# design 1

===== src/rtl/ex_hazard_ctrl.sv =====
// ex_hazard_ctrl: execute-stage hazard controller.
// Produces operand forwarding selects, a single-bubble load-use interlock,
// a hold sequence for multi-cycle EX operations, and a saturating count of
// front-end stall cycles.
//
// Forwarding select encoding on ra_sel / rb_sel:
//   2'd0 FW_SEL_NONE    operand comes from the register file
//   2'd1 FW_SEL_EX_MEM  operand comes from the EX/MEM result
//   2'd2 FW_SEL_MEM_WB  operand comes from the MEM/WB result
module ex_hazard_ctrl #(
  parameter int REG_ADDR_W = 5,
  parameter int EX_CYCLES  = 4
) (
  input  logic                  clk,
  input  logic                  rst,
  input  logic                  id_valid,
  input  logic [REG_ADDR_W-1:0] id_ra_addr,
  input  logic [REG_ADDR_W-1:0] id_rb_addr,
  input  logic                  id_ra_used,
  input  logic                  id_rb_used,
  input  logic                  ex_valid,
  input  logic [REG_ADDR_W-1:0] ex_ra_addr,
  input  logic [REG_ADDR_W-1:0] ex_rb_addr,
  input  logic [REG_ADDR_W-1:0] ex_rd_addr,
  input  logic                  ex_rd_we,
  input  logic                  ex_is_load,
  input  logic                  ex_multicycle,
  input  logic                  mem_valid,
  input  logic                  mem_rd_we,
  input  logic [REG_ADDR_W-1:0] mem_rd_addr,
  input  logic                  wb_valid,
  input  logic                  wb_rd_we,
  input  logic [REG_ADDR_W-1:0] wb_rd_addr,
  input  logic                  flush,
  output logic [1:0]            ra_sel,
  output logic [1:0]            rb_sel,
  output logic                  stall_front,
  output logic                  bubble_ex,
  output logic                  hold_ex,
  output logic                  ex_last,
  output logic [31:0]           stall_cycles
);

  localparam logic [1:0] FW_SEL_NONE   = 2'd0;
  localparam logic [1:0] FW_SEL_EX_MEM = 2'd1;
  localparam logic [1:0] FW_SEL_MEM_WB = 2'd2;

  // Counter only needs to hold EX_CYCLES-2; keep at least one bit.
  localparam int CNT_W = (EX_CYCLES > 2) ? $clog2(EX_CYCLES) : 1;
  localparam logic [CNT_W-1:0] CNT_LOAD = CNT_W'(EX_CYCLES - 2);
  localparam logic [CNT_W-1:0] CNT_ONE  = CNT_W'(1);

  typedef enum logic {
    IDLE = 1'b0,
    BUSY = 1'b1
  } state_e;

  state_e           state_q;
  logic [CNT_W-1:0] cnt_q;
  logic [31:0]      stall_cycles_q;

  logic luh;
  logic mc_start;
  logic hold_raw;
  logic last_raw;
  logic kill;

  // Pick the newest in-flight producer of an EX source register; r0 never forwards.
  function automatic logic [1:0] fw_sel(
    input logic [REG_ADDR_W-1:0] src,
    input logic                  m_valid,
    input logic                  m_we,
    input logic [REG_ADDR_W-1:0] m_rd,
    input logic                  w_valid,
    input logic                  w_we,
    input logic [REG_ADDR_W-1:0] w_rd
  );
    logic [1:0] sel;
    sel = FW_SEL_NONE;
    if (src != '0) begin
      if (m_valid && m_we && (m_rd == src)) begin
        sel = FW_SEL_EX_MEM;
      end else if (w_valid && w_we && (w_rd == src)) begin
        sel = FW_SEL_MEM_WB;
      end
    end
    return sel;
  endfunction

  // Increment that sticks at all-ones instead of wrapping.
  function automatic logic [31:0] sat_inc(input logic [31:0] v);
    return (v == 32'hFFFF_FFFF) ? v : v + 32'd1;
  endfunction

  // Operand forwarding selects; forced to NONE while in reset.
  always_comb begin
    ra_sel = FW_SEL_NONE;
    rb_sel = FW_SEL_NONE;
    if (!rst) begin
      ra_sel = fw_sel(ex_ra_addr, mem_valid, mem_rd_we, mem_rd_addr,
                      wb_valid, wb_rd_we, wb_rd_addr);
      rb_sel = fw_sel(ex_rb_addr, mem_valid, mem_rd_we, mem_rd_addr,
                      wb_valid, wb_rd_we, wb_rd_addr);
    end
  end

  // Load-use detect: the load result is only usable from MEM/WB, so a
  // consumer directly behind it in ID must wait one cycle.
  always_comb begin
    luh = ex_valid && ex_is_load && ex_rd_we && (ex_rd_addr != '0) && id_valid &&
          ((id_ra_used && (id_ra_addr == ex_rd_addr)) ||
           (id_rb_used && (id_rb_addr == ex_rd_addr)));
  end

  // Multi-cycle sequencing status; an op is only picked up from IDLE, so the
  // op still in ID/EX during the release cycle cannot start a second run.
  always_comb begin
    mc_start = (state_q == IDLE) && ex_valid && ex_multicycle && !flush;
    hold_raw = mc_start || ((state_q == BUSY) && (cnt_q != '0));
    last_raw = (state_q == BUSY) && (cnt_q == '0);
  end

  // Pipeline controls with priority flush/reset > multi-cycle hold > load-use.
  always_comb begin
    kill        = rst || flush;
    hold_ex     = !kill && hold_raw;
    ex_last     = !kill && last_raw;
    stall_front = !kill && (hold_raw || luh);
    bubble_ex   = !kill && !hold_raw && luh;
  end

  // Multi-cycle FSM: IDLE loads the remaining-hold count, BUSY counts it down.
  always_ff @(posedge clk) begin
    if (rst || flush) begin
      state_q <= IDLE;
      cnt_q   <= '0;
    end else begin
      case (state_q)
        IDLE: begin
          if (mc_start) begin
            state_q <= BUSY;
            cnt_q   <= CNT_LOAD;
          end
        end
        BUSY: begin
          if (cnt_q != '0) begin
            cnt_q <= cnt_q - CNT_ONE;
          end else begin
            state_q <= IDLE;
          end
        end
        default: begin
          state_q <= IDLE;
          cnt_q   <= '0;
        end
      endcase
    end
  end

  // Saturating count of cycles in which the front end is stalled.
  always_ff @(posedge clk) begin
    if (rst) begin
      stall_cycles_q <= '0;
    end else if (stall_front) begin
      stall_cycles_q <= sat_inc(stall_cycles_q);
    end
  end

  assign stall_cycles = stall_cycles_q;

endmodule


===== config.mk =====
export PLATFORM = sky130hd
export DESIGN_NAME = ex_hazard_ctrl
export DESIGN_NICKNAME = d
export VERILOG_FILES = /design/src/rtl/ex_hazard_ctrl.sv
export SDC_FILE = /design/constraint.sdc
export NUM_CORES = 1
export LEC_CHECK = 0
export CELL_PAD_IN_SITES_DETAIL_PLACEMENT = 1
export CELL_PAD_IN_SITES_GLOBAL_PLACEMENT = 2
export CORE_MARGIN = 2
export CORE_UTILIZATION = 26
export CTS_CLUSTER_SIZE = 28
export DETAILED_ROUTE_END_ITERATION = 6
export GPL_ROUTABILITY_DRIVEN = 0
export PLACE_DENSITY = 0.81
export RECOVER_POWER = 100
export SYNTH_ARGS = -nofsm -noshare
export SYNTH_HDL_FRONTEND = slang
export SYNTH_SLANG_ARGS = --single-unit

===== constraint.sdc =====
create_clock -name clk -period 5.95 [get_ports clk]
set_input_delay 0.595 -clock clk [delete_from_list [all_inputs] [get_ports clk]]
set_output_delay 0.595 -clock clk [all_outputs]
set_load 0.01 [all_outputs]

# design 2

[src/rtl/input_limit_pkg.sv]
// Shared types, constants and the golden response function for the
// LUT input-limit stimulus checker.
package input_limit_pkg;

    localparam int RESP_W = 8;
    localparam int IDX_W  = 24;

    localparam logic [31:0] LFSR_MASK = 32'h8020_0003;

    typedef enum logic [1:0] {
        IDLE  = 2'd0,
        RUN   = 2'd1,
        DRAIN = 2'd2,
        DONE  = 2'd3
    } state_t;

    // Expected DUT response, packed as {out2[3:0], out[3:0]}.
    // Every bit except bit 0 is gated by a[0].
    function automatic logic [RESP_W-1:0] golden_resp(input logic [31:0] a,
                                                      input logic [31:0] b);
        logic [RESP_W-1:0] r;
        r[0] = |a[5:0];
        r[1] = (&a[11:6]) & a[0];
        r[2] = (^a[17:12]) & a[0];
        r[3] = ~(|a[23:18]) & a[0];
        r[4] = ~(&b[5:1]) & a[0];
        r[5] = ~b[11] & (^b[10:7]) & a[0];
        r[6] = ~(^b[17:13]) & a[0];
        r[7] = (|b[23:22]) & (|b[20:18]) & a[0];
        return r;
    endfunction

    // One Galois LFSR step; both stimulus buses use the same mask.
    function automatic logic [31:0] lfsr_step(input logic [31:0] v);
        return v[0] ? ((v >> 1) ^ LFSR_MASK) : (v >> 1);
    endfunction

endpackage

[src/rtl/input_limit_golden.sv]
// Combinational wrapper around golden_resp so the same model can be
// instantiated as a loopback DUT or scoreboard.
import input_limit_pkg::*;

module input_limit_golden (
    input  logic [31:0]       a,
    input  logic [31:0]       b,
    output logic [RESP_W-1:0] resp
);

    // Pure function of the current stimulus pair.
    always_comb begin
        resp = golden_resp(a, b);
    end

endmodule

[config.mk]
export PLATFORM = sky130hd
export DESIGN_NAME = input_limit_golden
export DESIGN_NICKNAME = d
export VERILOG_FILES = /design/src/rtl/input_limit_pkg.sv /design/src/rtl/input_limit_golden.sv
export SDC_FILE = /design/constraint.sdc
export NUM_CORES = 1
export LEC_CHECK = 0
export CORE_MARGIN = 4
export CORE_UTILIZATION = 12
export DETAILED_ROUTE_END_ITERATION = 8
export PLACE_DENSITY = 0.87
export SLEW_MARGIN = 0
export SYNTH_ARGS = -nofsm -noshare
export SYNTH_HDL_FRONTEND = slang
export SYNTH_SLANG_ARGS = --single-unit
[constraint.sdc]
create_clock -name vclk -period 1.3
set_clock_uncertainty 0.15 [all_clocks]
set_input_delay 0.26 -clock vclk [all_inputs]
set_output_delay 0.26 -clock vclk [all_outputs]
set_load 0.005 [all_outputs]
### Sizing map, design 2

Scale: 8 px per um.
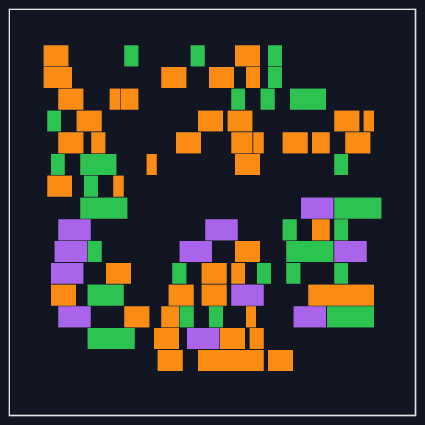
_6 and larger: in purple, cells 11, share 13%. _0 and _1 cells: in orange, cells 44, share 54%. _2 cells: in green, cells 27, share 33%.
Final Worst Setup Slack: -0.2413 ns
Area growth syn-to-layout: 233.9%
Buffers excl. clock: 54
fin area: 726.9 um^2

==> Slide: Implementation Results, design 2 <==
Key Metrics from the Run

Outcome
  – Status: complete, but fails checks
  – Failing checks: negative setup slack

Pwr
  – Leakage: 0.3806 nW
  – Seq pwr share: 0%

Synthesis
  – Xor/xnor share: 56.32%
  – Yosys simple share: 37.93%
  – Count leader, synth: xnor2_1
  – Area share, top type: 28.16%
  – Cell variety after synth: 14
  – Synth warn: 0

Placement
  – Port Buffers: 52
  – Dpl cells: 107
  – Cell Area, Placed: 792.0 um^2

Drt
  – Initial drt markers: 1

STA
  – Setup violations, final: 3
  – Clock period minus worst slack: 1.541 ns
  – Slew headroom: 87.67%
  – Final Worst Setup Slack: -0.2413 ns

Global route
  – Total GRT Usage: 9.269%
  – GRT overflow: 0

Final layout
  – Clock buffers: 0
  – Filler cells: 196
  – Flop count: 0
  – Comb/total area: 36.49%

Clocking
  – Postcts setup bufs: 0

Run
  – Tool warnings: 56

Floorplanning
  – Ports: 72

Setup path
  – Highest-delay cell along the critical path: xnor3_1
  – Cell breakdown of the critical path: buf_6 -> xnor2_2 -> xnor3_1 -> and2_1 -> buf_2
  – Crit end category: primary output
## design 2: metal layers
metal	global-route usage, %	up-vias	wire length, um
li1	-	207	-
met1	8.642	182	384
met2	21.30	26	729
met3	1.187	0	124
met4	0	0	0
met5	0	-	0
## design 2: path summary, 6_finish.rpt
check	start	end	slack (ns)	depth (start not counted)
worst max-delay path	a[15]	resp[2]	-0.24	5
worst min-delay path	a[4]	resp[0]	0.64	4
## design 2: tightest hold or removal path, delay by kind of cell
family        cells  cell delay [ns]
buf+inv           2             0.18
simple gates      2             0.08
### Local utilization, design 1

Scale: 4 px per um. 10 x 10 tiles, from white (low) to dark blue (high), 0 to 100% covered.
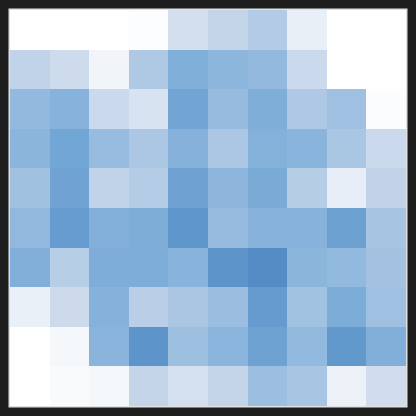
The densest ninth of the die: middle. The fullest tile reaches 62%. The emptiest ninth of the die: top right.
Initial Util: 26.92%
Core Util, Final: 38.74%

==> Slide: Implementation Results, design 1 <==
Key Metrics from the Run

STA
  – Fin Hold WS: 0.4999 ns

Setup path
  – WP data arrival: 3.48 ns
  – R2r startpoint: stall_cycles[14]

Synthesis
  – Mean area per synthesized cell: 8.066 um^2
  – Synth Seq Share: 29.85%
  – EDFF count, synth: 0
  – Yosys chip area: 2347 um^2
  – Post-Synth Adder-Cell Area: 1.066%
  – Xor/xnor share: 11.94%

Global route
  – Met2 Use GR: 26.72%
  – Grt met1 use: 18.03%

Placement
  – Dpl cells: 478

Final layout
  – Finished Layout Cells: 486
  – Most frequent logic cell in the layout: clkdlybuf4s50_1
  – Max FFs per register: 32

Outcome
  – Status: complete, no violations

Drt
  – Post-route ant nets: 0
  – Met3 Wirelength: 482 um

Floorplanning
  – Die Y: 99.02 um
-- design 1: where the power goes --
part | switching [W] | internal (W) | leakage [nW] | total, W
clock network | 0.0000990 | 0.0000816 | 0.0402 | 0.000181
logic | 0.0000313 | 0.0000436 | 0.874 | 0.0000749
registers | 0.000000637 | 0.000235 | 0.282 | 0.000235
-- design 1: layout make-up --
class                   count  area (um^2)
well taps                 108        135.1
inverters                  11        41.29
clock buffers               5        68.82
repair buffers             90        892.1
multi-input cells         234         1520
fillers                  1038         5343
flip-flops and latches     35        700.7
clock inverters             3        20.02

## Gallery

Routed metal, one color a layer.
panel A
Scale: 10 px per um.
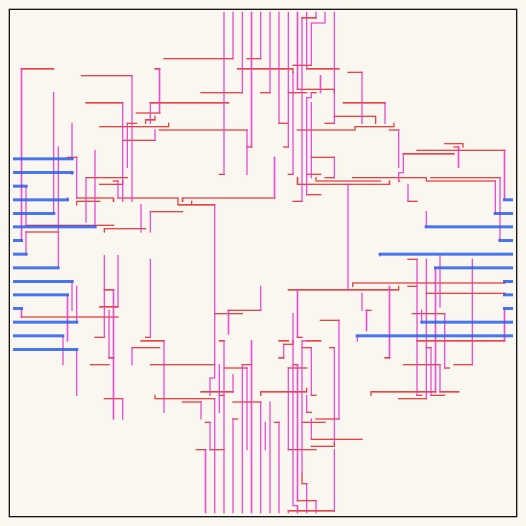
panel B
Scale: 4 px per um.
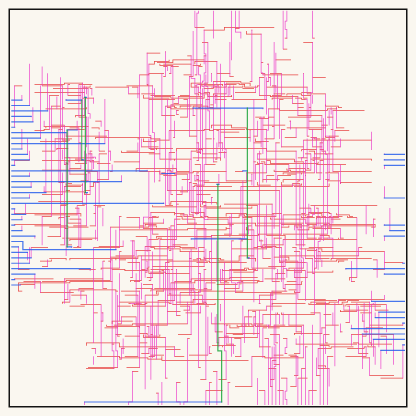
panel B -> design 1
panel A -> design 2
- largest die: panel B


# design 3

### Register map, names as in the netlist, design 3

Scale: 3 px per um.
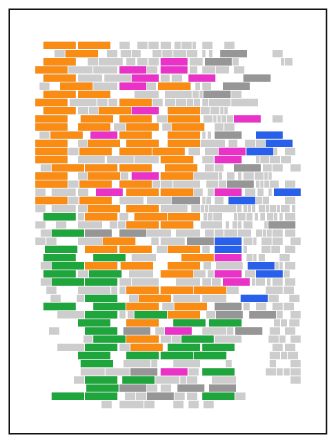

==> config.mk <==
export PLATFORM = sky130hd
export DESIGN_NAME = fb_port_arbiter
export DESIGN_NICKNAME = d
export VERILOG_FILES = /design/src/rtl/fb_port_arbiter.sv
export SDC_FILE = /design/constraint.sdc
export NUM_CORES = 1
export LEC_CHECK = 0
export CORE_ASPECT_RATIO = 1.4
export CORE_MARGIN = 8
export CORE_UTILIZATION = 57
export DETAILED_ROUTE_END_ITERATION = 6
export HOLD_SLACK_MARGIN = 0.1
export PLACE_DENSITY = 0.91
export SETUP_SLACK_MARGIN = 0.15
export SLEW_MARGIN = 20
export SYNTH_ARGS = -nofsm -noshare
export SYNTH_HDL_FRONTEND = slang
export SYNTH_SLANG_ARGS = --single-unit
export TNS_END_PERCENT = 10
==> constraint.sdc <==
create_clock -name i_clk25m -period 3.9 [get_ports i_clk25m]
set_input_delay 0.39 -clock i_clk25m [delete_from_list [all_inputs] [get_ports i_clk25m]]
set_output_delay 0.39 -clock i_clk25m [all_outputs]
set_load 0.05 [all_outputs]
==> src/rtl/fb_port_arbiter.sv <==
// Single-port frame-buffer BRAM arbiter: the VGA reader always wins the port, and
// camera writes are buffered in a small FIFO that drains in cycles the reader leaves free.
module fb_port_arbiter #(
    parameter int ADDR_W       = 19,
    parameter int DATA_W       = 9,
    parameter int FB_SIZE      = 307200,
    parameter int FIFO_DEPTH   = 4,
    parameter int STARVE_LIMIT = 800
) (
    input  logic                          i_clk25m,
    input  logic                          i_rst_clk25m,
    input  logic                          i_rd_req,
    input  logic [ADDR_W-1:0]             i_rd_addr,
    output logic [DATA_W-1:0]             o_rd_data,
    output logic                          o_rd_valid,
    input  logic                          i_wr_valid,
    output logic                          o_wr_ready,
    input  logic [ADDR_W-1:0]             i_wr_addr,
    input  logic [DATA_W-1:0]             i_wr_data,
    output logic                          o_mem_en,
    output logic                          o_mem_we,
    output logic [ADDR_W-1:0]             o_mem_addr,
    output logic [DATA_W-1:0]             o_mem_wdata,
    input  logic [DATA_W-1:0]             i_mem_rdata,
    output logic [$clog2(FIFO_DEPTH):0]   o_fifo_level,
    output logic                          o_starved,
    output logic                          o_wr_oor
);

    localparam int PTR_W = $clog2(FIFO_DEPTH);
    localparam int LVL_W = PTR_W + 1;
    localparam int CNT_W = $clog2(STARVE_LIMIT + 1);
    localparam logic [LVL_W-1:0]  DEPTH_L   = LVL_W'(FIFO_DEPTH);
    localparam logic [ADDR_W-1:0] FB_SIZE_L = ADDR_W'(FB_SIZE);
    localparam logic [CNT_W-1:0]  LIMIT_L   = CNT_W'(STARVE_LIMIT);

    typedef enum logic [1:0] {
        ST_IDLE = 2'd0,
        ST_RD   = 2'd1,
        ST_WR   = 2'd2
    } state_t;

    state_t              state_q, state_d;
    logic                mem_en_q, mem_en_d;
    logic                mem_we_q, mem_we_d;
    logic [ADDR_W-1:0]   mem_addr_q, mem_addr_d;
    logic [DATA_W-1:0]   mem_wdata_q, mem_wdata_d;
    logic                rd_valid_q, rd_valid_d;
    logic                init_q;
    logic [PTR_W-1:0]    wr_ptr_q, wr_ptr_d;
    logic [PTR_W-1:0]    rd_ptr_q, rd_ptr_d;
    logic [LVL_W-1:0]    level_q, level_d;
    logic [CNT_W-1:0]    stall_q, stall_d;
    logic                starved_q, starved_d;
    logic                oor_q, oor_d;

    logic [ADDR_W-1:0]   fifo_addr_q [FIFO_DEPTH];
    logic [DATA_W-1:0]   fifo_data_q [FIFO_DEPTH];

    logic                fifo_empty_s;
    logic                head_oor_s;
    logic                push_s;
    logic                pop_s;
    logic [ADDR_W-1:0]   head_addr_s;
    logic [DATA_W-1:0]   head_data_s;

    // init_q keeps the writer throttled during reset and for the first cycle after it
    assign o_wr_ready   = init_q && (level_q < DEPTH_L);
    assign o_rd_valid   = rd_valid_q;
    assign o_rd_data    = rd_valid_q ? i_mem_rdata : {DATA_W{1'b0}};
    assign o_mem_en     = mem_en_q;
    assign o_mem_we     = mem_we_q;
    assign o_mem_addr   = mem_addr_q;
    assign o_mem_wdata  = mem_wdata_q;
    assign o_fifo_level = level_q;
    assign o_starved    = starved_q;
    assign o_wr_oor     = oor_q;

    // Port-op selection, FIFO bookkeeping, stall counter and sticky flags
    always_comb begin
        fifo_empty_s = (level_q == {LVL_W{1'b0}});
        head_addr_s  = fifo_addr_q[rd_ptr_q];
        head_data_s  = fifo_data_q[rd_ptr_q];
        head_oor_s   = !fifo_empty_s && (head_addr_s >= FB_SIZE_L);
        push_s       = i_wr_valid && o_wr_ready;
        pop_s        = 1'b0;
        state_d      = ST_IDLE;
        mem_addr_d   = {ADDR_W{1'b0}};
        mem_wdata_d  = {DATA_W{1'b0}};
        oor_d        = oor_q;

        if (i_rd_req) begin
            state_d    = ST_RD;
            mem_addr_d = i_rd_addr;
        end else if (!fifo_empty_s && !head_oor_s) begin
            state_d     = ST_WR;
            pop_s       = 1'b1;
            mem_addr_d  = head_addr_s;
            mem_wdata_d = head_data_s;
        end else begin
            state_d = ST_IDLE;
        end

        // An out-of-range head never needs the port, so it is discarded even under reads
        if (head_oor_s) begin
            pop_s = 1'b1;
            oor_d = 1'b1;
        end else begin
            oor_d = oor_q;
        end

        mem_en_d   = (state_d != ST_IDLE);
        mem_we_d   = (state_d == ST_WR);
        rd_valid_d = (state_q == ST_RD);

        wr_ptr_d = push_s ? (wr_ptr_q + PTR_W'(1)) : wr_ptr_q;
        rd_ptr_d = pop_s  ? (rd_ptr_q + PTR_W'(1)) : rd_ptr_q;
        case ({push_s, pop_s})
            2'b10:   level_d = level_q + LVL_W'(1);
            2'b01:   level_d = level_q - LVL_W'(1);
            default: level_d = level_q;
        endcase

        if (pop_s || fifo_empty_s) begin
            stall_d = {CNT_W{1'b0}};
        end else if (i_rd_req && (stall_q != LIMIT_L)) begin
            stall_d = stall_q + CNT_W'(1);
        end else begin
            stall_d = stall_q;
        end
        starved_d = starved_q || (stall_d == LIMIT_L);
    end

    // Control and status registers
    always_ff @(posedge i_clk25m or posedge i_rst_clk25m) begin
        if (i_rst_clk25m) begin
            state_q     <= ST_IDLE;
            mem_en_q    <= 1'b0;
            mem_we_q    <= 1'b0;
            mem_addr_q  <= {ADDR_W{1'b0}};
            mem_wdata_q <= {DATA_W{1'b0}};
            rd_valid_q  <= 1'b0;
            init_q      <= 1'b0;
            wr_ptr_q    <= {PTR_W{1'b0}};
            rd_ptr_q    <= {PTR_W{1'b0}};
            level_q     <= {LVL_W{1'b0}};
            stall_q     <= {CNT_W{1'b0}};
            starved_q   <= 1'b0;
            oor_q       <= 1'b0;
        end else begin
            state_q     <= state_d;
            mem_en_q    <= mem_en_d;
            mem_we_q    <= mem_we_d;
            mem_addr_q  <= mem_addr_d;
            mem_wdata_q <= mem_wdata_d;
            rd_valid_q  <= rd_valid_d;
            init_q      <= 1'b1;
            wr_ptr_q    <= wr_ptr_d;
            rd_ptr_q    <= rd_ptr_d;
            level_q     <= level_d;
            stall_q     <= stall_d;
            starved_q   <= starved_d;
            oor_q       <= oor_d;
        end
    end

    // FIFO payload storage; contents are meaningless while level is zero
    always_ff @(posedge i_clk25m) begin
        if (push_s) begin
            fifo_addr_q[wr_ptr_q] <= i_wr_addr;
            fifo_data_q[wr_ptr_q] <= i_wr_data;
        end
    end

endmodule

# design 4

==> src/rtl/fifo_pkg.sv <==
// Shared constants and grant encoding for the ram64 FIFO controller.
package fifo_pkg;

    localparam int WIDTH = 16;
    localparam int AW    = 6;
    localparam int DEPTH = 2 ** AW;
    localparam int LVL_W = 7;

    typedef enum logic [1:0] {
        GNT_NONE = 2'd0,
        GNT_WR   = 2'd1,
        GNT_RD   = 2'd2
    } gnt_e;

endpackage

==> src/rtl/rr_arb2.sv <==
// Two-requester arbiter for the shared RAM port; rr flips on every conflict
// so neither reads nor writes can starve.
module rr_arb2
    import fifo_pkg::*;
(
    input  logic       clk,
    input  logic       reset,
    input  logic       rd_req,
    input  logic       wr_req,
    output logic [1:0] gnt
);

    logic rr;

    always_comb begin
        // NOTE: default first so every path assigns gnt and no latch is inferred.
        gnt = GNT_NONE;
        if (rd_req && wr_req)
            gnt = rr ? GNT_WR : GNT_RD;
        else if (rd_req)
            gnt = GNT_RD;
        else if (wr_req)
            gnt = GNT_WR;
    end

    always_ff @(posedge clk) begin
        // NOTE: non-blocking for all clocked state so every flop samples pre-edge values.
        if (reset)
            rr <= 1'b0;
        else if (rd_req && wr_req)
            rr <= ~rr;
    end

endmodule

==> src/rtl/ram64_fifo_ctrl.sv <==
// Turns the single-port 64x16 ram64 into a 65-entry FIFO: 64 RAM words plus
// one registered head word, arbitrating writes against prefetch reads.
module ram64_fifo_ctrl
    import fifo_pkg::*;
#(
    parameter int WIDTH  = fifo_pkg::WIDTH,
    parameter int AW     = fifo_pkg::AW,
    parameter int AF_LVL = 60
) (
    input  logic             clk,
    input  logic             reset,
    input  logic             in_valid,
    output logic             in_ready,
    input  logic [WIDTH-1:0] in_data,
    output logic             out_valid,
    input  logic             out_ready,
    output logic [WIDTH-1:0] out_data,
    output logic [6:0]       level,
    output logic             almost_full,
    output logic [AW-1:0]    ram_adr,
    output logic [WIDTH-1:0] ram_data,
    output logic             ram_load,
    input  logic [WIDTH-1:0] ram_out
);

    localparam int RAM_WORDS = 2 ** AW;

    logic [AW-1:0]    wr_ptr;
    logic [AW-1:0]    rd_ptr;
    logic [LVL_W-1:0] ram_cnt;
    logic             ram_full;
    logic             ram_empty;
    logic             rd_req;
    logic             wr_req;
    logic [1:0]       gnt;
    logic             wr_gnt;
    logic             rd_gnt;
    logic             pop;

    assign ram_full  = (ram_cnt == LVL_W'(RAM_WORDS));
    assign ram_empty = (ram_cnt == '0);
    assign pop       = out_valid & out_ready;

    // Requests are masked during reset so the RAM is never written then.
    assign rd_req = ~reset & ~ram_empty & (~out_valid | out_ready);
    assign wr_req = ~reset & in_valid & ~ram_full;

    rr_arb2 u_arb (
        .clk    (clk),
        .reset  (reset),
        .rd_req (rd_req),
        .wr_req (wr_req),
        .gnt    (gnt)
    );

    assign wr_gnt = (gnt == GNT_WR);
    assign rd_gnt = (gnt == GNT_RD);

    assign ram_load = wr_gnt;
    assign ram_adr  = wr_gnt ? wr_ptr : rd_ptr;
    assign ram_data = in_data;
    assign in_ready = ~reset & ~ram_full & ~rd_gnt;

    assign level       = ram_cnt + LVL_W'(out_valid);
    assign almost_full = (level >= LVL_W'(AF_LVL));

    always_ff @(posedge clk) begin
        if (reset) begin
            wr_ptr    <= '0;
            rd_ptr    <= '0;
            ram_cnt   <= '0;
            out_valid <= 1'b0;
            out_data  <= '0;
        end else begin
            if (wr_gnt)
                wr_ptr <= wr_ptr + AW'(1);
            if (rd_gnt) begin
                rd_ptr    <= rd_ptr + AW'(1);
                out_data  <= ram_out;
                out_valid <= 1'b1;
            end else if (pop) begin
                out_valid <= 1'b0;
            end
            ram_cnt <= ram_cnt + LVL_W'(wr_gnt) - LVL_W'(rd_gnt);
        end
    end

endmodule

==> config.mk <==
export PLATFORM = sky130hd
export DESIGN_NAME = ram64_fifo_ctrl
export DESIGN_NICKNAME = d
export VERILOG_FILES = /design/src/rtl/fifo_pkg.sv /design/src/rtl/rr_arb2.sv /design/src/rtl/ram64_fifo_ctrl.sv
export SDC_FILE = /design/constraint.sdc
export NUM_CORES = 1
export LEC_CHECK = 0
export CORE_MARGIN = 10
export CORE_UTILIZATION = 47
export DETAILED_ROUTE_END_ITERATION = 10
export HOLD_SLACK_MARGIN = 0.05
export PLACE_DENSITY = 0.85
export SYNTH_ARGS = -nofsm -noshare
export SYNTH_HDL_FRONTEND = slang
export SYNTH_SLANG_ARGS = --single-unit
==> constraint.sdc <==
create_clock -name clk -period 7.2 [get_ports clk]
set_clock_uncertainty 0.1 [all_clocks]
set_input_delay 1.44 -clock clk [delete_from_list [all_inputs] [get_ports clk]]
set_output_delay 1.44 -clock clk [all_outputs]
set_load 0.03 [all_outputs]
# design 5

==> src/rtl/pe_switch_ctx_seq_if.sv <==
// Configuration write port of the switch-context sequencer: the loader is the
// master and pushes context words into the sequencer's slave port.
interface pe_switch_ctx_seq_if #(
    parameter int PTR_W = 4,
    parameter int SW_W  = 24
);
    logic             cfg_valid;
    logic             cfg_ready;
    logic [PTR_W-1:0] cfg_addr;
    logic [SW_W-1:0]  cfg_data;

    modport master (output cfg_valid, cfg_addr, cfg_data, input cfg_ready);
    modport slave  (input cfg_valid, cfg_addr, cfg_data, output cfg_ready);
endinterface

==> src/rtl/pe_switch_ctx_seq.sv <==
// Stores CTX_DEPTH crossbar switch words and, on start, plays them out one per
// non-stalled cycle as a registered switch word for a PE crossbar.
module pe_switch_ctx_seq #(
    parameter int CTX_DEPTH = 16,
    parameter int PTR_W     = 4,
    parameter int SW_W      = 24
) (
    input  logic                clk,
    input  logic                rst,
    pe_switch_ctx_seq_if.slave  cfg,
    input  logic                start,
    input  logic [PTR_W:0]      ctx_len,
    input  logic                loop_en,
    input  logic                stall,
    input  logic                abort,
    output logic [SW_W-1:0]     switch,
    output logic [PTR_W-1:0]    ctx_idx,
    output logic                busy,
    output logic                done,
    output logic                cfg_err
);
    typedef enum logic {IDLE, RUN} state_t;

    localparam logic [PTR_W:0] DEPTH_W = (PTR_W+1)'(CTX_DEPTH);

    state_t           state;
    logic [PTR_W:0]   len;
    logic             loop_q;
    logic [SW_W-1:0]  mem [CTX_DEPTH];

    logic             wr_en;
    logic             addr_ok;
    logic             last;
    logic [PTR_W-1:0] nxt;

    function automatic logic bad_nibble(input logic [SW_W-1:0] w);
        bad_nibble = 1'b0;
        for (int i = 0; i < SW_W/4; i++)
            if (w[4*i +: 4] > 4'd8) bad_nibble = 1'b1;
    endfunction

    assign cfg.cfg_ready = (state == IDLE) && !start;
    assign wr_en   = cfg.cfg_valid && cfg.cfg_ready;
    assign addr_ok = {1'b0, cfg.cfg_addr} < DEPTH_W;
    assign nxt     = ctx_idx + 1'b1;
    assign last    = ({1'b0, ctx_idx} + 1'b1) == len;

    // Context storage is deliberately left unreset; rst only blocks a write in flight.
    always_ff @(posedge clk) begin
        if (!rst && wr_en && addr_ok)
            mem[cfg.cfg_addr] <= cfg.cfg_data;
    end

    always_ff @(posedge clk) begin
        if (rst) begin
            state   <= IDLE;
            switch  <= '1;
            ctx_idx <= '0;
            busy    <= 1'b0;
            done    <= 1'b0;
            cfg_err <= 1'b0;
            len     <= '0;
            loop_q  <= 1'b0;
        end else begin
            done <= 1'b0;
            if (wr_en && (!addr_ok || bad_nibble(cfg.cfg_data)))
                cfg_err <= 1'b1;
            case (state)
                IDLE: begin
                    if (start && ctx_len != '0) begin
                        len     <= (ctx_len > DEPTH_W) ? DEPTH_W : ctx_len;
                        loop_q  <= loop_en;
                        state   <= RUN;
                        switch  <= mem[0];
                        ctx_idx <= '0;
                        busy    <= 1'b1;
                    end
                end
                RUN: begin
                    if (abort) begin
                        state   <= IDLE;
                        switch  <= '1;
                        ctx_idx <= '0;
                        busy    <= 1'b0;
                    end else if (!stall) begin
                        if (!last) begin
                            ctx_idx <= nxt;
                            switch  <= mem[nxt];
                        end else if (loop_q) begin
                            ctx_idx <= '0;
                            switch  <= mem[0];
                        end else begin
                            state   <= IDLE;
                            switch  <= '1;
                            ctx_idx <= '0;
                            busy    <= 1'b0;
                            done    <= 1'b1;
                        end
                    end
                end
                default: state <= IDLE;
            endcase
        end
    end
endmodule

==> src/flat_wrapper.sv <==
// flat-port wrapper written by rule: the top's interface ports become plain ports
module pe_switch_ctx_seq_flat 
#(
    parameter int CTX_DEPTH = 16,
    parameter int PTR_W     = 4,
    parameter int SW_W      = 24
)
  (clk, rst, start, ctx_len, loop_en, stall, abort, switch, ctx_idx, busy, done, cfg_err, cfg_cfg_valid, cfg_cfg_addr, cfg_cfg_data, cfg_cfg_ready);
  pe_switch_ctx_seq_if #(.PTR_W(PTR_W), .SW_W(SW_W)) cfg_i ();
  input  logic clk;
  input  logic rst;
  input  logic start;
  input  logic [PTR_W:0] ctx_len;
  input  logic loop_en;
  input  logic stall;
  input  logic abort;
  output logic [SW_W-1:0] switch;
  output logic [PTR_W-1:0] ctx_idx;
  output logic busy;
  output logic done;
  output logic cfg_err;
  input wire logic [$bits(cfg_i.cfg_valid)-1:0] cfg_cfg_valid;
  input wire logic [$bits(cfg_i.cfg_addr)-1:0] cfg_cfg_addr;
  input wire logic [$bits(cfg_i.cfg_data)-1:0] cfg_cfg_data;
  output wire logic [$bits(cfg_i.cfg_ready)-1:0] cfg_cfg_ready;
  assign cfg_i.cfg_valid = cfg_cfg_valid;
  assign cfg_i.cfg_addr = cfg_cfg_addr;
  assign cfg_i.cfg_data = cfg_cfg_data;
  assign cfg_cfg_ready = cfg_i.cfg_ready;
  pe_switch_ctx_seq #(.CTX_DEPTH(CTX_DEPTH), .PTR_W(PTR_W), .SW_W(SW_W)) u_core (.clk(clk), .rst(rst), .cfg(cfg_i), .start(start), .ctx_len(ctx_len), .loop_en(loop_en), .stall(stall), .abort(abort), .switch(switch), .ctx_idx(ctx_idx), .busy(busy), .done(done), .cfg_err(cfg_err));
endmodule
==> config.mk <==
export PLATFORM = sky130hd
export DESIGN_NAME = pe_switch_ctx_seq_flat
export DESIGN_NICKNAME = d
export VERILOG_FILES = /design/src/rtl/pe_switch_ctx_seq_if.sv /design/src/rtl/pe_switch_ctx_seq.sv /design/src/flat_wrapper.sv
export SDC_FILE = /design/constraint.sdc
export NUM_CORES = 1
export LEC_CHECK = 0
export CAP_MARGIN = 15
export CORE_UTILIZATION = 45
export DETAILED_ROUTE_END_ITERATION = 12
export PLACE_DENSITY_LB_ADDON = 0.2
export SYNTH_ARGS = -nofsm -noshare
export SYNTH_HDL_FRONTEND = slang
export SYNTH_SLANG_ARGS = --single-unit
==> constraint.sdc <==
create_clock -name clk -period 11.08 [get_ports clk]
set_clock_uncertainty 0.05 [all_clocks]
set_input_delay 1.662 -clock clk [delete_from_list [all_inputs] [get_ports clk]]
set_output_delay 1.662 -clock clk [all_outputs]
set_load 0.005 [all_outputs]

==> layout pictures side by side <==
Clock nets.
shot_01.png
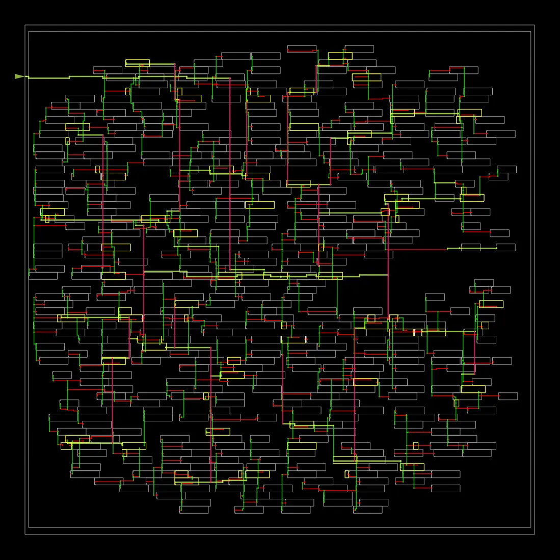
shot_02.png
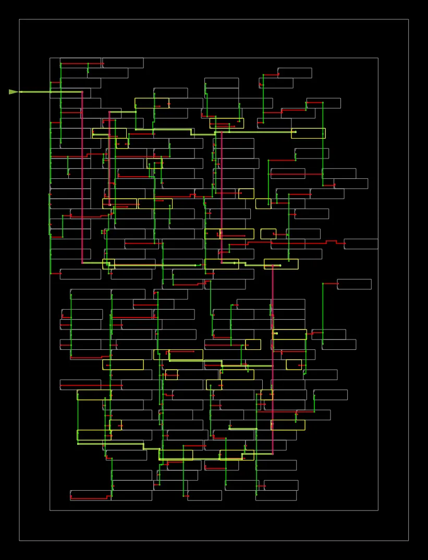
shot_03.png
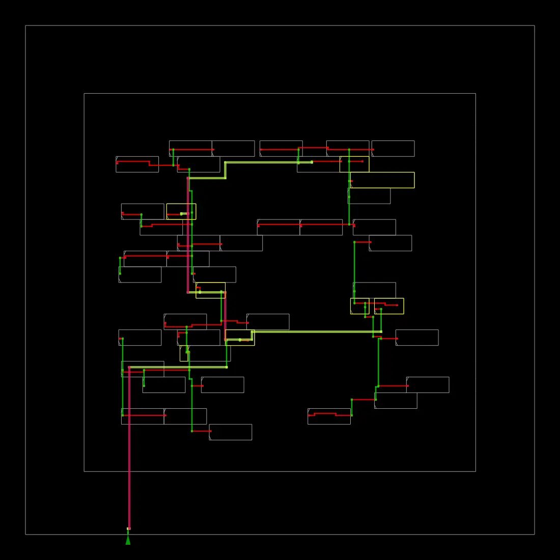
| picture | from |
|---|---|
| shot_01.png | design 5 |
| shot_02.png | design 3 |
| shot_03.png | design 4 |
Of these, most clock buffers: shot_01.png
Of these, most sequential cells: shot_01.png

### Register map, names as in the netlist, design 5

Scale: 2 px per um.
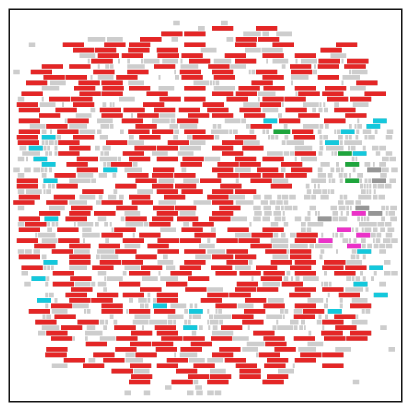
u_core.ctx_idx: in green, flops 4. u_core.switch: in cyan, flops 24. u_core.mem: in red, flops 384, where widely spread. u_core.len: in magenta, flops 5, where right middle.
Another 5 sequential cells are not colored.
sequential cell area share: 62.64%
Core Util, Final: 53.48%
sequential power: 0.00176 W

==> Slide: Implementation Results, design 5 <==
Key Metrics from the Run

Setup path
  – WP depth: 3
  – CP bufs+invs: 2
  – Slowest stage delay, CP: 0.50 ns
  – WP data arrival: 2.68 ns

Drt
  – Post-DR wirelength/cell: 25.53 um

Final layout
  – Buffers excl. clock: 90
  – Logic inverters: 56
  – Finished Layout Cells: 1515
  – Clock buffers: 56
  – Area-dominant class: sequential cells

Floorplanning
  – Initial Util: 45.93%
  – Die Y: 195.5 um
  – Row count: 70

Clocking
  – TritonCTS Sinks: 422
  – Clk latency of the worst-skew pair: 0.55 ns

STA
  – Final-report hold violation count: 0
  – Worst-Margin Slew: 0.9681 ns
  – Period utilization: 39.66%

Outcome
  – Status: complete, no violations

Hold path
  – Worst min-delay path category: reg2reg
  – Cells on Worst Hold Path: 2

Synthesis
  – Area share, top type: 68.41%

Pwr
  – Sw Pwr: 0.0007020 W

Placement
  – Pre-CTS WS: 6.602 ns
design 5: registers in the layout, indices dropped and copies added, names as in the netlist:
register / count
u_core.len: 5
u_core.mem: 384
u_core.cfg_err: 1
u_core.busy: 1
u_core.switch: 24
u_core.state: 1
u_core.done: 1
u_core.loop_q: 1
u_core.ctx_idx: 4
design 5: layer usage:
layer / share of wire, % / track usage [%]
met1: 44 / 30.72
met2: 46 / 32.45
met4: 1.9 / 5.249
met5: 0 / 0
met3: 7.6 / 4.076
design 5: worst min-delay path, stage by stage, from the launching register on:
cell and delay (ns):
dfxtp_1 0.32, nand2_1 0.06, a21oi_1 0.05
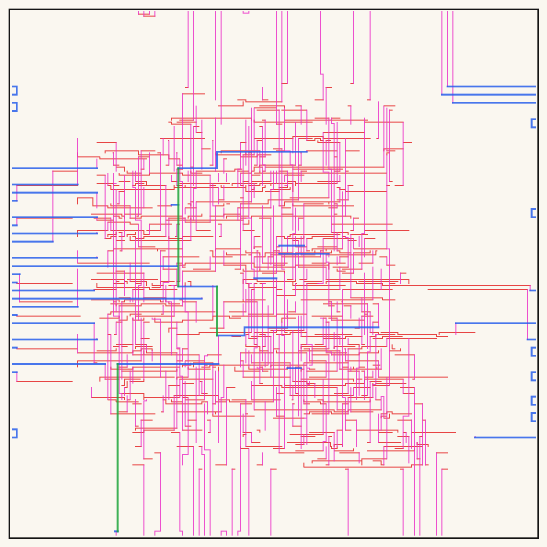
*Routed metal, one color a layer, design 4*
Scale: 6 px per um.
metal 1: in red, wire length 2210 um. metal 4: in green, wire length 55.8 um. metal 3: in blue, wire length 407 um. metal 2: in magenta, wire length 2550 um.
wirelength, routed: 5.225 mm
Total GRT Usage: 13.60%
post-DR wirelength/cell: 15.74 um
routed vias: 1858

==> Slide: Implementation Results, design 4 <==
Key Metrics from the Run

Outcome
  – Status: complete, no violations

Placement
  – Final GP Congestion: 0.8157
  – Port Buffers: 52

Global route
  – GRT overflow: 0
  – First-pass GRT wire length: 8.604 mm

STA
  – Period utilization: 75.85%
  – Final Max Tran Viols: 0

Synthesis
  – Mux cell area share: 6.120%
  – Synth warn: 0

Setup path
  – Crit end category: primary output
  – Family with the most delay on the worst path: buffers and inverters
  – Slowest stage delay, CP: 0.60 ns
  – Crit Path Category: in2out

Drt
  – Vias/cell: 5.596
  – Met3 Wirelength: 406 um
  – DRC viols: 0

Floorplanning
  – Chip width: 87.90 um
  – Ports: 85
  – Die Y: 87.90 um

Clocking
  – CTS Buffer Depth: 2
  – Postcts setup bufs: 0
  – Clk latency of the worst-skew pair: 0.29 ns
  – TritonCTS Sinks: 37

Pwr
  – Largest power group: combinational logic
  – Pwr/cell area: 431.4 nW/um^2
## design 4: layout make-up
class	count	area (um^2)
fillers	384	1709
well taps	52	65.06
inverters	12	45.04
clock buffers	6	72.57
clock inverters	2	38.79
flip-flops and latches	37	740.7
repair buffers	54	535.5
multi-input cells	169	1207
## design 4: routing by layer
metal	up-vias	track usage [%]
li1	939	-
met1	868	15.36
met2	44	22.42
met3	7	6.128
met4	0	4.203
met5	-	0
## design 4: state kept, by name, summed over array words and instances (netlist names)
register / count
out_valid: 1
out_data: 16
u_arb.rr: 1
ram_cnt: 7
rd_ptr: 6
wr_ptr: 6
### Local utilization, design 3

Scale: 3 px per um. 11 x 14 tiles, from white (low) to dark blue (high), 0 to 100% covered.
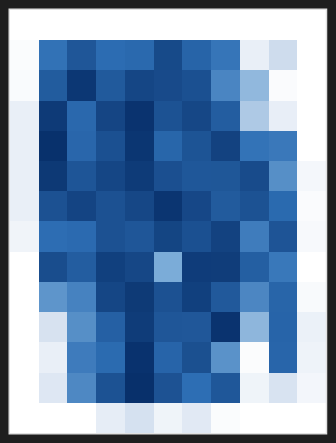
The fullest tile reaches 100%. The mean over all tiles is 54%. The densest ninth of the die: middle. 51% of the tiles are over 75% full. 18% of the tiles are nearly empty.

### Routed metal, one color a layer, design 3

Scale: 3 px per um.
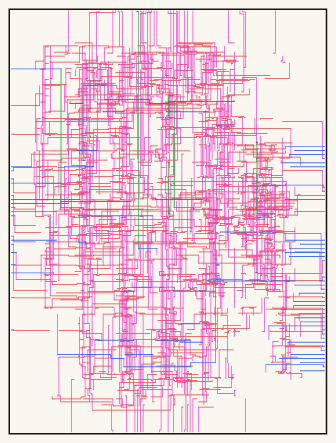
metal 4: in green, wire length 284 um. metal 2: in magenta, wire length 7560 um. metal 3: in blue, wire length 966 um. metal 1: in red, wire length 5120 um.

About 'Register map, names as in the netlist' of design 3:
fifo_data_q: in green, flops 36. stall_q: in blue, flops 10, where right middle. fifo_addr_q: in orange, flops 76. o_mem_addr: in magenta, flops 19.
Another 23 sequential cells are not colored.

==> Slide: Implementation Results, design 3 <==
Key Metrics from the Run

Drt
  – Routed wl met2: 7.564 mm
  – Top Metal Used: met4
  – Initial drt markers: 278

Setup path
  – Crit end category: flip-flop
  – Family with the most delay on the worst path: AND-OR/OR-AND gates
  – R2r startpoint: rd_ptr_q[0]
  – Worst Path Max Fanout: 19
  – CP bufs+invs: 1

Synthesis
  – Count leader, synth: edfxtp_1
  – Synthesized Nets: 424
  – Cell variety after synth: 40
  – Area share, top type: 52.86%
  – FF+latch count, synth: 164
  – Post-Synth Adder-Cell Area: 1.691%

Pwr
  – Post-layout power: 0.005910 W
  – Seq pwr share: 38.5%

Global route
  – Met2 Use GR: 33.90%

Final layout
  – Buffers excl. clock: 115
  – Fin area: 8192 um^2
  – Top cells excl fill/tap: edfxtp_1, clkdlybuf4s50_1, dfrtp_1

Clocking
  – TritonCTS Sinks: 164
  – Postcts setup bufs: 0
  – Worst-path clk slew: 0.07 ns

Outcome
  – Status: complete, no violations

STA
  – Fin Hold WS: 0.4224 ns
  – Period utilization: 75.16%

Placement
  – Dpl cells: 595
  – Port Buffers: 105

Floorplanning
  – Chip width: 105.3 um
[design 3: sequential cells by signal, indices dropped and copies added (netlist names)]
| signal | cells |
|---|---|
| fifo_addr_q | 76 |
| fifo_data_q | 36 |
| o_mem_addr | 19 |
| stall_q | 10 |
| o_mem_wdata | 9 |
| o_fifo_level | 3 |
| rd_ptr_q | 2 |
| wr_ptr_q | 2 |
| init_q | 1 |
| o_mem_en | 1 |
| o_mem_we | 1 |
| o_rd_valid | 1 |
| o_starved | 1 |
| o_wr_oor | 1 |
| state_q | 1 |

# design 6

`config.mk`:
```
export PLATFORM = sky130hd
export DESIGN_NAME = core_time_table
export DESIGN_NICKNAME = d
export VERILOG_FILES = /design/src/rtl/core_time_table_pkg.sv /design/src/rtl/core_time_table_gvt_monitor.sv /design/src/rtl/core_time_table.sv
export SDC_FILE = /design/constraint.sdc
export NUM_CORES = 1
export LEC_CHECK = 0
export CAP_MARGIN = 40
export CORE_ASPECT_RATIO = 1.5
export CORE_MARGIN = 2
export CORE_UTILIZATION = 35
export CTS_BUF_LIST = sky130_fd_sc_hd__clkbuf_8
export DETAILED_ROUTE_END_ITERATION = 6
export DONT_BUFFER_PORTS = 1
export PLACE_DENSITY_LB_ADDON = 0.12
export SLEW_MARGIN = 20
export SYNTH_ARGS = -nofsm -noshare
export SYNTH_HDL_FRONTEND = slang
export SYNTH_SLANG_ARGS = --single-unit
```
`constraint.sdc`:
```
create_clock -name clk -period 12 [get_ports clk]
set_clock_uncertainty 0.05 [all_clocks]
set_input_delay 1.8 -clock clk [delete_from_list [all_inputs] [get_ports clk]]
set_output_delay 1.8 -clock clk [all_outputs]
set_load 0.02 [all_outputs]
```
`src/rtl/core_time_table_pkg.sv`:
```
// Shared types and constants for the per-core event-time table and its GVT min-tree.
package core_time_table_pkg;

   localparam int unsigned NUM_CORE_DFLT = 4;
   localparam int unsigned TIME_WID_DFLT = 16;

   // Core-id width; a single core still needs one bit to index
   function automatic int unsigned cid_wid(input int unsigned num_core);
      return (num_core > 1) ? $clog2(num_core) : 1;
   endfunction

   localparam int unsigned CID_WID_DFLT = cid_wid(NUM_CORE_DFLT);

   typedef logic [TIME_WID_DFLT-1:0] time_t;

   localparam time_t GVT_RESET_VALUE = '0;

endpackage

```
`src/rtl/core_time_table_gvt_monitor.sv`:
```
// Combinational min over valid per-core times and the pending-queue head.
module gvt_monitor
   import core_time_table_pkg::*;
#(
   parameter int unsigned NUM_CORE = NUM_CORE_DFLT,
   parameter int unsigned TIME_WID = TIME_WID_DFLT
) (
   input  logic [NUM_CORE*TIME_WID-1:0] core_times_i,
   input  logic [NUM_CORE-1:0]          core_vld_i,
   input  logic [TIME_WID-1:0]          next_event_i,
   output logic [TIME_WID-1:0]          gvt_min_c_o
);

   logic [TIME_WID-1:0] min_v;

   always_comb begin
      min_v = next_event_i;
      for (int unsigned i = 0; i < NUM_CORE; i++) begin
         if (core_vld_i[i] && (core_times_i[i*TIME_WID +: TIME_WID] < min_v)) begin
            min_v = core_times_i[i*TIME_WID +: TIME_WID];
         end
      end
   end

   assign gvt_min_c_o = min_v;

endmodule

```
`src/rtl/core_time_table.sv`:
```
// Per-core event-time table feeding the GVT min-tree, plus registered GVT/update strobe.
// Optional GVT regression flag enabled by defining GVT_REGRESS_CHECK_EN.
module core_time_table
   import core_time_table_pkg::*;
#(
   parameter  int unsigned NUM_CORE = NUM_CORE_DFLT,
   parameter  int unsigned TIME_WID = TIME_WID_DFLT,
   localparam int unsigned CID_WID  = cid_wid(NUM_CORE)
) (
   input  logic                         clk,
   input  logic                         rst_n,
   input  logic                         dispatch_vld,
   input  logic [CID_WID-1:0]           dispatch_cid,
   input  logic [TIME_WID-1:0]          dispatch_time,
   output logic                         dispatch_rdy,
   input  logic                         retire_vld,
   input  logic [CID_WID-1:0]           retire_cid,
   input  logic [TIME_WID-1:0]          next_event,
   output logic [TIME_WID*NUM_CORE-1:0] core_times,
   output logic [NUM_CORE-1:0]          core_vld,
   output logic [CID_WID:0]             num_active,
   output logic [TIME_WID-1:0]          gvt,
   output logic                         gvt_update,
   output logic                         gvt_err
);

   localparam int unsigned CNT_WID = CID_WID + 1;

   logic [NUM_CORE-1:0][TIME_WID-1:0] times_q, times_d;
   logic [NUM_CORE-1:0]               vld_q, vld_d;
   logic [CNT_WID-1:0]                active_q, active_d;
   logic [TIME_WID-1:0]               gvt_q, gvt_d;
   logic                              upd_q, upd_d;
   logic                              dispatch_fire;
   logic                              retire_eff;
   logic [TIME_WID-1:0]               gvt_min;

   assign dispatch_rdy  = !vld_q[dispatch_cid];
   assign dispatch_fire = dispatch_vld && dispatch_rdy;
   // An idle-core retire (including one colliding with a dispatch to that core) is a no-op
   assign retire_eff    = retire_vld && vld_q[retire_cid];

   gvt_monitor #(
      .NUM_CORE (NUM_CORE),
      .TIME_WID (TIME_WID)
   ) u_gvt_monitor (
      .core_times_i (times_q),
      .core_vld_i   (vld_q),
      .next_event_i (next_event),
      .gvt_min_c_o  (gvt_min)
   );

   always_comb begin
      times_d  = times_q;
      vld_d    = vld_q;
      active_d = active_q;
      if (dispatch_fire) begin
         times_d[dispatch_cid] = dispatch_time;
         vld_d[dispatch_cid]   = 1'b1;
      end
      if (retire_eff) begin
         vld_d[retire_cid] = 1'b0;
      end
      case ({dispatch_fire, retire_eff})
         2'b10:   active_d = active_q + CNT_WID'(1);
         2'b01:   active_d = active_q - CNT_WID'(1);
         default: active_d = active_q;
      endcase
      gvt_d = gvt_min;
      upd_d = (gvt_d != gvt_q);
   end

   always_ff @(posedge clk or negedge rst_n) begin
      if (!rst_n) begin
         times_q  <= '0;
         vld_q    <= '0;
         active_q <= '0;
         gvt_q    <= TIME_WID'(GVT_RESET_VALUE);
         upd_q    <= 1'b0;
      end else begin
         times_q  <= times_d;
         vld_q    <= vld_d;
         active_q <= active_d;
         gvt_q    <= gvt_d;
         upd_q    <= upd_d;
      end
   end

`ifdef GVT_REGRESS_CHECK_EN
   logic err_q, err_d;

   // Straggler detect: GVT about to move backwards once the table has been live
   always_comb begin
      err_d = err_q;
      if ((gvt_d < gvt_q) && ((active_q != '0) || (gvt_q != '0))) begin
         err_d = 1'b1;
      end
   end

   always_ff @(posedge clk or negedge rst_n) begin
      if (!rst_n) begin
         err_q <= 1'b0;
      end else begin
         err_q <= err_d;
      end
   end

   assign gvt_err = err_q;
`else
   assign gvt_err = 1'b0;
`endif

   assign core_times = times_q;
   assign core_vld   = vld_q;
   assign num_active = active_q;
   assign gvt        = gvt_q;
   assign gvt_update = upd_q;

endmodule

```
# design 7

$ cat src/rtl/servo_pkg.sv
// Shared constants for the servo PWM decoder: duty width, direction codes and FSM states.
package servo_pkg;

   localparam int unsigned DUTY_W = 10;

   localparam logic [1:0] DIR_STOP = 2'b00;
   localparam logic [1:0] DIR_CCW  = 2'b01;
   localparam logic [1:0] DIR_CW   = 2'b10;

   typedef enum logic {
      StWaitEdge = 1'b0,
      StMeasure  = 1'b1
   } state_e;

endpackage

$ cat src/rtl/pwm_ratio_divider.sv
// Restoring shift-subtract divider: quotient = floor(dividend * 2^DUTY_W / divisor),
// one quotient bit per cycle. Requires dividend < divisor.
module pwm_ratio_divider
   import servo_pkg::*;
#(
   parameter int unsigned CNT_W = 21
) (
   input  logic              clk,
   input  logic              reset_n,
   input  logic              start_i,
   input  logic              abort_i,
   input  logic [CNT_W-1:0]  dividend_i,
   input  logic [CNT_W-1:0]  divisor_i,
   output logic [DUTY_W-1:0] quotient_o,
   output logic              done_o
);

   localparam logic [3:0] LastIter = 4'(DUTY_W - 1);

   logic [CNT_W-1:0]  rem_q, rem_d;
   logic [CNT_W-1:0]  div_q, div_d;
   logic [DUTY_W-2:0] quo_q, quo_d;
   logic [3:0]        iter_q, iter_d;
   logic              busy_q, busy_d;
   logic [CNT_W:0]    rem_sh;
   logic              fits;

   always_comb begin
      rem_sh     = {rem_q, 1'b0};
      fits       = (rem_sh >= {1'b0, div_q});
      rem_d      = rem_q;
      div_d      = div_q;
      quo_d      = quo_q;
      iter_d     = iter_q;
      busy_d     = busy_q;
      done_o     = 1'b0;
      // Final quotient bit is presented combinationally so the result lands on the done cycle.
      quotient_o = {quo_q, fits};
      if (abort_i) begin
         busy_d = 1'b0;
      end else if (start_i) begin
         rem_d  = dividend_i;
         div_d  = divisor_i;
         quo_d  = '0;
         iter_d = '0;
         busy_d = 1'b1;
      end else if (busy_q) begin
         rem_d  = fits ? CNT_W'(rem_sh - {1'b0, div_q}) : rem_sh[CNT_W-1:0];
         quo_d  = {quo_q[DUTY_W-3:0], fits};
         iter_d = iter_q + 4'd1;
         if (iter_q == LastIter) begin
            busy_d = 1'b0;
            done_o = 1'b1;
         end
      end
   end

   always_ff @(posedge clk or negedge reset_n) begin
      if (!reset_n) begin
         rem_q  <= '0;
         div_q  <= '0;
         quo_q  <= '0;
         iter_q <= '0;
         busy_q <= 1'b0;
      end else begin
         rem_q  <= rem_d;
         div_q  <= div_d;
         quo_q  <= quo_d;
         iter_q <= iter_d;
         busy_q <= busy_d;
      end
   end

endmodule

$ cat src/rtl/servo_pwm_decoder.sv
// Measures an incoming servo PWM train: duty in 1/1024 of period, period, loss detection.
// Define SERVO_PWM_DIR_EN to decode wheel direction from duty; otherwise dir is tied to STOP.
module servo_pwm_decoder
   import servo_pkg::*;
#(
   parameter int unsigned CNT_W          = 21,
   parameter int unsigned MIN_PERIOD     = 100,
   parameter int unsigned TIMEOUT_CYCLES = 2_000_000,
   parameter int unsigned CENTER         = 28,
   parameter int unsigned DEADBAND       = 4
) (
   input  logic              clk,
   input  logic              reset_n,
   input  logic              pwm_in,
   output logic [DUTY_W-1:0] duty,
   output logic              duty_valid,
   output logic [CNT_W-1:0]  period,
   output logic              signal_lost,
   output logic [1:0]        dir
);

   localparam logic [CNT_W-1:0] CntMax  = '1;
   localparam logic [CNT_W-1:0] MinP    = CNT_W'(MIN_PERIOD);
   localparam logic [CNT_W-1:0] Timeout = CNT_W'(TIMEOUT_CYCLES);

   logic              sync1_q, sync2_q, prev_q, rise;
   logic [CNT_W-1:0]  period_cnt_q, period_cnt_d, high_cnt_q, high_cnt_d;
   logic [CNT_W-1:0]  meas_period_q, meas_period_d;
   state_e            state_q, state_d;
   logic              div_start, timeout;
   logic              div_done;
   logic [DUTY_W-1:0] quotient;
   logic [DUTY_W-1:0] duty_q, duty_d;
   logic [CNT_W-1:0]  period_q, period_d;
   logic              valid_q, valid_d, lost_q, lost_d;

   assign rise = sync2_q & ~prev_q;

   always_comb begin
      period_cnt_d = (period_cnt_q == CntMax) ? CntMax : period_cnt_q + 1'b1;
      high_cnt_d   = (sync2_q && high_cnt_q != CntMax) ? high_cnt_q + 1'b1 : high_cnt_q;
      if (rise) begin
         period_cnt_d = CNT_W'(1);
         high_cnt_d   = CNT_W'(1);
      end
   end

   always_comb begin
      state_d       = state_q;
      div_start     = 1'b0;
      timeout       = 1'b0;
      meas_period_d = meas_period_q;
      unique case (state_q)
         StWaitEdge: if (rise) state_d = StMeasure;
         StMeasure: begin
            // A rise beats a coincident timeout; short windows are glitches and only restart.
            if (rise) begin
               if (period_cnt_q >= MinP) begin
                  div_start     = 1'b1;
                  meas_period_d = period_cnt_q;
               end
            end else if (period_cnt_q == Timeout) begin
               timeout = 1'b1;
               state_d = StWaitEdge;
            end
         end
         default: state_d = StWaitEdge;
      endcase
   end

   pwm_ratio_divider #(
      .CNT_W (CNT_W)
   ) u_div (
      .clk        (clk),
      .reset_n    (reset_n),
      .start_i    (div_start),
      .abort_i    (timeout),
      .dividend_i (high_cnt_q),
      .divisor_i  (period_cnt_q),
      .quotient_o (quotient),
      .done_o     (div_done)
   );

   always_comb begin
      duty_d   = duty_q;
      period_d = period_q;
      lost_d   = lost_q;
      valid_d  = 1'b0;
      if (timeout) begin
         duty_d   = '0;
         period_d = '0;
         lost_d   = 1'b1;
      end else if (div_done) begin
         duty_d   = quotient;
         period_d = meas_period_q;
         lost_d   = 1'b0;
         valid_d  = 1'b1;
      end
   end

   always_ff @(posedge clk or negedge reset_n) begin
      if (!reset_n) begin
         sync1_q       <= 1'b0;
         sync2_q       <= 1'b0;
         prev_q        <= 1'b0;
         period_cnt_q  <= '0;
         high_cnt_q    <= '0;
         meas_period_q <= '0;
         state_q       <= StWaitEdge;
         duty_q        <= '0;
         period_q      <= '0;
         valid_q       <= 1'b0;
         lost_q        <= 1'b1;
      end else begin
         sync1_q       <= pwm_in;
         sync2_q       <= sync1_q;
         prev_q        <= sync2_q;
         period_cnt_q  <= period_cnt_d;
         high_cnt_q    <= high_cnt_d;
         meas_period_q <= meas_period_d;
         state_q       <= state_d;
         duty_q        <= duty_d;
         period_q      <= period_d;
         valid_q       <= valid_d;
         lost_q        <= lost_d;
      end
   end

   assign duty        = duty_q;
   assign period      = period_q;
   assign duty_valid  = valid_q;
   assign signal_lost = lost_q;

`ifdef SERVO_PWM_DIR_EN
   localparam logic [DUTY_W-1:0] DutyHi = DUTY_W'(CENTER + DEADBAND);
   localparam logic [DUTY_W-1:0] DutyLo = DUTY_W'(CENTER - DEADBAND);

   logic [1:0] dir_q, dir_d;

   always_comb begin
      dir_d = dir_q;
      if (timeout) begin
         dir_d = DIR_STOP;
      end else if (div_done) begin
         if (quotient > DutyHi)      dir_d = DIR_CCW;
         else if (quotient < DutyLo) dir_d = DIR_CW;
         else                        dir_d = DIR_STOP;
      end
   end

   always_ff @(posedge clk or negedge reset_n) begin
      if (!reset_n) dir_q <= DIR_STOP;
      else          dir_q <= dir_d;
   end

   assign dir = dir_q;
`else
   assign dir = DIR_STOP;
`endif

endmodule

$ cat config.mk
export PLATFORM = sky130hd
export DESIGN_NAME = servo_pwm_decoder
export DESIGN_NICKNAME = d
export VERILOG_FILES = /design/src/rtl/servo_pkg.sv /design/src/rtl/pwm_ratio_divider.sv /design/src/rtl/servo_pwm_decoder.sv
export SDC_FILE = /design/constraint.sdc
export NUM_CORES = 1
export LEC_CHECK = 0
export CORE_AREA = 2 2 145 147
export DETAILED_ROUTE_END_ITERATION = 6
export DIE_AREA = 0 0 147 149
export GPL_TIMING_DRIVEN = 0
export SYNTH_ARGS = -nofsm -noshare
export SYNTH_HDL_FRONTEND = slang
export SYNTH_HIERARCHICAL = 1
export SYNTH_SLANG_ARGS = --single-unit
$ cat constraint.sdc
create_clock -name clk -period 4 [get_ports clk]
set_input_delay 1.2 -clock clk [delete_from_list [all_inputs] [get_ports clk]]
set_output_delay 1.2 -clock clk [all_outputs]
set_load 0.02 [all_outputs]
# design 8

--- src/rtl/waveform_pkg.sv ---
// Shared types and small helpers for the triangle waveform generator:
// output-mode and ramp-direction encodings plus the enable decode.
package waveform_pkg;

  typedef enum logic [1:0] {MODE_IDLE, MODE_PWM, MODE_R2R, MODE_FAULT} out_mode_t;
  typedef enum logic {DIR_UP, DIR_DOWN} ramp_dir_t;

  function automatic out_mode_t decode_mode(input logic triangle_en,
                                            input logic pwm_enable,
                                            input logic r2r_enable);
    out_mode_t m;
    m = MODE_IDLE;
    if (triangle_en) begin
      if (pwm_enable && r2r_enable) m = MODE_FAULT;
      else if (pwm_enable)          m = MODE_PWM;
      else if (r2r_enable)          m = MODE_R2R;
    end
    return m;
  endfunction

  function automatic logic is_active(input out_mode_t m);
    return (m == MODE_PWM) || (m == MODE_R2R);
  endfunction

endpackage

--- src/rtl/pwm_compare.sv ---
// PWM back end: free-running frame counter, level latched at the frame
// boundary so duty never changes mid-frame, and a registered compare.
module pwm_compare #(
  parameter int WIDTH = 8
) (
  input  logic             clk,
  input  logic             reset,
  input  logic             en,
  input  logic [WIDTH-1:0] level_in,
  output logic             pwm_out
);

  localparam logic [WIDTH-1:0] CNT_MAX = '1;

  logic [WIDTH-1:0] pwm_cnt_q, pwm_cnt_d;
  logic [WIDTH-1:0] level_q, level_d;
  logic             pwm_q, pwm_d;

  always_comb begin
    pwm_cnt_d = '0;
    level_d   = '0;
    pwm_d     = 1'b0;
    if (en) begin
      pwm_cnt_d = pwm_cnt_q + 1'b1;
      level_d   = (pwm_cnt_q == CNT_MAX) ? level_in : level_q;
      // At the boundary slot pwm_cnt==max, so the old level can never drive high.
      pwm_d     = (pwm_cnt_q < level_q);
    end
  end

  always_ff @(posedge clk or posedge reset) begin
    if (reset) begin
      pwm_cnt_q <= '0;
      level_q   <= '0;
      pwm_q     <= 1'b0;
    end else begin
      pwm_cnt_q <= pwm_cnt_d;
      level_q   <= level_d;
      pwm_q     <= pwm_d;
    end
  end

  assign pwm_out = pwm_q;

endmodule

--- src/rtl/triangle_wave_gen.sv ---
// Triangle waveform generator: mode decode, step prescaler and up/down ramp,
// delivered as a parallel R2R code or through the PWM back end.
module triangle_wave_gen
  import waveform_pkg::*;
#(
  parameter int WIDTH    = 8,
  parameter int PRESCALE = 4
) (
  input  logic             clk,
  input  logic             reset,
  input  logic             triangle_en,
  input  logic             pwm_enable,
  input  logic             r2r_enable,
  output logic             pwm_out,
  output logic [WIDTH-1:0] r2r_out,
  output logic             cycle_done,
  output logic             mode_fault
);

  localparam int               PW        = $clog2(PRESCALE) + 1;
  localparam logic [PW-1:0]    PS_LAST   = PW'(PRESCALE - 1);
  localparam logic [WIDTH-1:0] RAMP_MAX  = '1;
  localparam logic [WIDTH-1:0] RAMP_ONE  = WIDTH'(1);

  out_mode_t        mode_q, mode_d;
  out_mode_t        prev_mode_q;
  logic             fault_q, fault_d;
  logic [PW-1:0]    presc_q, presc_d;
  logic [WIDTH-1:0] ramp_q, ramp_d;
  ramp_dir_t        dir_q, dir_d;
  logic [WIDTH-1:0] r2r_q, r2r_d;
  logic             done_q, done_d;
  logic             run;
  logic             tick;
  logic             pwm_en;

  always_comb begin
    mode_d  = decode_mode(triangle_en, pwm_enable, r2r_enable);
    fault_d = (mode_d == MODE_FAULT);
    // A direct PWM<->R2R switch spends one cycle cleared before restarting.
    run     = is_active(mode_q) &&
              !(is_active(prev_mode_q) && (prev_mode_q != mode_q));
    tick    = run && (presc_q == PS_LAST);
    pwm_en  = run && (mode_q == MODE_PWM);

    presc_d = '0;
    ramp_d  = '0;
    dir_d   = DIR_UP;
    r2r_d   = '0;
    done_d  = 1'b0;

    if (run) begin
      presc_d = tick ? '0 : presc_q + 1'b1;
      ramp_d  = ramp_q;
      dir_d   = dir_q;
      r2r_d   = (mode_q == MODE_R2R) ? ramp_q : '0;
      if (tick) begin
        if (dir_q == DIR_UP) begin
          if (ramp_q == RAMP_MAX) begin
            ramp_d = ramp_q - 1'b1;
            dir_d  = DIR_DOWN;
          end else begin
            ramp_d = ramp_q + 1'b1;
          end
        end else begin
          if (ramp_q == RAMP_ONE) begin
            ramp_d = '0;
            dir_d  = DIR_UP;
            done_d = 1'b1;
          end else begin
            ramp_d = ramp_q - 1'b1;
          end
        end
      end
    end
  end

  always_ff @(posedge clk or posedge reset) begin
    if (reset) begin
      mode_q      <= MODE_IDLE;
      prev_mode_q <= MODE_IDLE;
      fault_q     <= 1'b0;
      presc_q     <= '0;
      ramp_q      <= '0;
      dir_q       <= DIR_UP;
      r2r_q       <= '0;
      done_q      <= 1'b0;
    end else begin
      mode_q      <= mode_d;
      prev_mode_q <= mode_q;
      fault_q     <= fault_d;
      presc_q     <= presc_d;
      ramp_q      <= ramp_d;
      dir_q       <= dir_d;
      r2r_q       <= r2r_d;
      done_q      <= done_d;
    end
  end

  pwm_compare #(.WIDTH(WIDTH)) u_pwm (
    .clk      (clk),
    .reset    (reset),
    .en       (pwm_en),
    .level_in (ramp_q),
    .pwm_out  (pwm_out)
  );

  assign r2r_out    = r2r_q;
  assign cycle_done = done_q;
  assign mode_fault = fault_q;

endmodule

--- config.mk ---
export PLATFORM = sky130hd
export DESIGN_NAME = triangle_wave_gen
export DESIGN_NICKNAME = d
export VERILOG_FILES = /design/src/rtl/waveform_pkg.sv /design/src/rtl/pwm_compare.sv /design/src/rtl/triangle_wave_gen.sv
export SDC_FILE = /design/constraint.sdc
export NUM_CORES = 1
export LEC_CHECK = 0
export CAP_MARGIN = 20
export CORE_MARGIN = 3
export CORE_UTILIZATION = 30
export DETAILED_ROUTE_END_ITERATION = 8
export GPL_TIMING_DRIVEN = 0
export RECOVER_POWER = 100
export SYNTH_ARGS = -nofsm -noshare
export SYNTH_HDL_FRONTEND = slang
export SYNTH_HIERARCHICAL = 1
export SYNTH_SLANG_ARGS = --single-unit
--- constraint.sdc ---
create_clock -name clk -period 5.08 [get_ports clk]
set_input_delay 0.762 -clock clk [delete_from_list [all_inputs] [get_ports clk]]
set_output_delay 0.762 -clock clk [all_outputs]
set_load 0.005 [all_outputs]
# design 9

## config.mk

```make
export PLATFORM = sky130hd
export DESIGN_NAME = sprite_animator
export DESIGN_NICKNAME = d
export VERILOG_FILES = /design/src/rtl/sprite_animator.sv
export SDC_FILE = /design/constraint.sdc
export NUM_CORES = 1
export LEC_CHECK = 0
export ABC_AREA = 1
export CORE_ASPECT_RATIO = 1.5
export CORE_MARGIN = 5
export CORE_UTILIZATION = 30
export CTS_CLUSTER_SIZE = 16
export DETAILED_ROUTE_END_ITERATION = 7
export GPL_ROUTABILITY_DRIVEN = 0
export PLACE_DENSITY = 0.5
export SYNTH_ARGS = -nofsm -noshare
export SYNTH_HDL_FRONTEND = slang
export SYNTH_SLANG_ARGS = --single-unit
```

## constraint.sdc

```tcl
create_clock -name clk_pixel -period 6.1 [get_ports clk_pixel]
set_clock_uncertainty 0.2 [all_clocks]
set_input_delay 1.22 -clock clk_pixel [delete_from_list [all_inputs] [get_ports clk_pixel]]
set_output_delay 1.22 -clock clk_pixel [all_outputs]
set_load 0.02 [all_outputs]
```

## src/rtl/sprite_animator.sv

```systemverilog
// Sprite walker: latches spawn/despawn requests and, once per video frame,
// steps a sprite toward its target while cycling its walk-animation frames.
module sprite_animator #(
  parameter int NUM_FRAMES = 5,
  parameter int FRAME_HOLD = 6,
  parameter int SPEED      = 2
) (
  input  logic        clk_pixel,
  input  logic        sys_rst,
  input  logic        new_frame,
  input  logic        spawn_in,
  input  logic [10:0] spawn_x_in,
  input  logic [9:0]  spawn_y_in,
  input  logic [10:0] target_x_in,
  input  logic [9:0]  target_y_in,
  input  logic        despawn_in,
  output logic        sprite_valid,
  output logic [10:0] sprite_x,
  output logic [9:0]  sprite_y,
  output logic [7:0]  sprite_frame_number,
  output logic        arrived_out
);

  typedef enum logic [1:0] {IDLE = 2'd0, WALK = 2'd1, ARRIVED = 2'd2} state_t;
  typedef enum logic [1:0] {CMD_NONE = 2'd0, CMD_SPAWN = 2'd1, CMD_DESPAWN = 2'd2} cmd_t;

  localparam logic [10:0] STEP_X     = 11'(SPEED);
  localparam logic [9:0]  STEP_Y     = 10'(SPEED);
  localparam logic [7:0]  LAST_FRAME = 8'(NUM_FRAMES - 1);
  localparam logic [7:0]  LAST_HOLD  = 8'(FRAME_HOLD - 1);

  state_t      state_r, state_s;
  cmd_t        cmd_r, cmd_s, eff_cmd_s;
  logic [10:0] pend_sx_r, pend_sx_s, pend_tx_r, pend_tx_s, eff_sx_s, eff_tx_s;
  logic [9:0]  pend_sy_r, pend_sy_s, pend_ty_r, pend_ty_s, eff_sy_s, eff_ty_s;
  logic [10:0] tgt_x_r, tgt_x_s, x_r, x_s, move_x_s;
  logic [9:0]  tgt_y_r, tgt_y_s, y_r, y_s, move_y_s;
  logic [7:0]  frame_r, frame_s, hold_r, hold_s;
  logic        valid_r, valid_s, arrived_r, arrived_s;

  // Closest clamp: never overshoots, so no wrap is possible.
  function automatic logic [10:0] approach_x(input logic [10:0] pos, input logic [10:0] tgt);
    if (tgt > pos) begin
      approach_x = ((tgt - pos) < STEP_X) ? tgt : pos + STEP_X;
    end else begin
      approach_x = ((pos - tgt) < STEP_X) ? tgt : pos - STEP_X;
    end
  endfunction

  function automatic logic [9:0] approach_y(input logic [9:0] pos, input logic [9:0] tgt);
    if (tgt > pos) begin
      approach_y = ((tgt - pos) < STEP_Y) ? tgt : pos + STEP_Y;
    end else begin
      approach_y = ((pos - tgt) < STEP_Y) ? tgt : pos - STEP_Y;
    end
  endfunction

  // Next-state logic: merge this cycle's request over the pending one, commit at new_frame.
  always_comb begin
    state_s   = state_r;
    cmd_s     = cmd_r;
    pend_sx_s = pend_sx_r;
    pend_sy_s = pend_sy_r;
    pend_tx_s = pend_tx_r;
    pend_ty_s = pend_ty_r;
    tgt_x_s   = tgt_x_r;
    tgt_y_s   = tgt_y_r;
    x_s       = x_r;
    y_s       = y_r;
    frame_s   = frame_r;
    hold_s    = hold_r;
    valid_s   = valid_r;
    arrived_s = 1'b0;
    move_x_s  = approach_x(x_r, tgt_x_r);
    move_y_s  = approach_y(y_r, tgt_y_r);

    eff_cmd_s = cmd_r;
    eff_sx_s  = pend_sx_r;
    eff_sy_s  = pend_sy_r;
    eff_tx_s  = pend_tx_r;
    eff_ty_s  = pend_ty_r;
    if (despawn_in) begin
      eff_cmd_s = CMD_DESPAWN;
    end else if (spawn_in) begin
      eff_cmd_s = CMD_SPAWN;
      eff_sx_s  = spawn_x_in;
      eff_sy_s  = spawn_y_in;
      eff_tx_s  = target_x_in;
      eff_ty_s  = target_y_in;
    end else begin
      eff_cmd_s = cmd_r;
    end

    if (new_frame) begin
      cmd_s = CMD_NONE;
      case (eff_cmd_s)
        CMD_SPAWN: begin
          x_s     = eff_sx_s;
          y_s     = eff_sy_s;
          tgt_x_s = eff_tx_s;
          tgt_y_s = eff_ty_s;
          frame_s = 8'd0;
          hold_s  = 8'd0;
          valid_s = 1'b1;
          state_s = WALK;
        end
        CMD_DESPAWN: begin
          valid_s = 1'b0;
          state_s = IDLE;
        end
        default: begin
          if (state_r == WALK) begin
            x_s = move_x_s;
            y_s = move_y_s;
            if ((move_x_s == tgt_x_r) && (move_y_s == tgt_y_r)) begin
              state_s   = ARRIVED;
              frame_s   = 8'd0;
              hold_s    = 8'd0;
              arrived_s = 1'b1;
            end else if (hold_r == LAST_HOLD) begin
              hold_s  = 8'd0;
              frame_s = (frame_r == LAST_FRAME) ? 8'd0 : frame_r + 8'd1;
            end else begin
              hold_s = hold_r + 8'd1;
            end
          end else begin
            state_s = state_r;
          end
        end
      endcase
    end else begin
      cmd_s     = eff_cmd_s;
      pend_sx_s = eff_sx_s;
      pend_sy_s = eff_sy_s;
      pend_tx_s = eff_tx_s;
      pend_ty_s = eff_ty_s;
    end
  end

  // State and output registers with synchronous reset.
  always_ff @(posedge clk_pixel) begin
    if (sys_rst) begin
      state_r   <= IDLE;
      cmd_r     <= CMD_NONE;
      pend_sx_r <= 11'd0;
      pend_sy_r <= 10'd0;
      pend_tx_r <= 11'd0;
      pend_ty_r <= 10'd0;
      tgt_x_r   <= 11'd0;
      tgt_y_r   <= 10'd0;
      x_r       <= 11'd0;
      y_r       <= 10'd0;
      frame_r   <= 8'd0;
      hold_r    <= 8'd0;
      valid_r   <= 1'b0;
      arrived_r <= 1'b0;
    end else begin
      state_r   <= state_s;
      cmd_r     <= cmd_s;
      pend_sx_r <= pend_sx_s;
      pend_sy_r <= pend_sy_s;
      pend_tx_r <= pend_tx_s;
      pend_ty_r <= pend_ty_s;
      tgt_x_r   <= tgt_x_s;
      tgt_y_r   <= tgt_y_s;
      x_r       <= x_s;
      y_r       <= y_s;
      frame_r   <= frame_s;
      hold_r    <= hold_s;
      valid_r   <= valid_s;
      arrived_r <= arrived_s;
    end
  end

  assign sprite_valid        = valid_r;
  assign sprite_x            = x_r;
  assign sprite_y            = y_r;
  assign sprite_frame_number = frame_r;
  assign arrived_out         = arrived_r;

endmodule

```

### Clock nets, design 8

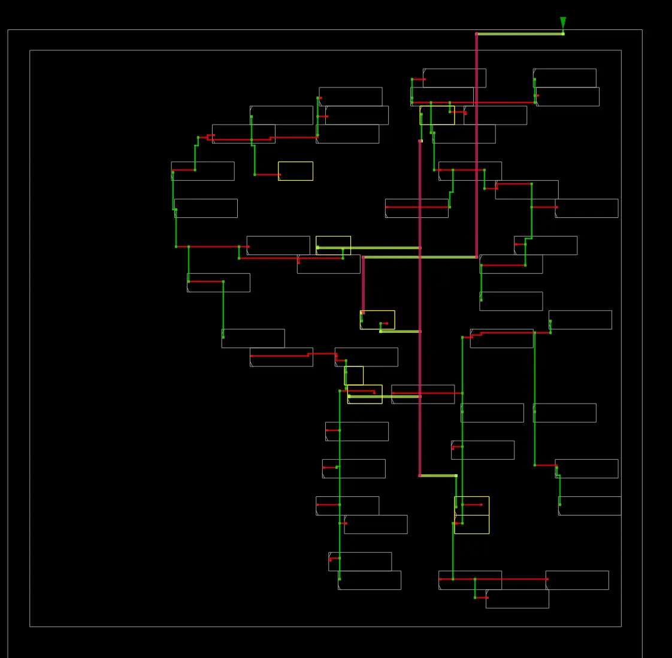
TritonCTS Sinks: 43
clock buffers: 7
flop count: 43

### Register map, names as in the netlist, design 8

Scale: 4 px per um.
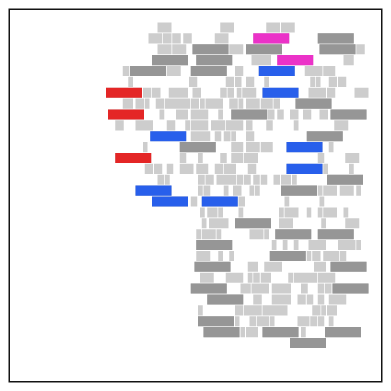
ramp_q: in blue, flops 8. mode_q: in magenta, flops 2. presc_q: in red, flops 3.
Another 30 sequential cells are not colored.

==> Slide: Implementation Results, design 8 <==
Key Metrics from the Run

Setup path
  – Crit path to: u_pwm/level_q[4]
  – CP Data Required Time: 5.31 ns

Final layout
  – Most frequent logic cell in the layout: dfrtp_1
  – Filler cells: 764
  – Signal buf overhead: 7.249%
  – Core Util, Final: 35.74%
  – Layout clock area frac: 3.985%
  – Area-dominant class: sequential cells

Hold path
  – Worst min-delay path category: reg2reg

Clocking
  – Postcts setup bufs: 0
  – Num CTS Buffers: 5
  – Clk latency of the worst-skew pair: 0.30 ns

Synthesis
  – Area leader, netlist: dfrtp_1
  – Post-Synth Adder-Cell Area: 7.756%
  – Synth area leaders: dfrtp_1, ha_1, mux2i_1
  – EDFF count, synth: 0
  – FF+latch count, synth: 43
  – Synth warn: 6

Drt
  – Wirelength, routed: 4.210 mm
  – DRC viols: 0
  – Top Metal Used: met4

Global route
  – Gr busiest metal: met2

Outcome
  – Status: complete, no violations

Placement
  – Cell Area, Placed: 2532 um^2
  – Dpl cells: 334
[design 8: cells in the mapped netlist (2+ instances only)]
library cell,instances
nor3b_1,2
nor2_1,7
or3_1,3
nor3_1,4
and2_1,6
mux2i_1,10
xnor2_1,2
a21oi_1,13
o22ai_1,3
a31oi_1,2
and3_1,11
xor2_1,3
nand2_1,24
inv_1,20
nand3_1,5
buf_6,2
nor2b_1,3
nand3_4,2
buf_2,5
ha_1,14
o21ai_0,8
dfrtp_1,43
nand2b_1,4
### Register map, names as in the netlist, design 9

Scale: 2 px per um.
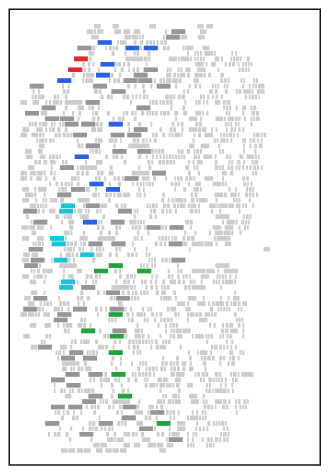
hold_r: in cyan, flops 8, where left middle. sprite_y: in green, flops 10. pend_tx_r: in blue, flops 11. cmd_r: in red, flops 2.
Another 75 sequential cells are not colored.
sequential cell area share: 19.73%
Core Util, Final: 34.66%

==> Slide: Implementation Results, design 9 <==
Key Metrics from the Run

Final layout
  – Finished Layout Cells: 2006
  – Most frequent logic cell in the layout: nand2_1
  – Area growth syn-to-layout: 14.14%
  – Nets: 1697

STA
  – Setup violations, final: 0
  – Fin Hold WS: 0.2872 ns

Global route
  – Grt met1 use: 21.44%
  – Gr busiest metal: met2
  – Total GRT Usage: 17.11%
  – Vias in the first global route: 9079

Synthesis
  – Synth warn: 0
  – Count leader, synth: nand2_1
  – Synth cell count leaders: nand2_1, inv_1, nand3_1, a21oi_1, o21ai_0

Drt
  – Initial drt markers: 511
  – Top Metal Used: met4
  – Met3 Wirelength: 894 um
  – DRC viols: 0
  – Vias/cell: 4.826

Setup path
  – Crit path to: hold_r[5]

Outcome
  – Status: complete, no violations
==> design 9: area by class of cell <==
cell class,instances,area [um^2],area share [%]
clock buffers,11,232.7,2.164
flip-flops and latches,106,2122,19.73
clock inverters,5,55.05,0.5118
well taps,405,506.7,4.711
multi-input cells,1145,6085,56.57
repair buffers,85,820.8,7.631
inverters,249,934.6,8.689
==> design 9: kinds of logic after synthesis <==
logic type      Yosys count
fa+ha+maj                54
flops                   106
buf+inv                 307
mux                      21
xor+xnor                 40
compound gates          242
simple gates            788
### Register map, names as in the netlist, design 6

Scale: 3 px per um.
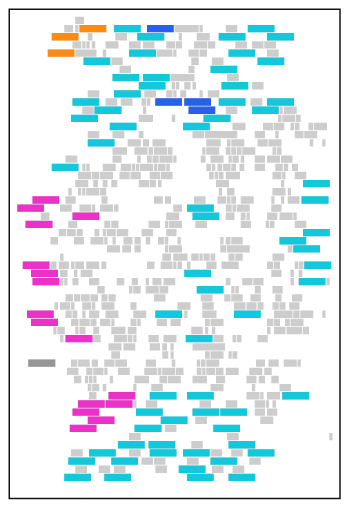
core_times: in cyan, flops 64. core_vld: in blue, flops 4, where top middle. gvt: in magenta, flops 16. num_active: in orange, flops 3.
Another 1 sequential cells are not colored.

==> Slide: Implementation Results, design 6 <==
Key Metrics from the Run

Outcome
  – Status: complete, no violations

Clocking
  – Clk latency of the worst-skew pair: 0.38 ns
  – TritonCTS clock tree: yes
  – Worst-path clk slew: 0.10 ns

Final layout
  – Antenna Cells: 0
  – Flop area: 2202 um^2
  – Buffers excl. clock: 6
  – Signal buf overhead: 0.8841%
  – Comb area: 3366 um^2

Synthesis
  – Area share, top type: 37.52%
  – FF+latch count, synth: 88
  – Synth Seq Share: 37.52%
  – Yosys Instances: 558
  – Most common reg cell: dfrtp_1

Setup path
  – Crit path to: gvt_update

Placement
  – Dpl cells: 759
  – Port Buffers: 0
  – Post-DP HPWL: 14.69 mm
  – Pre-CTS WS: 0.5040 ns

STA
  – Clock period minus worst slack: 11.13 ns
  – Final-report hold violation count: 0

Run
  – Max-Cap Viols: 0

Floorplanning
  – Die Size: 17840 um^2

Drt
  – Routed wl met2: 9.455 mm
  – DRC viols: 0
design 6: sequential cells by signal, summed over array words and instances (netlist names):
register and flops:
core_times 64, core_vld 4, gvt 16, gvt_update 1, num_active 3
### Clock nets, design 7

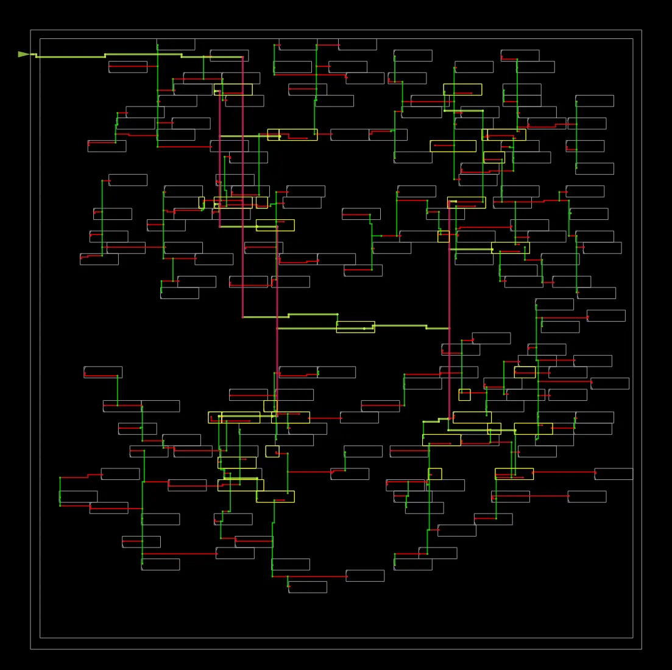
Setup Skew: 0.009506 ns
TritonCTS Sinks: 156
Num CTS Buffers: 17
flop count: 156
clock buffers: 21

==> Slide: Implementation Results, design 7 <==
Key Metrics from the Run

Outcome
  – Status: complete, no violations

Setup path
  – WP data arrival: 4.05 ns
  – Reg2reg path depth: 12
  – Crit path to: u_div/rem_q[15]
  – Crit Path Category: reg2reg

Final layout
  – Filler cells: 1993
  – Signal buf overhead: 6.439%

Global route
  – GRT overflow: 0
  – Largest net degree at the start of global routing: 92
  – Met3 track utilization from global routing: 3.242%

Synthesis
  – Synth Seq Share: 48.68%
  – Area share, top type: 48.35%
  – Cell variety after synth: 72

Floorplanning
  – Initial Util: 39.02%

Drt
  – Post-DR wirelength/cell: 16.57 um
  – Wirelength, routed: 18.99 mm
  – Initial drt markers: 446
  – DRC viols: 0

Clocking
  – CTS Buffer Depth: 2

STA
  – Setup violations, final: 0
==> design 7: cell families (layout without fill, tap and decap cells) <==
kind of cell / Yosys count / after routing
xor gates and xnor gates: 40 / 40
DFF: 156 / 156
muxes: 53 / 53
buffers and inverters: 77 / 145
other: 1 / 2
and+or+nand+nor: 259 / 259
AOI/OAI and AO/OA: 189 / 189
adders and majority gates: 27 / 27

# design 10

### Routed metal, one color a layer, design 10

Scale: 4 px per um.
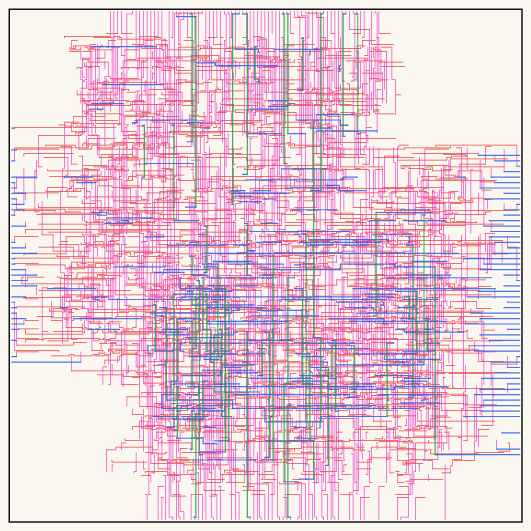

--- src/rtl/lsu_ctrl_if.sv ---
// Pipeline-to-LSU request/response signals and the LSU-to-data-memory port.
// The slave modport is the LSU's view; the master modport is the pipeline plus memory side.
interface lsu_ctrl_if;
    logic        req_i;
    logic        we_i;
    logic [1:0]  size_i;
    logic        sext_i;
    logic [31:0] addr_i;
    logic [31:0] wdata_i;
    logic        busy_o;
    logic        done_o;
    logic        err_o;
    logic [31:0] rdata_o;
    logic [31:0] mem_addr_o;
    logic        mem_we_o;
    logic [31:0] mem_wdata_o;
    logic [31:0] mem_rdata_i;

    modport slave (
        input  req_i, we_i, size_i, sext_i, addr_i, wdata_i, mem_rdata_i,
        output busy_o, done_o, err_o, rdata_o, mem_addr_o, mem_we_o, mem_wdata_o
    );

    modport master (
        output req_i, we_i, size_i, sext_i, addr_i, wdata_i, mem_rdata_i,
        input  busy_o, done_o, err_o, rdata_o, mem_addr_o, mem_we_o, mem_wdata_o
    );
endinterface

--- src/rtl/lsu_ctrl.sv ---
// Load/store unit controller: one access at a time against a word-wide data memory,
// with lane extraction for loads and read-modify-write for sub-word stores.
module lsu_ctrl #(
    parameter logic [31:0] BASE_ADDR = 32'h0000_4000,
    parameter int unsigned MEM_BYTES = 65536
) (
    input  logic       clk_i,
    input  logic       rst_n_i,
    lsu_ctrl_if.slave  bus
);

    // Window end is computed one bit wider so the upper bound compare cannot wrap.
    localparam logic [32:0] WIN_END = {1'b0, BASE_ADDR} + 33'(MEM_BYTES);

    typedef enum logic [1:0] {
        IDLE     = 2'b00,
        ACC      = 2'b01,
        MERGE_WR = 2'b10,
        RESP     = 2'b11
    } state_t;

    state_t      state_r;
    logic        we_r;
    logic [1:0]  size_r;
    logic        sext_r;
    logic [1:0]  lane_r;
    logic [15:0] wdata_r;

    logic        align_fault_s;
    logic        range_fault_s;
    logic        fault_s;
    logic [31:0] load_s;
    logic [31:0] merge_s;

    function automatic logic [31:0] load_extract(input logic [31:0] word, input logic [1:0] size,
                                                 input logic [1:0] lane, input logic sext);
        logic [7:0]  b;
        logic [15:0] h;
        logic [31:0] r;
        case (lane)
            2'b00:   b = word[7:0];
            2'b01:   b = word[15:8];
            2'b10:   b = word[23:16];
            2'b11:   b = word[31:24];
            default: b = 8'h00;
        endcase
        h = lane[1] ? word[31:16] : word[15:0];
        case (size)
            2'b00:   r = {{24{sext & b[7]}}, b};
            2'b01:   r = {{16{sext & h[15]}}, h};
            default: r = word;
        endcase
        return r;
    endfunction

    function automatic logic [31:0] store_merge(input logic [31:0] word, input logic half,
                                                input logic [1:0] lane, input logic [15:0] data);
        logic [31:0] r;
        r = word;
        if (half) begin
            if (lane[1]) begin
                r[31:16] = data;
            end else begin
                r[15:0] = data;
            end
        end else begin
            case (lane)
                2'b00:   r[7:0]   = data[7:0];
                2'b01:   r[15:8]  = data[7:0];
                2'b10:   r[23:16] = data[7:0];
                2'b11:   r[31:24] = data[7:0];
                default: r = word;
            endcase
        end
        return r;
    endfunction

    // Request fault classification and memory-data lane handling.
    always_comb begin
        align_fault_s = 1'b0;
        case (bus.size_i)
            2'b00:   align_fault_s = 1'b0;
            2'b01:   align_fault_s = bus.addr_i[0];
            2'b10:   align_fault_s = (bus.addr_i[1:0] != 2'b00);
            default: align_fault_s = 1'b1;
        endcase
        range_fault_s = (bus.addr_i < BASE_ADDR) || ({1'b0, bus.addr_i} >= WIN_END);
        fault_s       = align_fault_s | range_fault_s;
        load_s        = load_extract(bus.mem_rdata_i, size_r, lane_r, sext_r);
        merge_s       = store_merge(bus.mem_rdata_i, size_r[0], lane_r, wdata_r);
    end

    // Control FSM; every output is registered and cleared asynchronously by reset.
    always_ff @(posedge clk_i or negedge rst_n_i) begin
        if (!rst_n_i) begin
            state_r         <= IDLE;
            we_r            <= 1'b0;
            size_r          <= 2'b00;
            sext_r          <= 1'b0;
            lane_r          <= 2'b00;
            wdata_r         <= 16'h0000;
            bus.busy_o      <= 1'b0;
            bus.done_o      <= 1'b0;
            bus.err_o       <= 1'b0;
            bus.rdata_o     <= 32'h0000_0000;
            bus.mem_addr_o  <= 32'h0000_0000;
            bus.mem_we_o    <= 1'b0;
            bus.mem_wdata_o <= 32'h0000_0000;
        end else begin
            bus.done_o   <= 1'b0;
            bus.err_o    <= 1'b0;
            bus.mem_we_o <= 1'b0;
            case (state_r)
                IDLE: begin
                    if (bus.req_i) begin
                        we_r       <= bus.we_i;
                        size_r     <= bus.size_i;
                        sext_r     <= bus.sext_i;
                        lane_r     <= bus.addr_i[1:0];
                        wdata_r    <= bus.wdata_i[15:0];
                        bus.busy_o <= 1'b1;
                        if (fault_s) begin
                            state_r    <= RESP;
                            bus.done_o <= 1'b1;
                            bus.err_o  <= 1'b1;
                        end else begin
                            state_r        <= ACC;
                            bus.mem_addr_o <= {bus.addr_i[31:2], 2'b00};
                            if (bus.we_i && (bus.size_i == 2'b10)) begin
                                bus.mem_we_o    <= 1'b1;
                                bus.mem_wdata_o <= bus.wdata_i;
                            end else begin
                                bus.mem_we_o <= 1'b0;
                            end
                        end
                    end else begin
                        state_r <= IDLE;
                    end
                end
                ACC: begin
                    if (!we_r) begin
                        bus.rdata_o    <= load_s;
                        bus.mem_addr_o <= 32'h0000_0000;
                        bus.done_o     <= 1'b1;
                        state_r        <= RESP;
                    end else if (size_r == 2'b10) begin
                        bus.mem_addr_o <= 32'h0000_0000;
                        bus.done_o     <= 1'b1;
                        state_r        <= RESP;
                    end else begin
                        // mem_wdata_o doubles as the merge register: it captures the
                        // read word with the addressed lane already replaced.
                        bus.mem_wdata_o <= merge_s;
                        bus.mem_we_o    <= 1'b1;
                        state_r         <= MERGE_WR;
                    end
                end
                MERGE_WR: begin
                    bus.mem_addr_o <= 32'h0000_0000;
                    bus.done_o     <= 1'b1;
                    state_r        <= RESP;
                end
                RESP: begin
                    bus.busy_o <= 1'b0;
                    state_r    <= IDLE;
                end
                default: begin
                    bus.busy_o     <= 1'b0;
                    bus.mem_addr_o <= 32'h0000_0000;
                    state_r        <= IDLE;
                end
            endcase
        end
    end

endmodule

--- src/flat_wrapper.sv ---
// flat-port wrapper written by rule: the top's interface ports become plain ports
module lsu_ctrl_flat 
#(
    parameter logic [31:0] BASE_ADDR = 32'h0000_4000,
    parameter int unsigned MEM_BYTES = 65536
)
  (clk_i, rst_n_i, bus_req_i, bus_we_i, bus_size_i, bus_sext_i, bus_addr_i, bus_wdata_i, bus_mem_rdata_i, bus_busy_o, bus_done_o, bus_err_o, bus_rdata_o, bus_mem_addr_o, bus_mem_we_o, bus_mem_wdata_o);
  lsu_ctrl_if bus_i ();
  input  logic clk_i;
  input  logic rst_n_i;
  input wire logic [$bits(bus_i.req_i)-1:0] bus_req_i;
  input wire logic [$bits(bus_i.we_i)-1:0] bus_we_i;
  input wire logic [$bits(bus_i.size_i)-1:0] bus_size_i;
  input wire logic [$bits(bus_i.sext_i)-1:0] bus_sext_i;
  input wire logic [$bits(bus_i.addr_i)-1:0] bus_addr_i;
  input wire logic [$bits(bus_i.wdata_i)-1:0] bus_wdata_i;
  input wire logic [$bits(bus_i.mem_rdata_i)-1:0] bus_mem_rdata_i;
  output wire logic [$bits(bus_i.busy_o)-1:0] bus_busy_o;
  output wire logic [$bits(bus_i.done_o)-1:0] bus_done_o;
  output wire logic [$bits(bus_i.err_o)-1:0] bus_err_o;
  output wire logic [$bits(bus_i.rdata_o)-1:0] bus_rdata_o;
  output wire logic [$bits(bus_i.mem_addr_o)-1:0] bus_mem_addr_o;
  output wire logic [$bits(bus_i.mem_we_o)-1:0] bus_mem_we_o;
  output wire logic [$bits(bus_i.mem_wdata_o)-1:0] bus_mem_wdata_o;
  assign bus_i.req_i = bus_req_i;
  assign bus_i.we_i = bus_we_i;
  assign bus_i.size_i = bus_size_i;
  assign bus_i.sext_i = bus_sext_i;
  assign bus_i.addr_i = bus_addr_i;
  assign bus_i.wdata_i = bus_wdata_i;
  assign bus_i.mem_rdata_i = bus_mem_rdata_i;
  assign bus_busy_o = bus_i.busy_o;
  assign bus_done_o = bus_i.done_o;
  assign bus_err_o = bus_i.err_o;
  assign bus_rdata_o = bus_i.rdata_o;
  assign bus_mem_addr_o = bus_i.mem_addr_o;
  assign bus_mem_we_o = bus_i.mem_we_o;
  assign bus_mem_wdata_o = bus_i.mem_wdata_o;
  lsu_ctrl #(.BASE_ADDR(BASE_ADDR), .MEM_BYTES(MEM_BYTES)) u_core (.clk_i(clk_i), .rst_n_i(rst_n_i), .bus(bus_i));
endmodule
--- config.mk ---
export PLATFORM = sky130hd
export DESIGN_NAME = lsu_ctrl_flat
export DESIGN_NICKNAME = d
export VERILOG_FILES = /design/src/rtl/lsu_ctrl_if.sv /design/src/rtl/lsu_ctrl.sv /design/src/flat_wrapper.sv
export SDC_FILE = /design/constraint.sdc
export NUM_CORES = 1
export LEC_CHECK = 0
export ABC_AREA = 1
export CORE_MARGIN = 3
export CORE_UTILIZATION = 49
export CTS_CLUSTER_DIAMETER = 60
export CTS_CLUSTER_SIZE = 24
export DETAILED_ROUTE_END_ITERATION = 10
export GPL_ROUTABILITY_DRIVEN = 0
export HOLD_SLACK_MARGIN = 0.1
export MAX_ROUTING_LAYER = met4
export PLACE_DENSITY = 0.92
export REMOVE_ABC_BUFFERS = 1
export SYNTH_ARGS = -nofsm -noshare
export SYNTH_HDL_FRONTEND = slang
export SYNTH_SLANG_ARGS = --single-unit
export TNS_END_PERCENT = 30
--- constraint.sdc ---
create_clock -name clk_i -period 2.35 [get_ports clk_i]
set_input_delay 0.47 -clock clk_i [delete_from_list [all_inputs] [get_ports clk_i]]
set_output_delay 0.47 -clock clk_i [all_outputs]
set_load 0.03 [all_outputs]
# design 11

**config.mk**
```make
export PLATFORM = sky130hd
export DESIGN_NAME = noc_rr_arbiter_p
export DESIGN_NICKNAME = d
export VERILOG_FILES = /design/src/rtl/noc_rr_arbiter_p.sv
export SDC_FILE = /design/constraint.sdc
export NUM_CORES = 1
export LEC_CHECK = 0
export ABC_AREA = 1
export CORE_MARGIN = 3
export CORE_UTILIZATION = 59
export CTS_CLUSTER_DIAMETER = 200
export CTS_CLUSTER_SIZE = 30
export DETAILED_ROUTE_END_ITERATION = 10
export HOLD_SLACK_MARGIN = 0.08
export PLACE_DENSITY = 0.83
export SYNTH_ARGS = -nofsm -noshare
export SYNTH_HDL_FRONTEND = slang
export SYNTH_SLANG_ARGS = --single-unit
```
**constraint.sdc**
```tcl
create_clock -name clk -period 3.6 [get_ports clk]
set_input_delay 0.9 -clock clk [delete_from_list [all_inputs] [get_ports clk]]
set_output_delay 0.9 -clock clk [all_outputs]
set_load 0.1 [all_outputs]
```
**src/rtl/noc_rr_arbiter_p.sv**
```systemverilog
// noc_rr_arbiter_p
// Switch allocator for a 5-port (N, S, W, E, L) mesh router. Each input
// latches a dimension-ordered next hop from its header (YX or XY). One
// round-robin arbiter per output grants the output to one waiting input and
// keeps it locked until that input's tail release.
//
// Ports
//   clk            clock
//   reset          asynchronous active-low reset
//   router_addr_i  this router's {Y, X}
//   req_i          per-input request, held until granted
//   hdr_addr_i     per-input destination {Y, X}, slice i = [i*ADDR_W +: ADDR_W]
//   release_i      per-input tail-sent pulse
//   gnt_o          grant matrix, bit o*5+i = output o granted to input i
//   in_granted_o   input i currently holds an output
//   out_busy_o     output o is locked
//   route_err_o    sticky per-input U-turn flag
//
// Input FSM
//   state     | meaning
//   IN_IDLE   | no request latched; samples req_i and the header route
//   IN_WAIT   | next hop latched, competing for that output
//   IN_ACTIVE | owns its output until release_i
//
// Port index: 0=N 1=S 2=W 3=E 4=L. RR pointers reset to 4 so the first
// search starts at N.

module noc_rr_arbiter_p #(
  parameter int COORD_W  = 4,
  parameter int ROUTE_YX = 1
) (
  input  logic                     clk,
  input  logic                     reset,
  input  logic [2*COORD_W-1:0]     router_addr_i,
  input  logic [4:0]               req_i,
  input  logic [5*2*COORD_W-1:0]   hdr_addr_i,
  input  logic [4:0]               release_i,
  output logic [24:0]              gnt_o,
  output logic [4:0]               in_granted_o,
  output logic [4:0]               out_busy_o,
  output logic [4:0]               route_err_o
);

  localparam int ADDR_W    = 2 * COORD_W;
  localparam int NUM_PORTS = 5;

  localparam logic [2:0] DIR_N = 3'd0;
  localparam logic [2:0] DIR_S = 3'd1;
  localparam logic [2:0] DIR_W = 3'd2;
  localparam logic [2:0] DIR_E = 3'd3;
  localparam logic [2:0] DIR_L = 3'd4;

  typedef enum logic [1:0] {
    IN_IDLE,
    IN_WAIT,
    IN_ACTIVE
  } in_state_t;

  in_state_t            state_q [NUM_PORTS];
  in_state_t            state_d [NUM_PORTS];
  logic [2:0]           hop_q   [NUM_PORTS];
  logic [2:0]           hop_d   [NUM_PORTS];
  logic [NUM_PORTS-1:0] blk_q, blk_d;
  logic [NUM_PORTS-1:0] err_q, err_d;

  logic                 busy_q  [NUM_PORTS];
  logic                 busy_d  [NUM_PORTS];
  logic [2:0]           owner_q [NUM_PORTS];
  logic [2:0]           owner_d [NUM_PORTS];
  logic [2:0]           ptr_q   [NUM_PORTS];
  logic [2:0]           ptr_d   [NUM_PORTS];

  logic [2:0]           route   [NUM_PORTS];
  logic [NUM_PORTS-1:0] uturn;
  logic [NUM_PORTS-1:0] cand    [NUM_PORTS];
  logic [NUM_PORTS-1:0] granted_in;

  function automatic logic [2:0] route_fn(
    input logic [COORD_W-1:0] dy,
    input logic [COORD_W-1:0] dx,
    input logic [COORD_W-1:0] ry,
    input logic [COORD_W-1:0] rx
  );
    logic [2:0] y_hop;
    logic [2:0] x_hop;
    logic [2:0] hop;
    y_hop = (dy > ry) ? DIR_N : DIR_S;
    x_hop = (dx > rx) ? DIR_E : DIR_W;
    hop   = DIR_L;
    if (ROUTE_YX != 0) begin
      if (dy != ry)      hop = y_hop;
      else if (dx != rx) hop = x_hop;
    end else begin
      if (dx != rx)      hop = x_hop;
      else if (dy != ry) hop = y_hop;
    end
    return hop;
  endfunction

  // Route and U-turn detection per input; a local packet arriving on L is
  // legal, so L is excluded from the U-turn test.
  always_comb begin
    for (int i = 0; i < NUM_PORTS; i++) begin
      route[i] = route_fn(hdr_addr_i[i*ADDR_W + COORD_W +: COORD_W],
                          hdr_addr_i[i*ADDR_W +: COORD_W],
                          router_addr_i[ADDR_W-1:COORD_W],
                          router_addr_i[COORD_W-1:0]);
      uturn[i] = (route[i] == 3'(i)) && (i != NUM_PORTS - 1);
    end
  end

  // Candidates use the live req_i so a request dropped this cycle never wins.
  always_comb begin
    for (int o = 0; o < NUM_PORTS; o++) begin
      cand[o] = '0;
      for (int i = 0; i < NUM_PORTS; i++) begin
        cand[o][i] = (state_q[i] == IN_WAIT) && (hop_q[i] == 3'(o)) && req_i[i];
      end
    end
  end

  always_comb begin
    logic [3:0] sum;
    logic [2:0] idx;
    logic [2:0] win;
    logic       found;
    granted_in = '0;
    sum        = '0;
    idx        = '0;
    win        = '0;
    found      = 1'b0;
    for (int o = 0; o < NUM_PORTS; o++) begin
      busy_d[o]  = busy_q[o];
      owner_d[o] = owner_q[o];
      ptr_d[o]   = ptr_q[o];
      found      = 1'b0;
      win        = '0;
      for (int k = 1; k <= NUM_PORTS; k++) begin
        sum = {1'b0, ptr_q[o]} + 4'(k);
        if (sum >= 4'd5) sum = sum - 4'd5;
        idx = sum[2:0];
        if (!found && cand[o][idx]) begin
          found = 1'b1;
          win   = idx;
        end
      end
      if (busy_q[o]) begin
        // Owner is always ACTIVE while the output is busy.
        if (release_i[owner_q[o]]) busy_d[o] = 1'b0;
      end else if (found) begin
        busy_d[o]       = 1'b1;
        owner_d[o]      = win;
        ptr_d[o]        = win;
        granted_in[win] = 1'b1;
      end
    end
  end

  always_comb begin
    blk_d = blk_q & req_i;  // a dropped U-turn request re-arms once req falls
    err_d = err_q;
    for (int i = 0; i < NUM_PORTS; i++) begin
      state_d[i] = state_q[i];
      hop_d[i]   = hop_q[i];
      case (state_q[i])
        IN_IDLE: begin
          if (req_i[i] && !blk_q[i]) begin
            if (uturn[i]) begin
              err_d[i] = 1'b1;
              blk_d[i] = 1'b1;
            end else begin
              hop_d[i]   = route[i];
              state_d[i] = IN_WAIT;
            end
          end
        end
        IN_WAIT: begin
          if (!req_i[i])          state_d[i] = IN_IDLE;
          else if (granted_in[i]) state_d[i] = IN_ACTIVE;
        end
        IN_ACTIVE: begin
          if (release_i[i]) state_d[i] = IN_IDLE;
        end
        default: state_d[i] = IN_IDLE;
      endcase
    end
  end

  always_ff @(posedge clk or negedge reset) begin
    if (!reset) begin
      blk_q <= '0;
      err_q <= '0;
      for (int i = 0; i < NUM_PORTS; i++) begin
        state_q[i] <= IN_IDLE;
        hop_q[i]   <= '0;
        busy_q[i]  <= 1'b0;
        owner_q[i] <= '0;
        ptr_q[i]   <= 3'd4;
      end
    end else begin
      blk_q <= blk_d;
      err_q <= err_d;
      for (int i = 0; i < NUM_PORTS; i++) begin
        state_q[i] <= state_d[i];
        hop_q[i]   <= hop_d[i];
        busy_q[i]  <= busy_d[i];
        owner_q[i] <= owner_d[i];
        ptr_q[i]   <= ptr_d[i];
      end
    end
  end

  always_comb begin
    gnt_o        = '0;
    in_granted_o = '0;
    out_busy_o   = '0;
    for (int o = 0; o < NUM_PORTS; o++) begin
      out_busy_o[o]   = busy_q[o];
      in_granted_o[o] = (state_q[o] == IN_ACTIVE);
      if (busy_q[o]) gnt_o[o*NUM_PORTS + int'(owner_q[o])] = 1'b1;
    end
  end

  assign route_err_o = err_q;

endmodule

```
# design 12

==> src/rtl/sqrt_out_fifo.sv <==
// Show-ahead result FIFO behind the square-root controller.
// Optional root check enabled by defining SQRT_OUT_CHECK_EN.
module sqrt_out_fifo #(
  parameter int DEPTH = 4,
  parameter int R_W   = 8,
  parameter int X_W   = 8,
  parameter int CNT_W = 8
) (
  input  logic                     clk_i,
  input  logic                     enb_i,
  input  logic                     res_valid_i,
  input  logic [R_W-1:0]           res_r_i,
  input  logic [X_W-1:0]           res_x_i,
  output logic                     res_ready_o,
  output logic                     out_valid_o,
  output logic [R_W-1:0]           out_r_o,
  output logic [X_W-1:0]           out_x_o,
  input  logic                     out_ready_i,
  output logic [$clog2(DEPTH):0]   count_o,
  output logic                     full_o,
  output logic [CNT_W-1:0]         drop_cnt_o,
  output logic                     chk_err_o
);

  localparam int AW = $clog2(DEPTH);
  localparam int CW = AW + 1;
  localparam int DW = R_W + X_W;

  logic [DW-1:0]    mem [DEPTH];
  logic [AW-1:0]    wr_ptr;
  logic [AW-1:0]    rd_ptr;
  logic [CW-1:0]    count;
  logic [CNT_W-1:0] drop_cnt;
  logic             full;
  logic             push;
  logic             pop;
  logic             drop;

  // full/ready come from registered count only, never from a same-cycle pop
  assign full  = (count == CW'(DEPTH));
  assign push  = res_valid_i & ~full;
  assign drop  = res_valid_i & full;
  assign pop   = (count != '0) & out_ready_i;

  assign full_o      = full;
  assign res_ready_o = ~full;
  assign out_valid_o = (count != '0);
  assign count_o     = count;
  assign drop_cnt_o  = drop_cnt;

  // head entry shown combinationally from storage
  assign {out_r_o, out_x_o} = mem[rd_ptr];

  // storage array, deliberately left uncleared by reset
  always_ff @(posedge clk_i) begin
    if (push) begin
      mem[wr_ptr] <= {res_r_i, res_x_i};
    end
  end

  // pointers and occupancy
  always_ff @(posedge clk_i or negedge enb_i) begin
    if (!enb_i) begin
      wr_ptr <= '0;
      rd_ptr <= '0;
      count  <= '0;
    end else begin
      if (push) wr_ptr <= wr_ptr + 1'b1;
      if (pop)  rd_ptr <= rd_ptr + 1'b1;
      unique case (1'b1)
        (push & ~pop): count <= count + 1'b1;
        (pop & ~push): count <= count - 1'b1;
        default:       count <= count;
      endcase
    end
  end

  // saturating count of pushes rejected while full
  always_ff @(posedge clk_i or negedge enb_i) begin
    if (!enb_i) begin
      drop_cnt <= '0;
    end else if (drop && (drop_cnt != '1)) begin
      drop_cnt <= drop_cnt + 1'b1;
    end
  end

`ifdef SQRT_OUT_CHECK_EN
  localparam int PW0 = 2 * R_W + 2;
  localparam int PW  = (PW0 > X_W) ? PW0 : X_W;

  logic [PW-1:0] r_ext;
  logic [PW-1:0] r_inc;
  logic [PW-1:0] x_ext;
  logic [PW-1:0] sq_lo;
  logic [PW-1:0] sq_hi;
  logic          bad;
  logic          chk_err;

  assign r_ext = PW'(res_r_i);
  assign r_inc = r_ext + 1'b1;
  assign x_ext = PW'(res_x_i);
  assign sq_lo = r_ext * r_ext;
  assign sq_hi = r_inc * r_inc;
  assign bad   = ~((sq_lo <= x_ext) && (x_ext < sq_hi));

  // sticky flag for a pushed root that does not bracket its operand
  always_ff @(posedge clk_i or negedge enb_i) begin
    if (!enb_i) begin
      chk_err <= 1'b0;
    end else if (push && bad) begin
      chk_err <= 1'b1;
    end
  end

  assign chk_err_o = chk_err;
`else
  assign chk_err_o = 1'b0;
`endif

endmodule

==> config.mk <==
export PLATFORM = sky130hd
export DESIGN_NAME = sqrt_out_fifo
export DESIGN_NICKNAME = d
export VERILOG_FILES = /design/src/rtl/sqrt_out_fifo.sv
export SDC_FILE = /design/constraint.sdc
export NUM_CORES = 1
export LEC_CHECK = 0
export CAP_MARGIN = 20
export CORE_ASPECT_RATIO = 1.2
export CORE_MARGIN = 5
export CORE_UTILIZATION = 57
export CTS_CLUSTER_DIAMETER = 30
export DETAILED_ROUTE_END_ITERATION = 16
export GPL_TIMING_DRIVEN = 0
export PLACE_DENSITY = 0.8
export SLEW_MARGIN = 20
export SYNTH_ARGS = -nofsm -noshare
export SYNTH_HDL_FRONTEND = slang
export SYNTH_SLANG_ARGS = --single-unit
export TNS_END_PERCENT = 20
==> constraint.sdc <==
create_clock -name clk_i -period 3.25 [get_ports clk_i]
set_input_delay 0.325 -clock clk_i [delete_from_list [all_inputs] [get_ports clk_i]]
set_output_delay 0.325 -clock clk_i [all_outputs]
set_load 0.02 [all_outputs]
### Register map, names as in the netlist, design 11

Scale: 4 px per um.
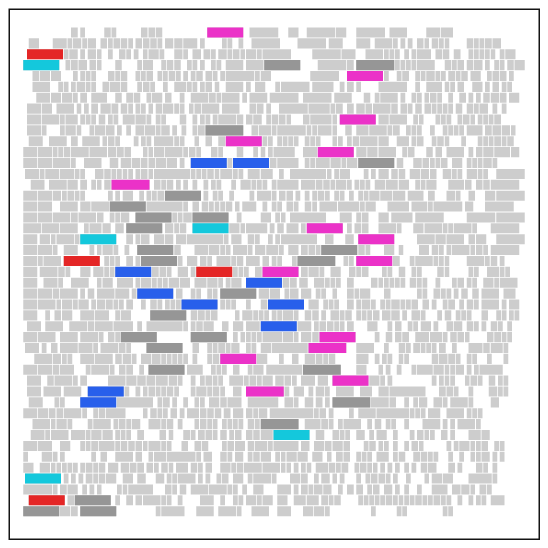
route_err_o: in red, flops 4. owner_q: in magenta, flops 15. state_q: in blue, flops 10. blk_q: in cyan, flops 5.

==> Slide: Implementation Results, design 11 <==
Key Metrics from the Run

Outcome
  – Status: complete, no violations

Global route
  – Grt met1 use: 42.90%
  – Vias in the first global route: 10440
  – Antenna violations before repair: 1

Final layout
  – Filler cells: 1200
  – Buffers excl. clock: 191
  – Logic inverters: 246
  – Area growth syn-to-layout: 27.71%

Clocking
  – Clock root cell: clkbuf_16
  – Postcts setup bufs: 0

Synthesis
  – Post-Synthesis Cell Area: 9381 um^2
  – Most common reg cell: dfrtp_1
  – Cell variety after synth: 57
  – Yosys Instances: 1568
  – EDFF count, synth: 0

Setup path
  – Cell breakdown of the critical path: clkdlybuf4s50_1 -> buf_4 -> nand3_1 -> nor2_1 -> buf_4 -> inv_1 -> nand2_1 -> nand2_1 -> nand2_1 -> nand3_2 -> nand2_2 -> nor2_4 -> nand2_1 -> nor2_2 -> nand3_1 -> nand2_1 -> nor2_2 -> nand2_1 -> nand2_1 -> nor2_2 -> nand2_1 -> o211ai_2 -> inv_2

Placement
  – Dpl cells: 1953

Drt
  – Met3 Wirelength: 2.914 mm

STA
  – Fin Hold WS: 0.4721 ns
## design 11: sequential cells by signal (all words and copies together) (netlist names)
signal	flops
blk_q	5
hop_q	15
out_busy_o	5
owner_q	15
ptr_q	5
route_err_o	4
state_q	10
## design 11: power breakdown
group / total [W] / leakage [nW] / internal, W / switching (W)
Combinational: 0.0103 / 5.45 / 0.00338 / 0.00688
Sequential: 0.00112 / 0.718 / 0.000866 / 0.000258
Clock: 0.000923 / 0.156 / 0.000612 / 0.000311
Total: 0.0123 / 6.32 / 0.00486 / 0.00745
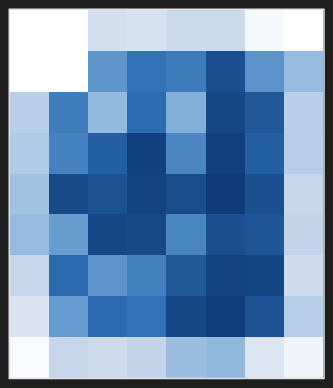
*Local utilization, design 12*
Scale: 4 px per um. 8 x 9 tiles, from white (low) to dark blue (high), 0 to 100% covered.
6.9% of the tiles are nearly empty. 36% of the tiles are over 75% full. The emptiest ninth of the die: top left. The densest ninth of the die: middle. The fullest tile reaches 96%.
Initial Util: 59.39%
Core Util, Final: 73.32%
area of the core: 5370 um^2

==> Slide: Implementation Results, design 12 <==
Key Metrics from the Run

Synthesis
  – Mux cell area share: 13.85%
  – Xor/xnor share: 1.922%
  – Mean area per synthesized cell: 19.33 um^2
  – Synth area leaders: edfxtp_1, dfrtp_1, mux4_2
  – AO/OA Area Share: 1.608%
  – EDFF count, synth: 64

Global route
  – Largest net degree at the start of global routing: 17
  – First-pass GRT wire length: 9.052 mm

Drt
  – Post-route ant nets: 0
  – Wirelength, routed: 5.554 mm

Clocking
  – Clock root cell: clkbuf_8

Pwr
  – Post-layout power: 0.003538 W

Setup path
  – Crit Path Category: reg2out

Placement
  – Dpl cells: 276

STA
  – Slew headroom: 52.70%
  – Setup violations, final: 0

Final layout
  – Area-dominant class: sequential cells
  – Flop count: 79
  – Nets: 252
  – Logic inverters: 8

Outcome
  – Status: complete, no violations
design 12: registers in the layout (all words and copies together), names as in the netlist:
signal      count
count_o         3
drop_cnt_o      8
mem            64
rd_ptr          2
wr_ptr          2
design 12: power by group:
part	internal [W]	total, W	switching (W)
clock	0.000349	0.000671	0.000321
combinational	0.000706	0.00141	0.000703
sequential	0.00134	0.00146	0.000114
total	0.00240	0.00354	0.00114
design 12: layer usage:
layer  track usage [%]  up-vias  routed length [um]
li1                  -      764                   -
met1             19.95      872                2170
met2             28.57       51                3047
met3             5.098        4                 297
met4             5.831        0                  39
met5                 0        -                   0
### Metal 4, design 10

Scale: 4 px per um. Supply wires on this layer in gray.
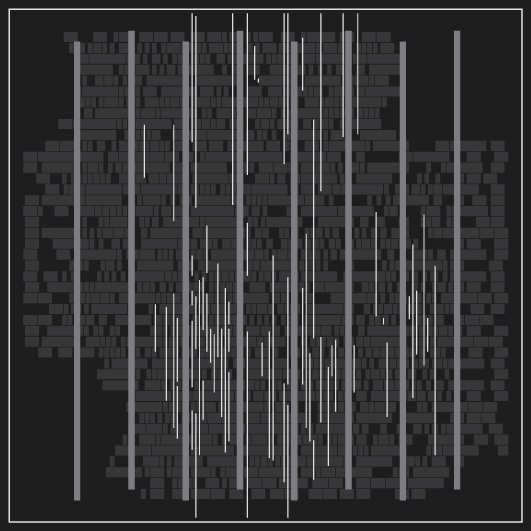
The wires run mostly vertical. 55 nets have wire on it. The layer holds 5.9% of the routed length.
routed vias: 8269
wirelength, routed: 24.86 mm

### Clock nets, design 10

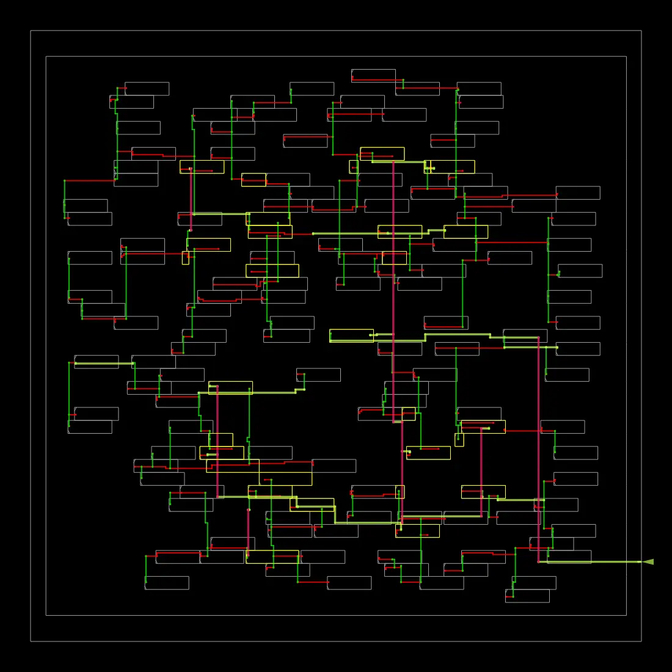
TritonCTS Sinks: 122
Setup Skew: 0.009226 ns
clock buffers: 22
Num CTS Buffers: 17
clk latency of the worst-skew pair: 0.42 ns

## Picture notes: 'Routed metal, one color a layer' of design 10
metal 2: in magenta, wire length 11600 um. metal 3: in blue, wire length 2550 um. metal 4: in green, wire length 1460 um. metal 1: in red, wire length 9230 um.
Total GRT Usage: 30.89%
post-DR wirelength/cell: 17.71 um

==> Slide: Implementation Results, design 10 <==
Key Metrics from the Run

Floorplanning
  – Die Size: 16330 um^2
  – Initial Util: 51.18%
  – Ports: 203

Clocking
  – Clock root cell: clkbuf_16

Final layout
  – Logic inverters: 92
  – Layout cells sized above 1: 7.026%
  – Layout clock area frac: 6.140%
  – Area-dominant class: combinational gates
  – Comb_multi_in: 754

Pwr
  – Comb pwr share: 58.5%
  – Power in combinational cells: 0.00931 W
  – Power share of the clock group: 17.5%
  – Clk power: 0.00278 W

Outcome
  – Status: complete, no violations

Synthesis
  – Yosys Instances: 1035
  – Yosys simple share: 37.64%
  – Cell variety after synth: 38
  – Xor/xnor share: 0%

STA
  – Worst-Margin Slew: 0.5529 ns
  – Final-report hold violation count: 0
  – RSZ-0062 raised after global routing: false

Setup path
  – Crit Path Category: reg2reg
  – Reg-to-reg endpoint: u_core.bus.mem_wdata_o[6]

Drt
  – Post-route ant nets: 0
==> design 10: worst max-delay path by stage <==
stage	end	cells past startpoint
after floorplan	u_core.bus.rdata_o[7]	7
after global placement	u_core.bus.mem_wdata_o[12]	11
after detailed placement	u_core.bus.mem_addr_o[2]	11
after CTS	u_core.bus.mem_wdata_o[6]	8
after global routing	u_core.bus.mem_wdata_o[5]	8
final	u_core.bus.mem_wdata_o[6]	8
==> design 10: repair_timing <==
item | in CTS | in global routing
resized | 0 | 0
setup buffers | 0 | 0
endpoints found under the hold margin | 18 | 0
hold buffers | 1 | 0


==> screenshots <==
Metal 4.
image #1
Scale: 6 px per um. Supply wires on this layer in gray.
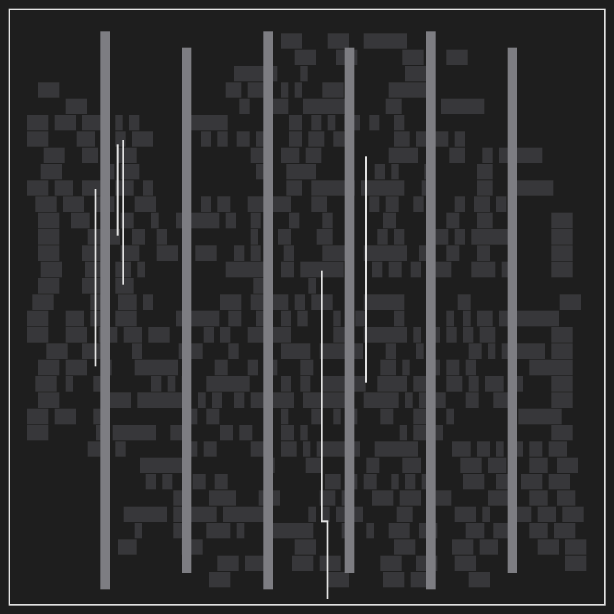
image #2
Scale: 4 px per um. Supply wires on this layer in gray.
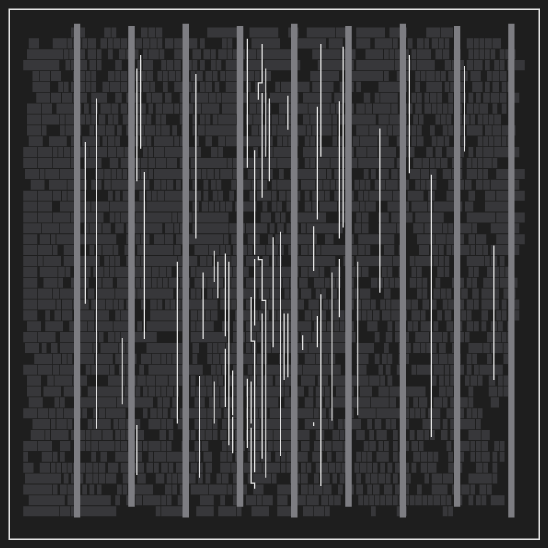
image #3
Scale: 3 px per um. Supply wires on this layer in gray.
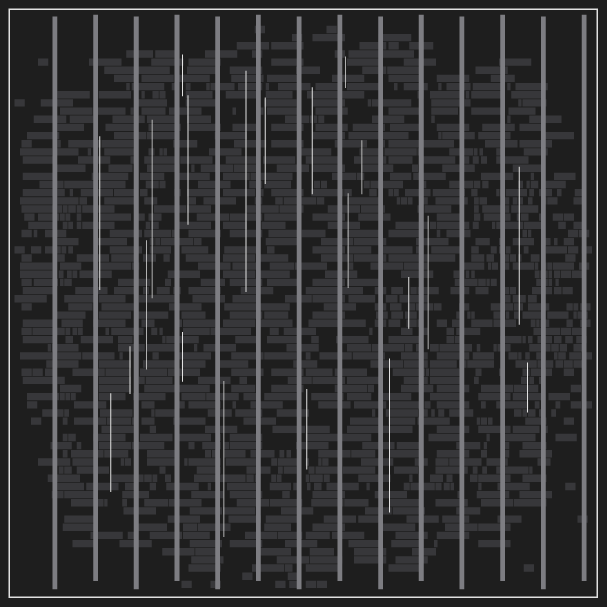
image #4
Scale: 4 px per um. Supply wires on this layer in gray.
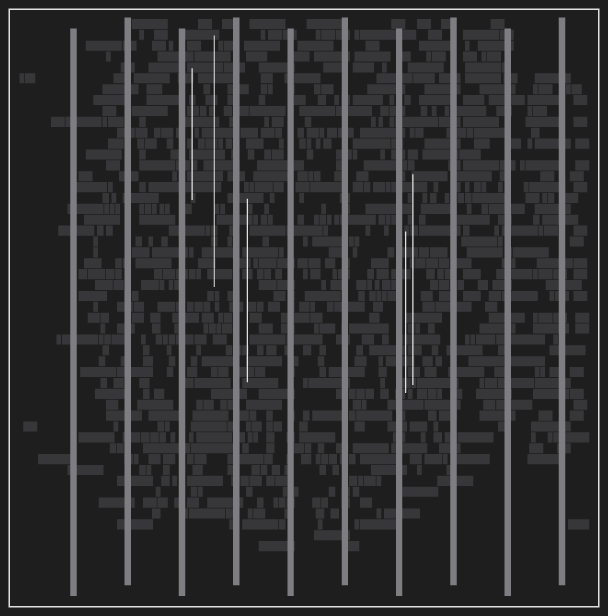
image #5
Scale: 2 px per um. Supply wires on this layer in gray.
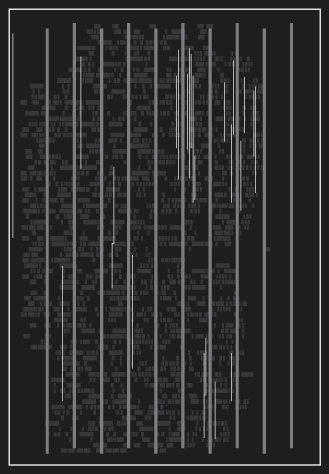
image #6
Scale: 4 px per um. Supply wires on this layer in gray.
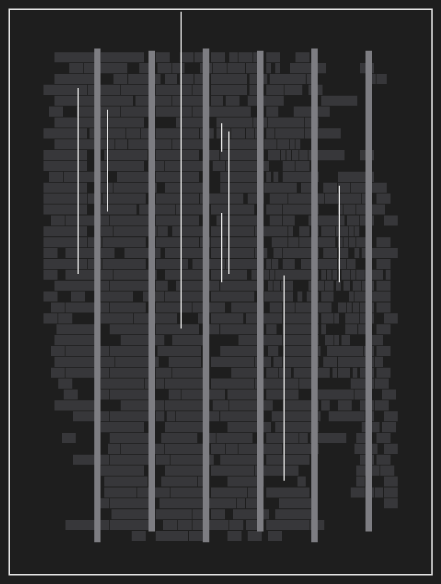
Of these, smallest die: image #1
| from | picture |
|---|---|
| design 5 | image #3 |
| design 11 | image #2 |
| design 9 | image #5 |
| design 7 | image #4 |
| design 3 | image #6 |
| design 1 | image #1 |


==> notes/layouts.md <==
Pictures saved along the way, in no particular order.

Power grid.
Plate I
Scale: 4 px per um. Pins as bars on the die edge. Tap cells in gray.
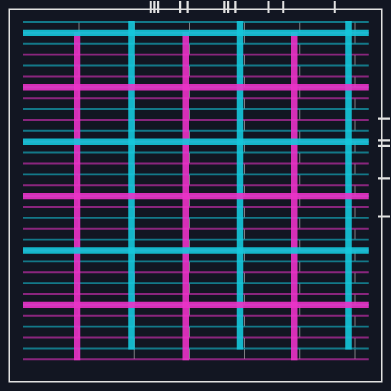
Plate II
Scale: 8 px per um. Pins as bars on the die edge. Tap cells in gray.
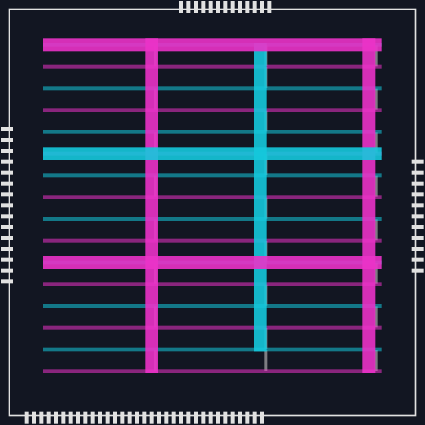
Plate III
Scale: 4 px per um. Pins as bars on the die edge. Tap cells in gray.
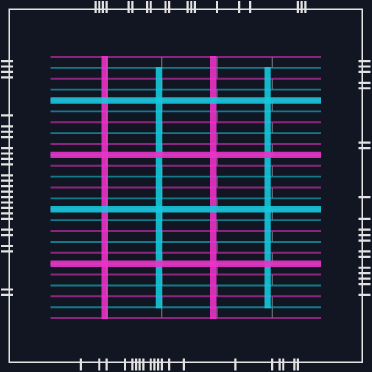
Plate IV
Scale: 4 px per um. Pins as bars on the die edge. Tap cells in gray.
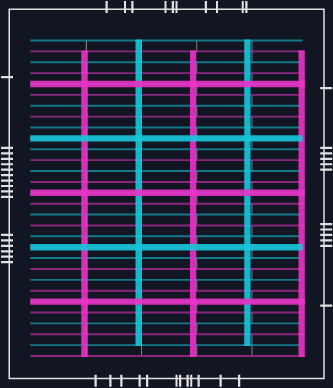
Plate II -> design 2
Plate IV -> design 12
Plate I -> design 8
Plate III -> design 4
The one with the most pins is Plate III.
The one with the smallest die is Plate II.

Key to Plate III:
VDD: in cyan. VSS: in magenta.
4 straps on met5. 4 straps on met4. 85 signal pins sit on the boundary.

Power figures rest on the tool's default switching activity, not on a simulated workload.
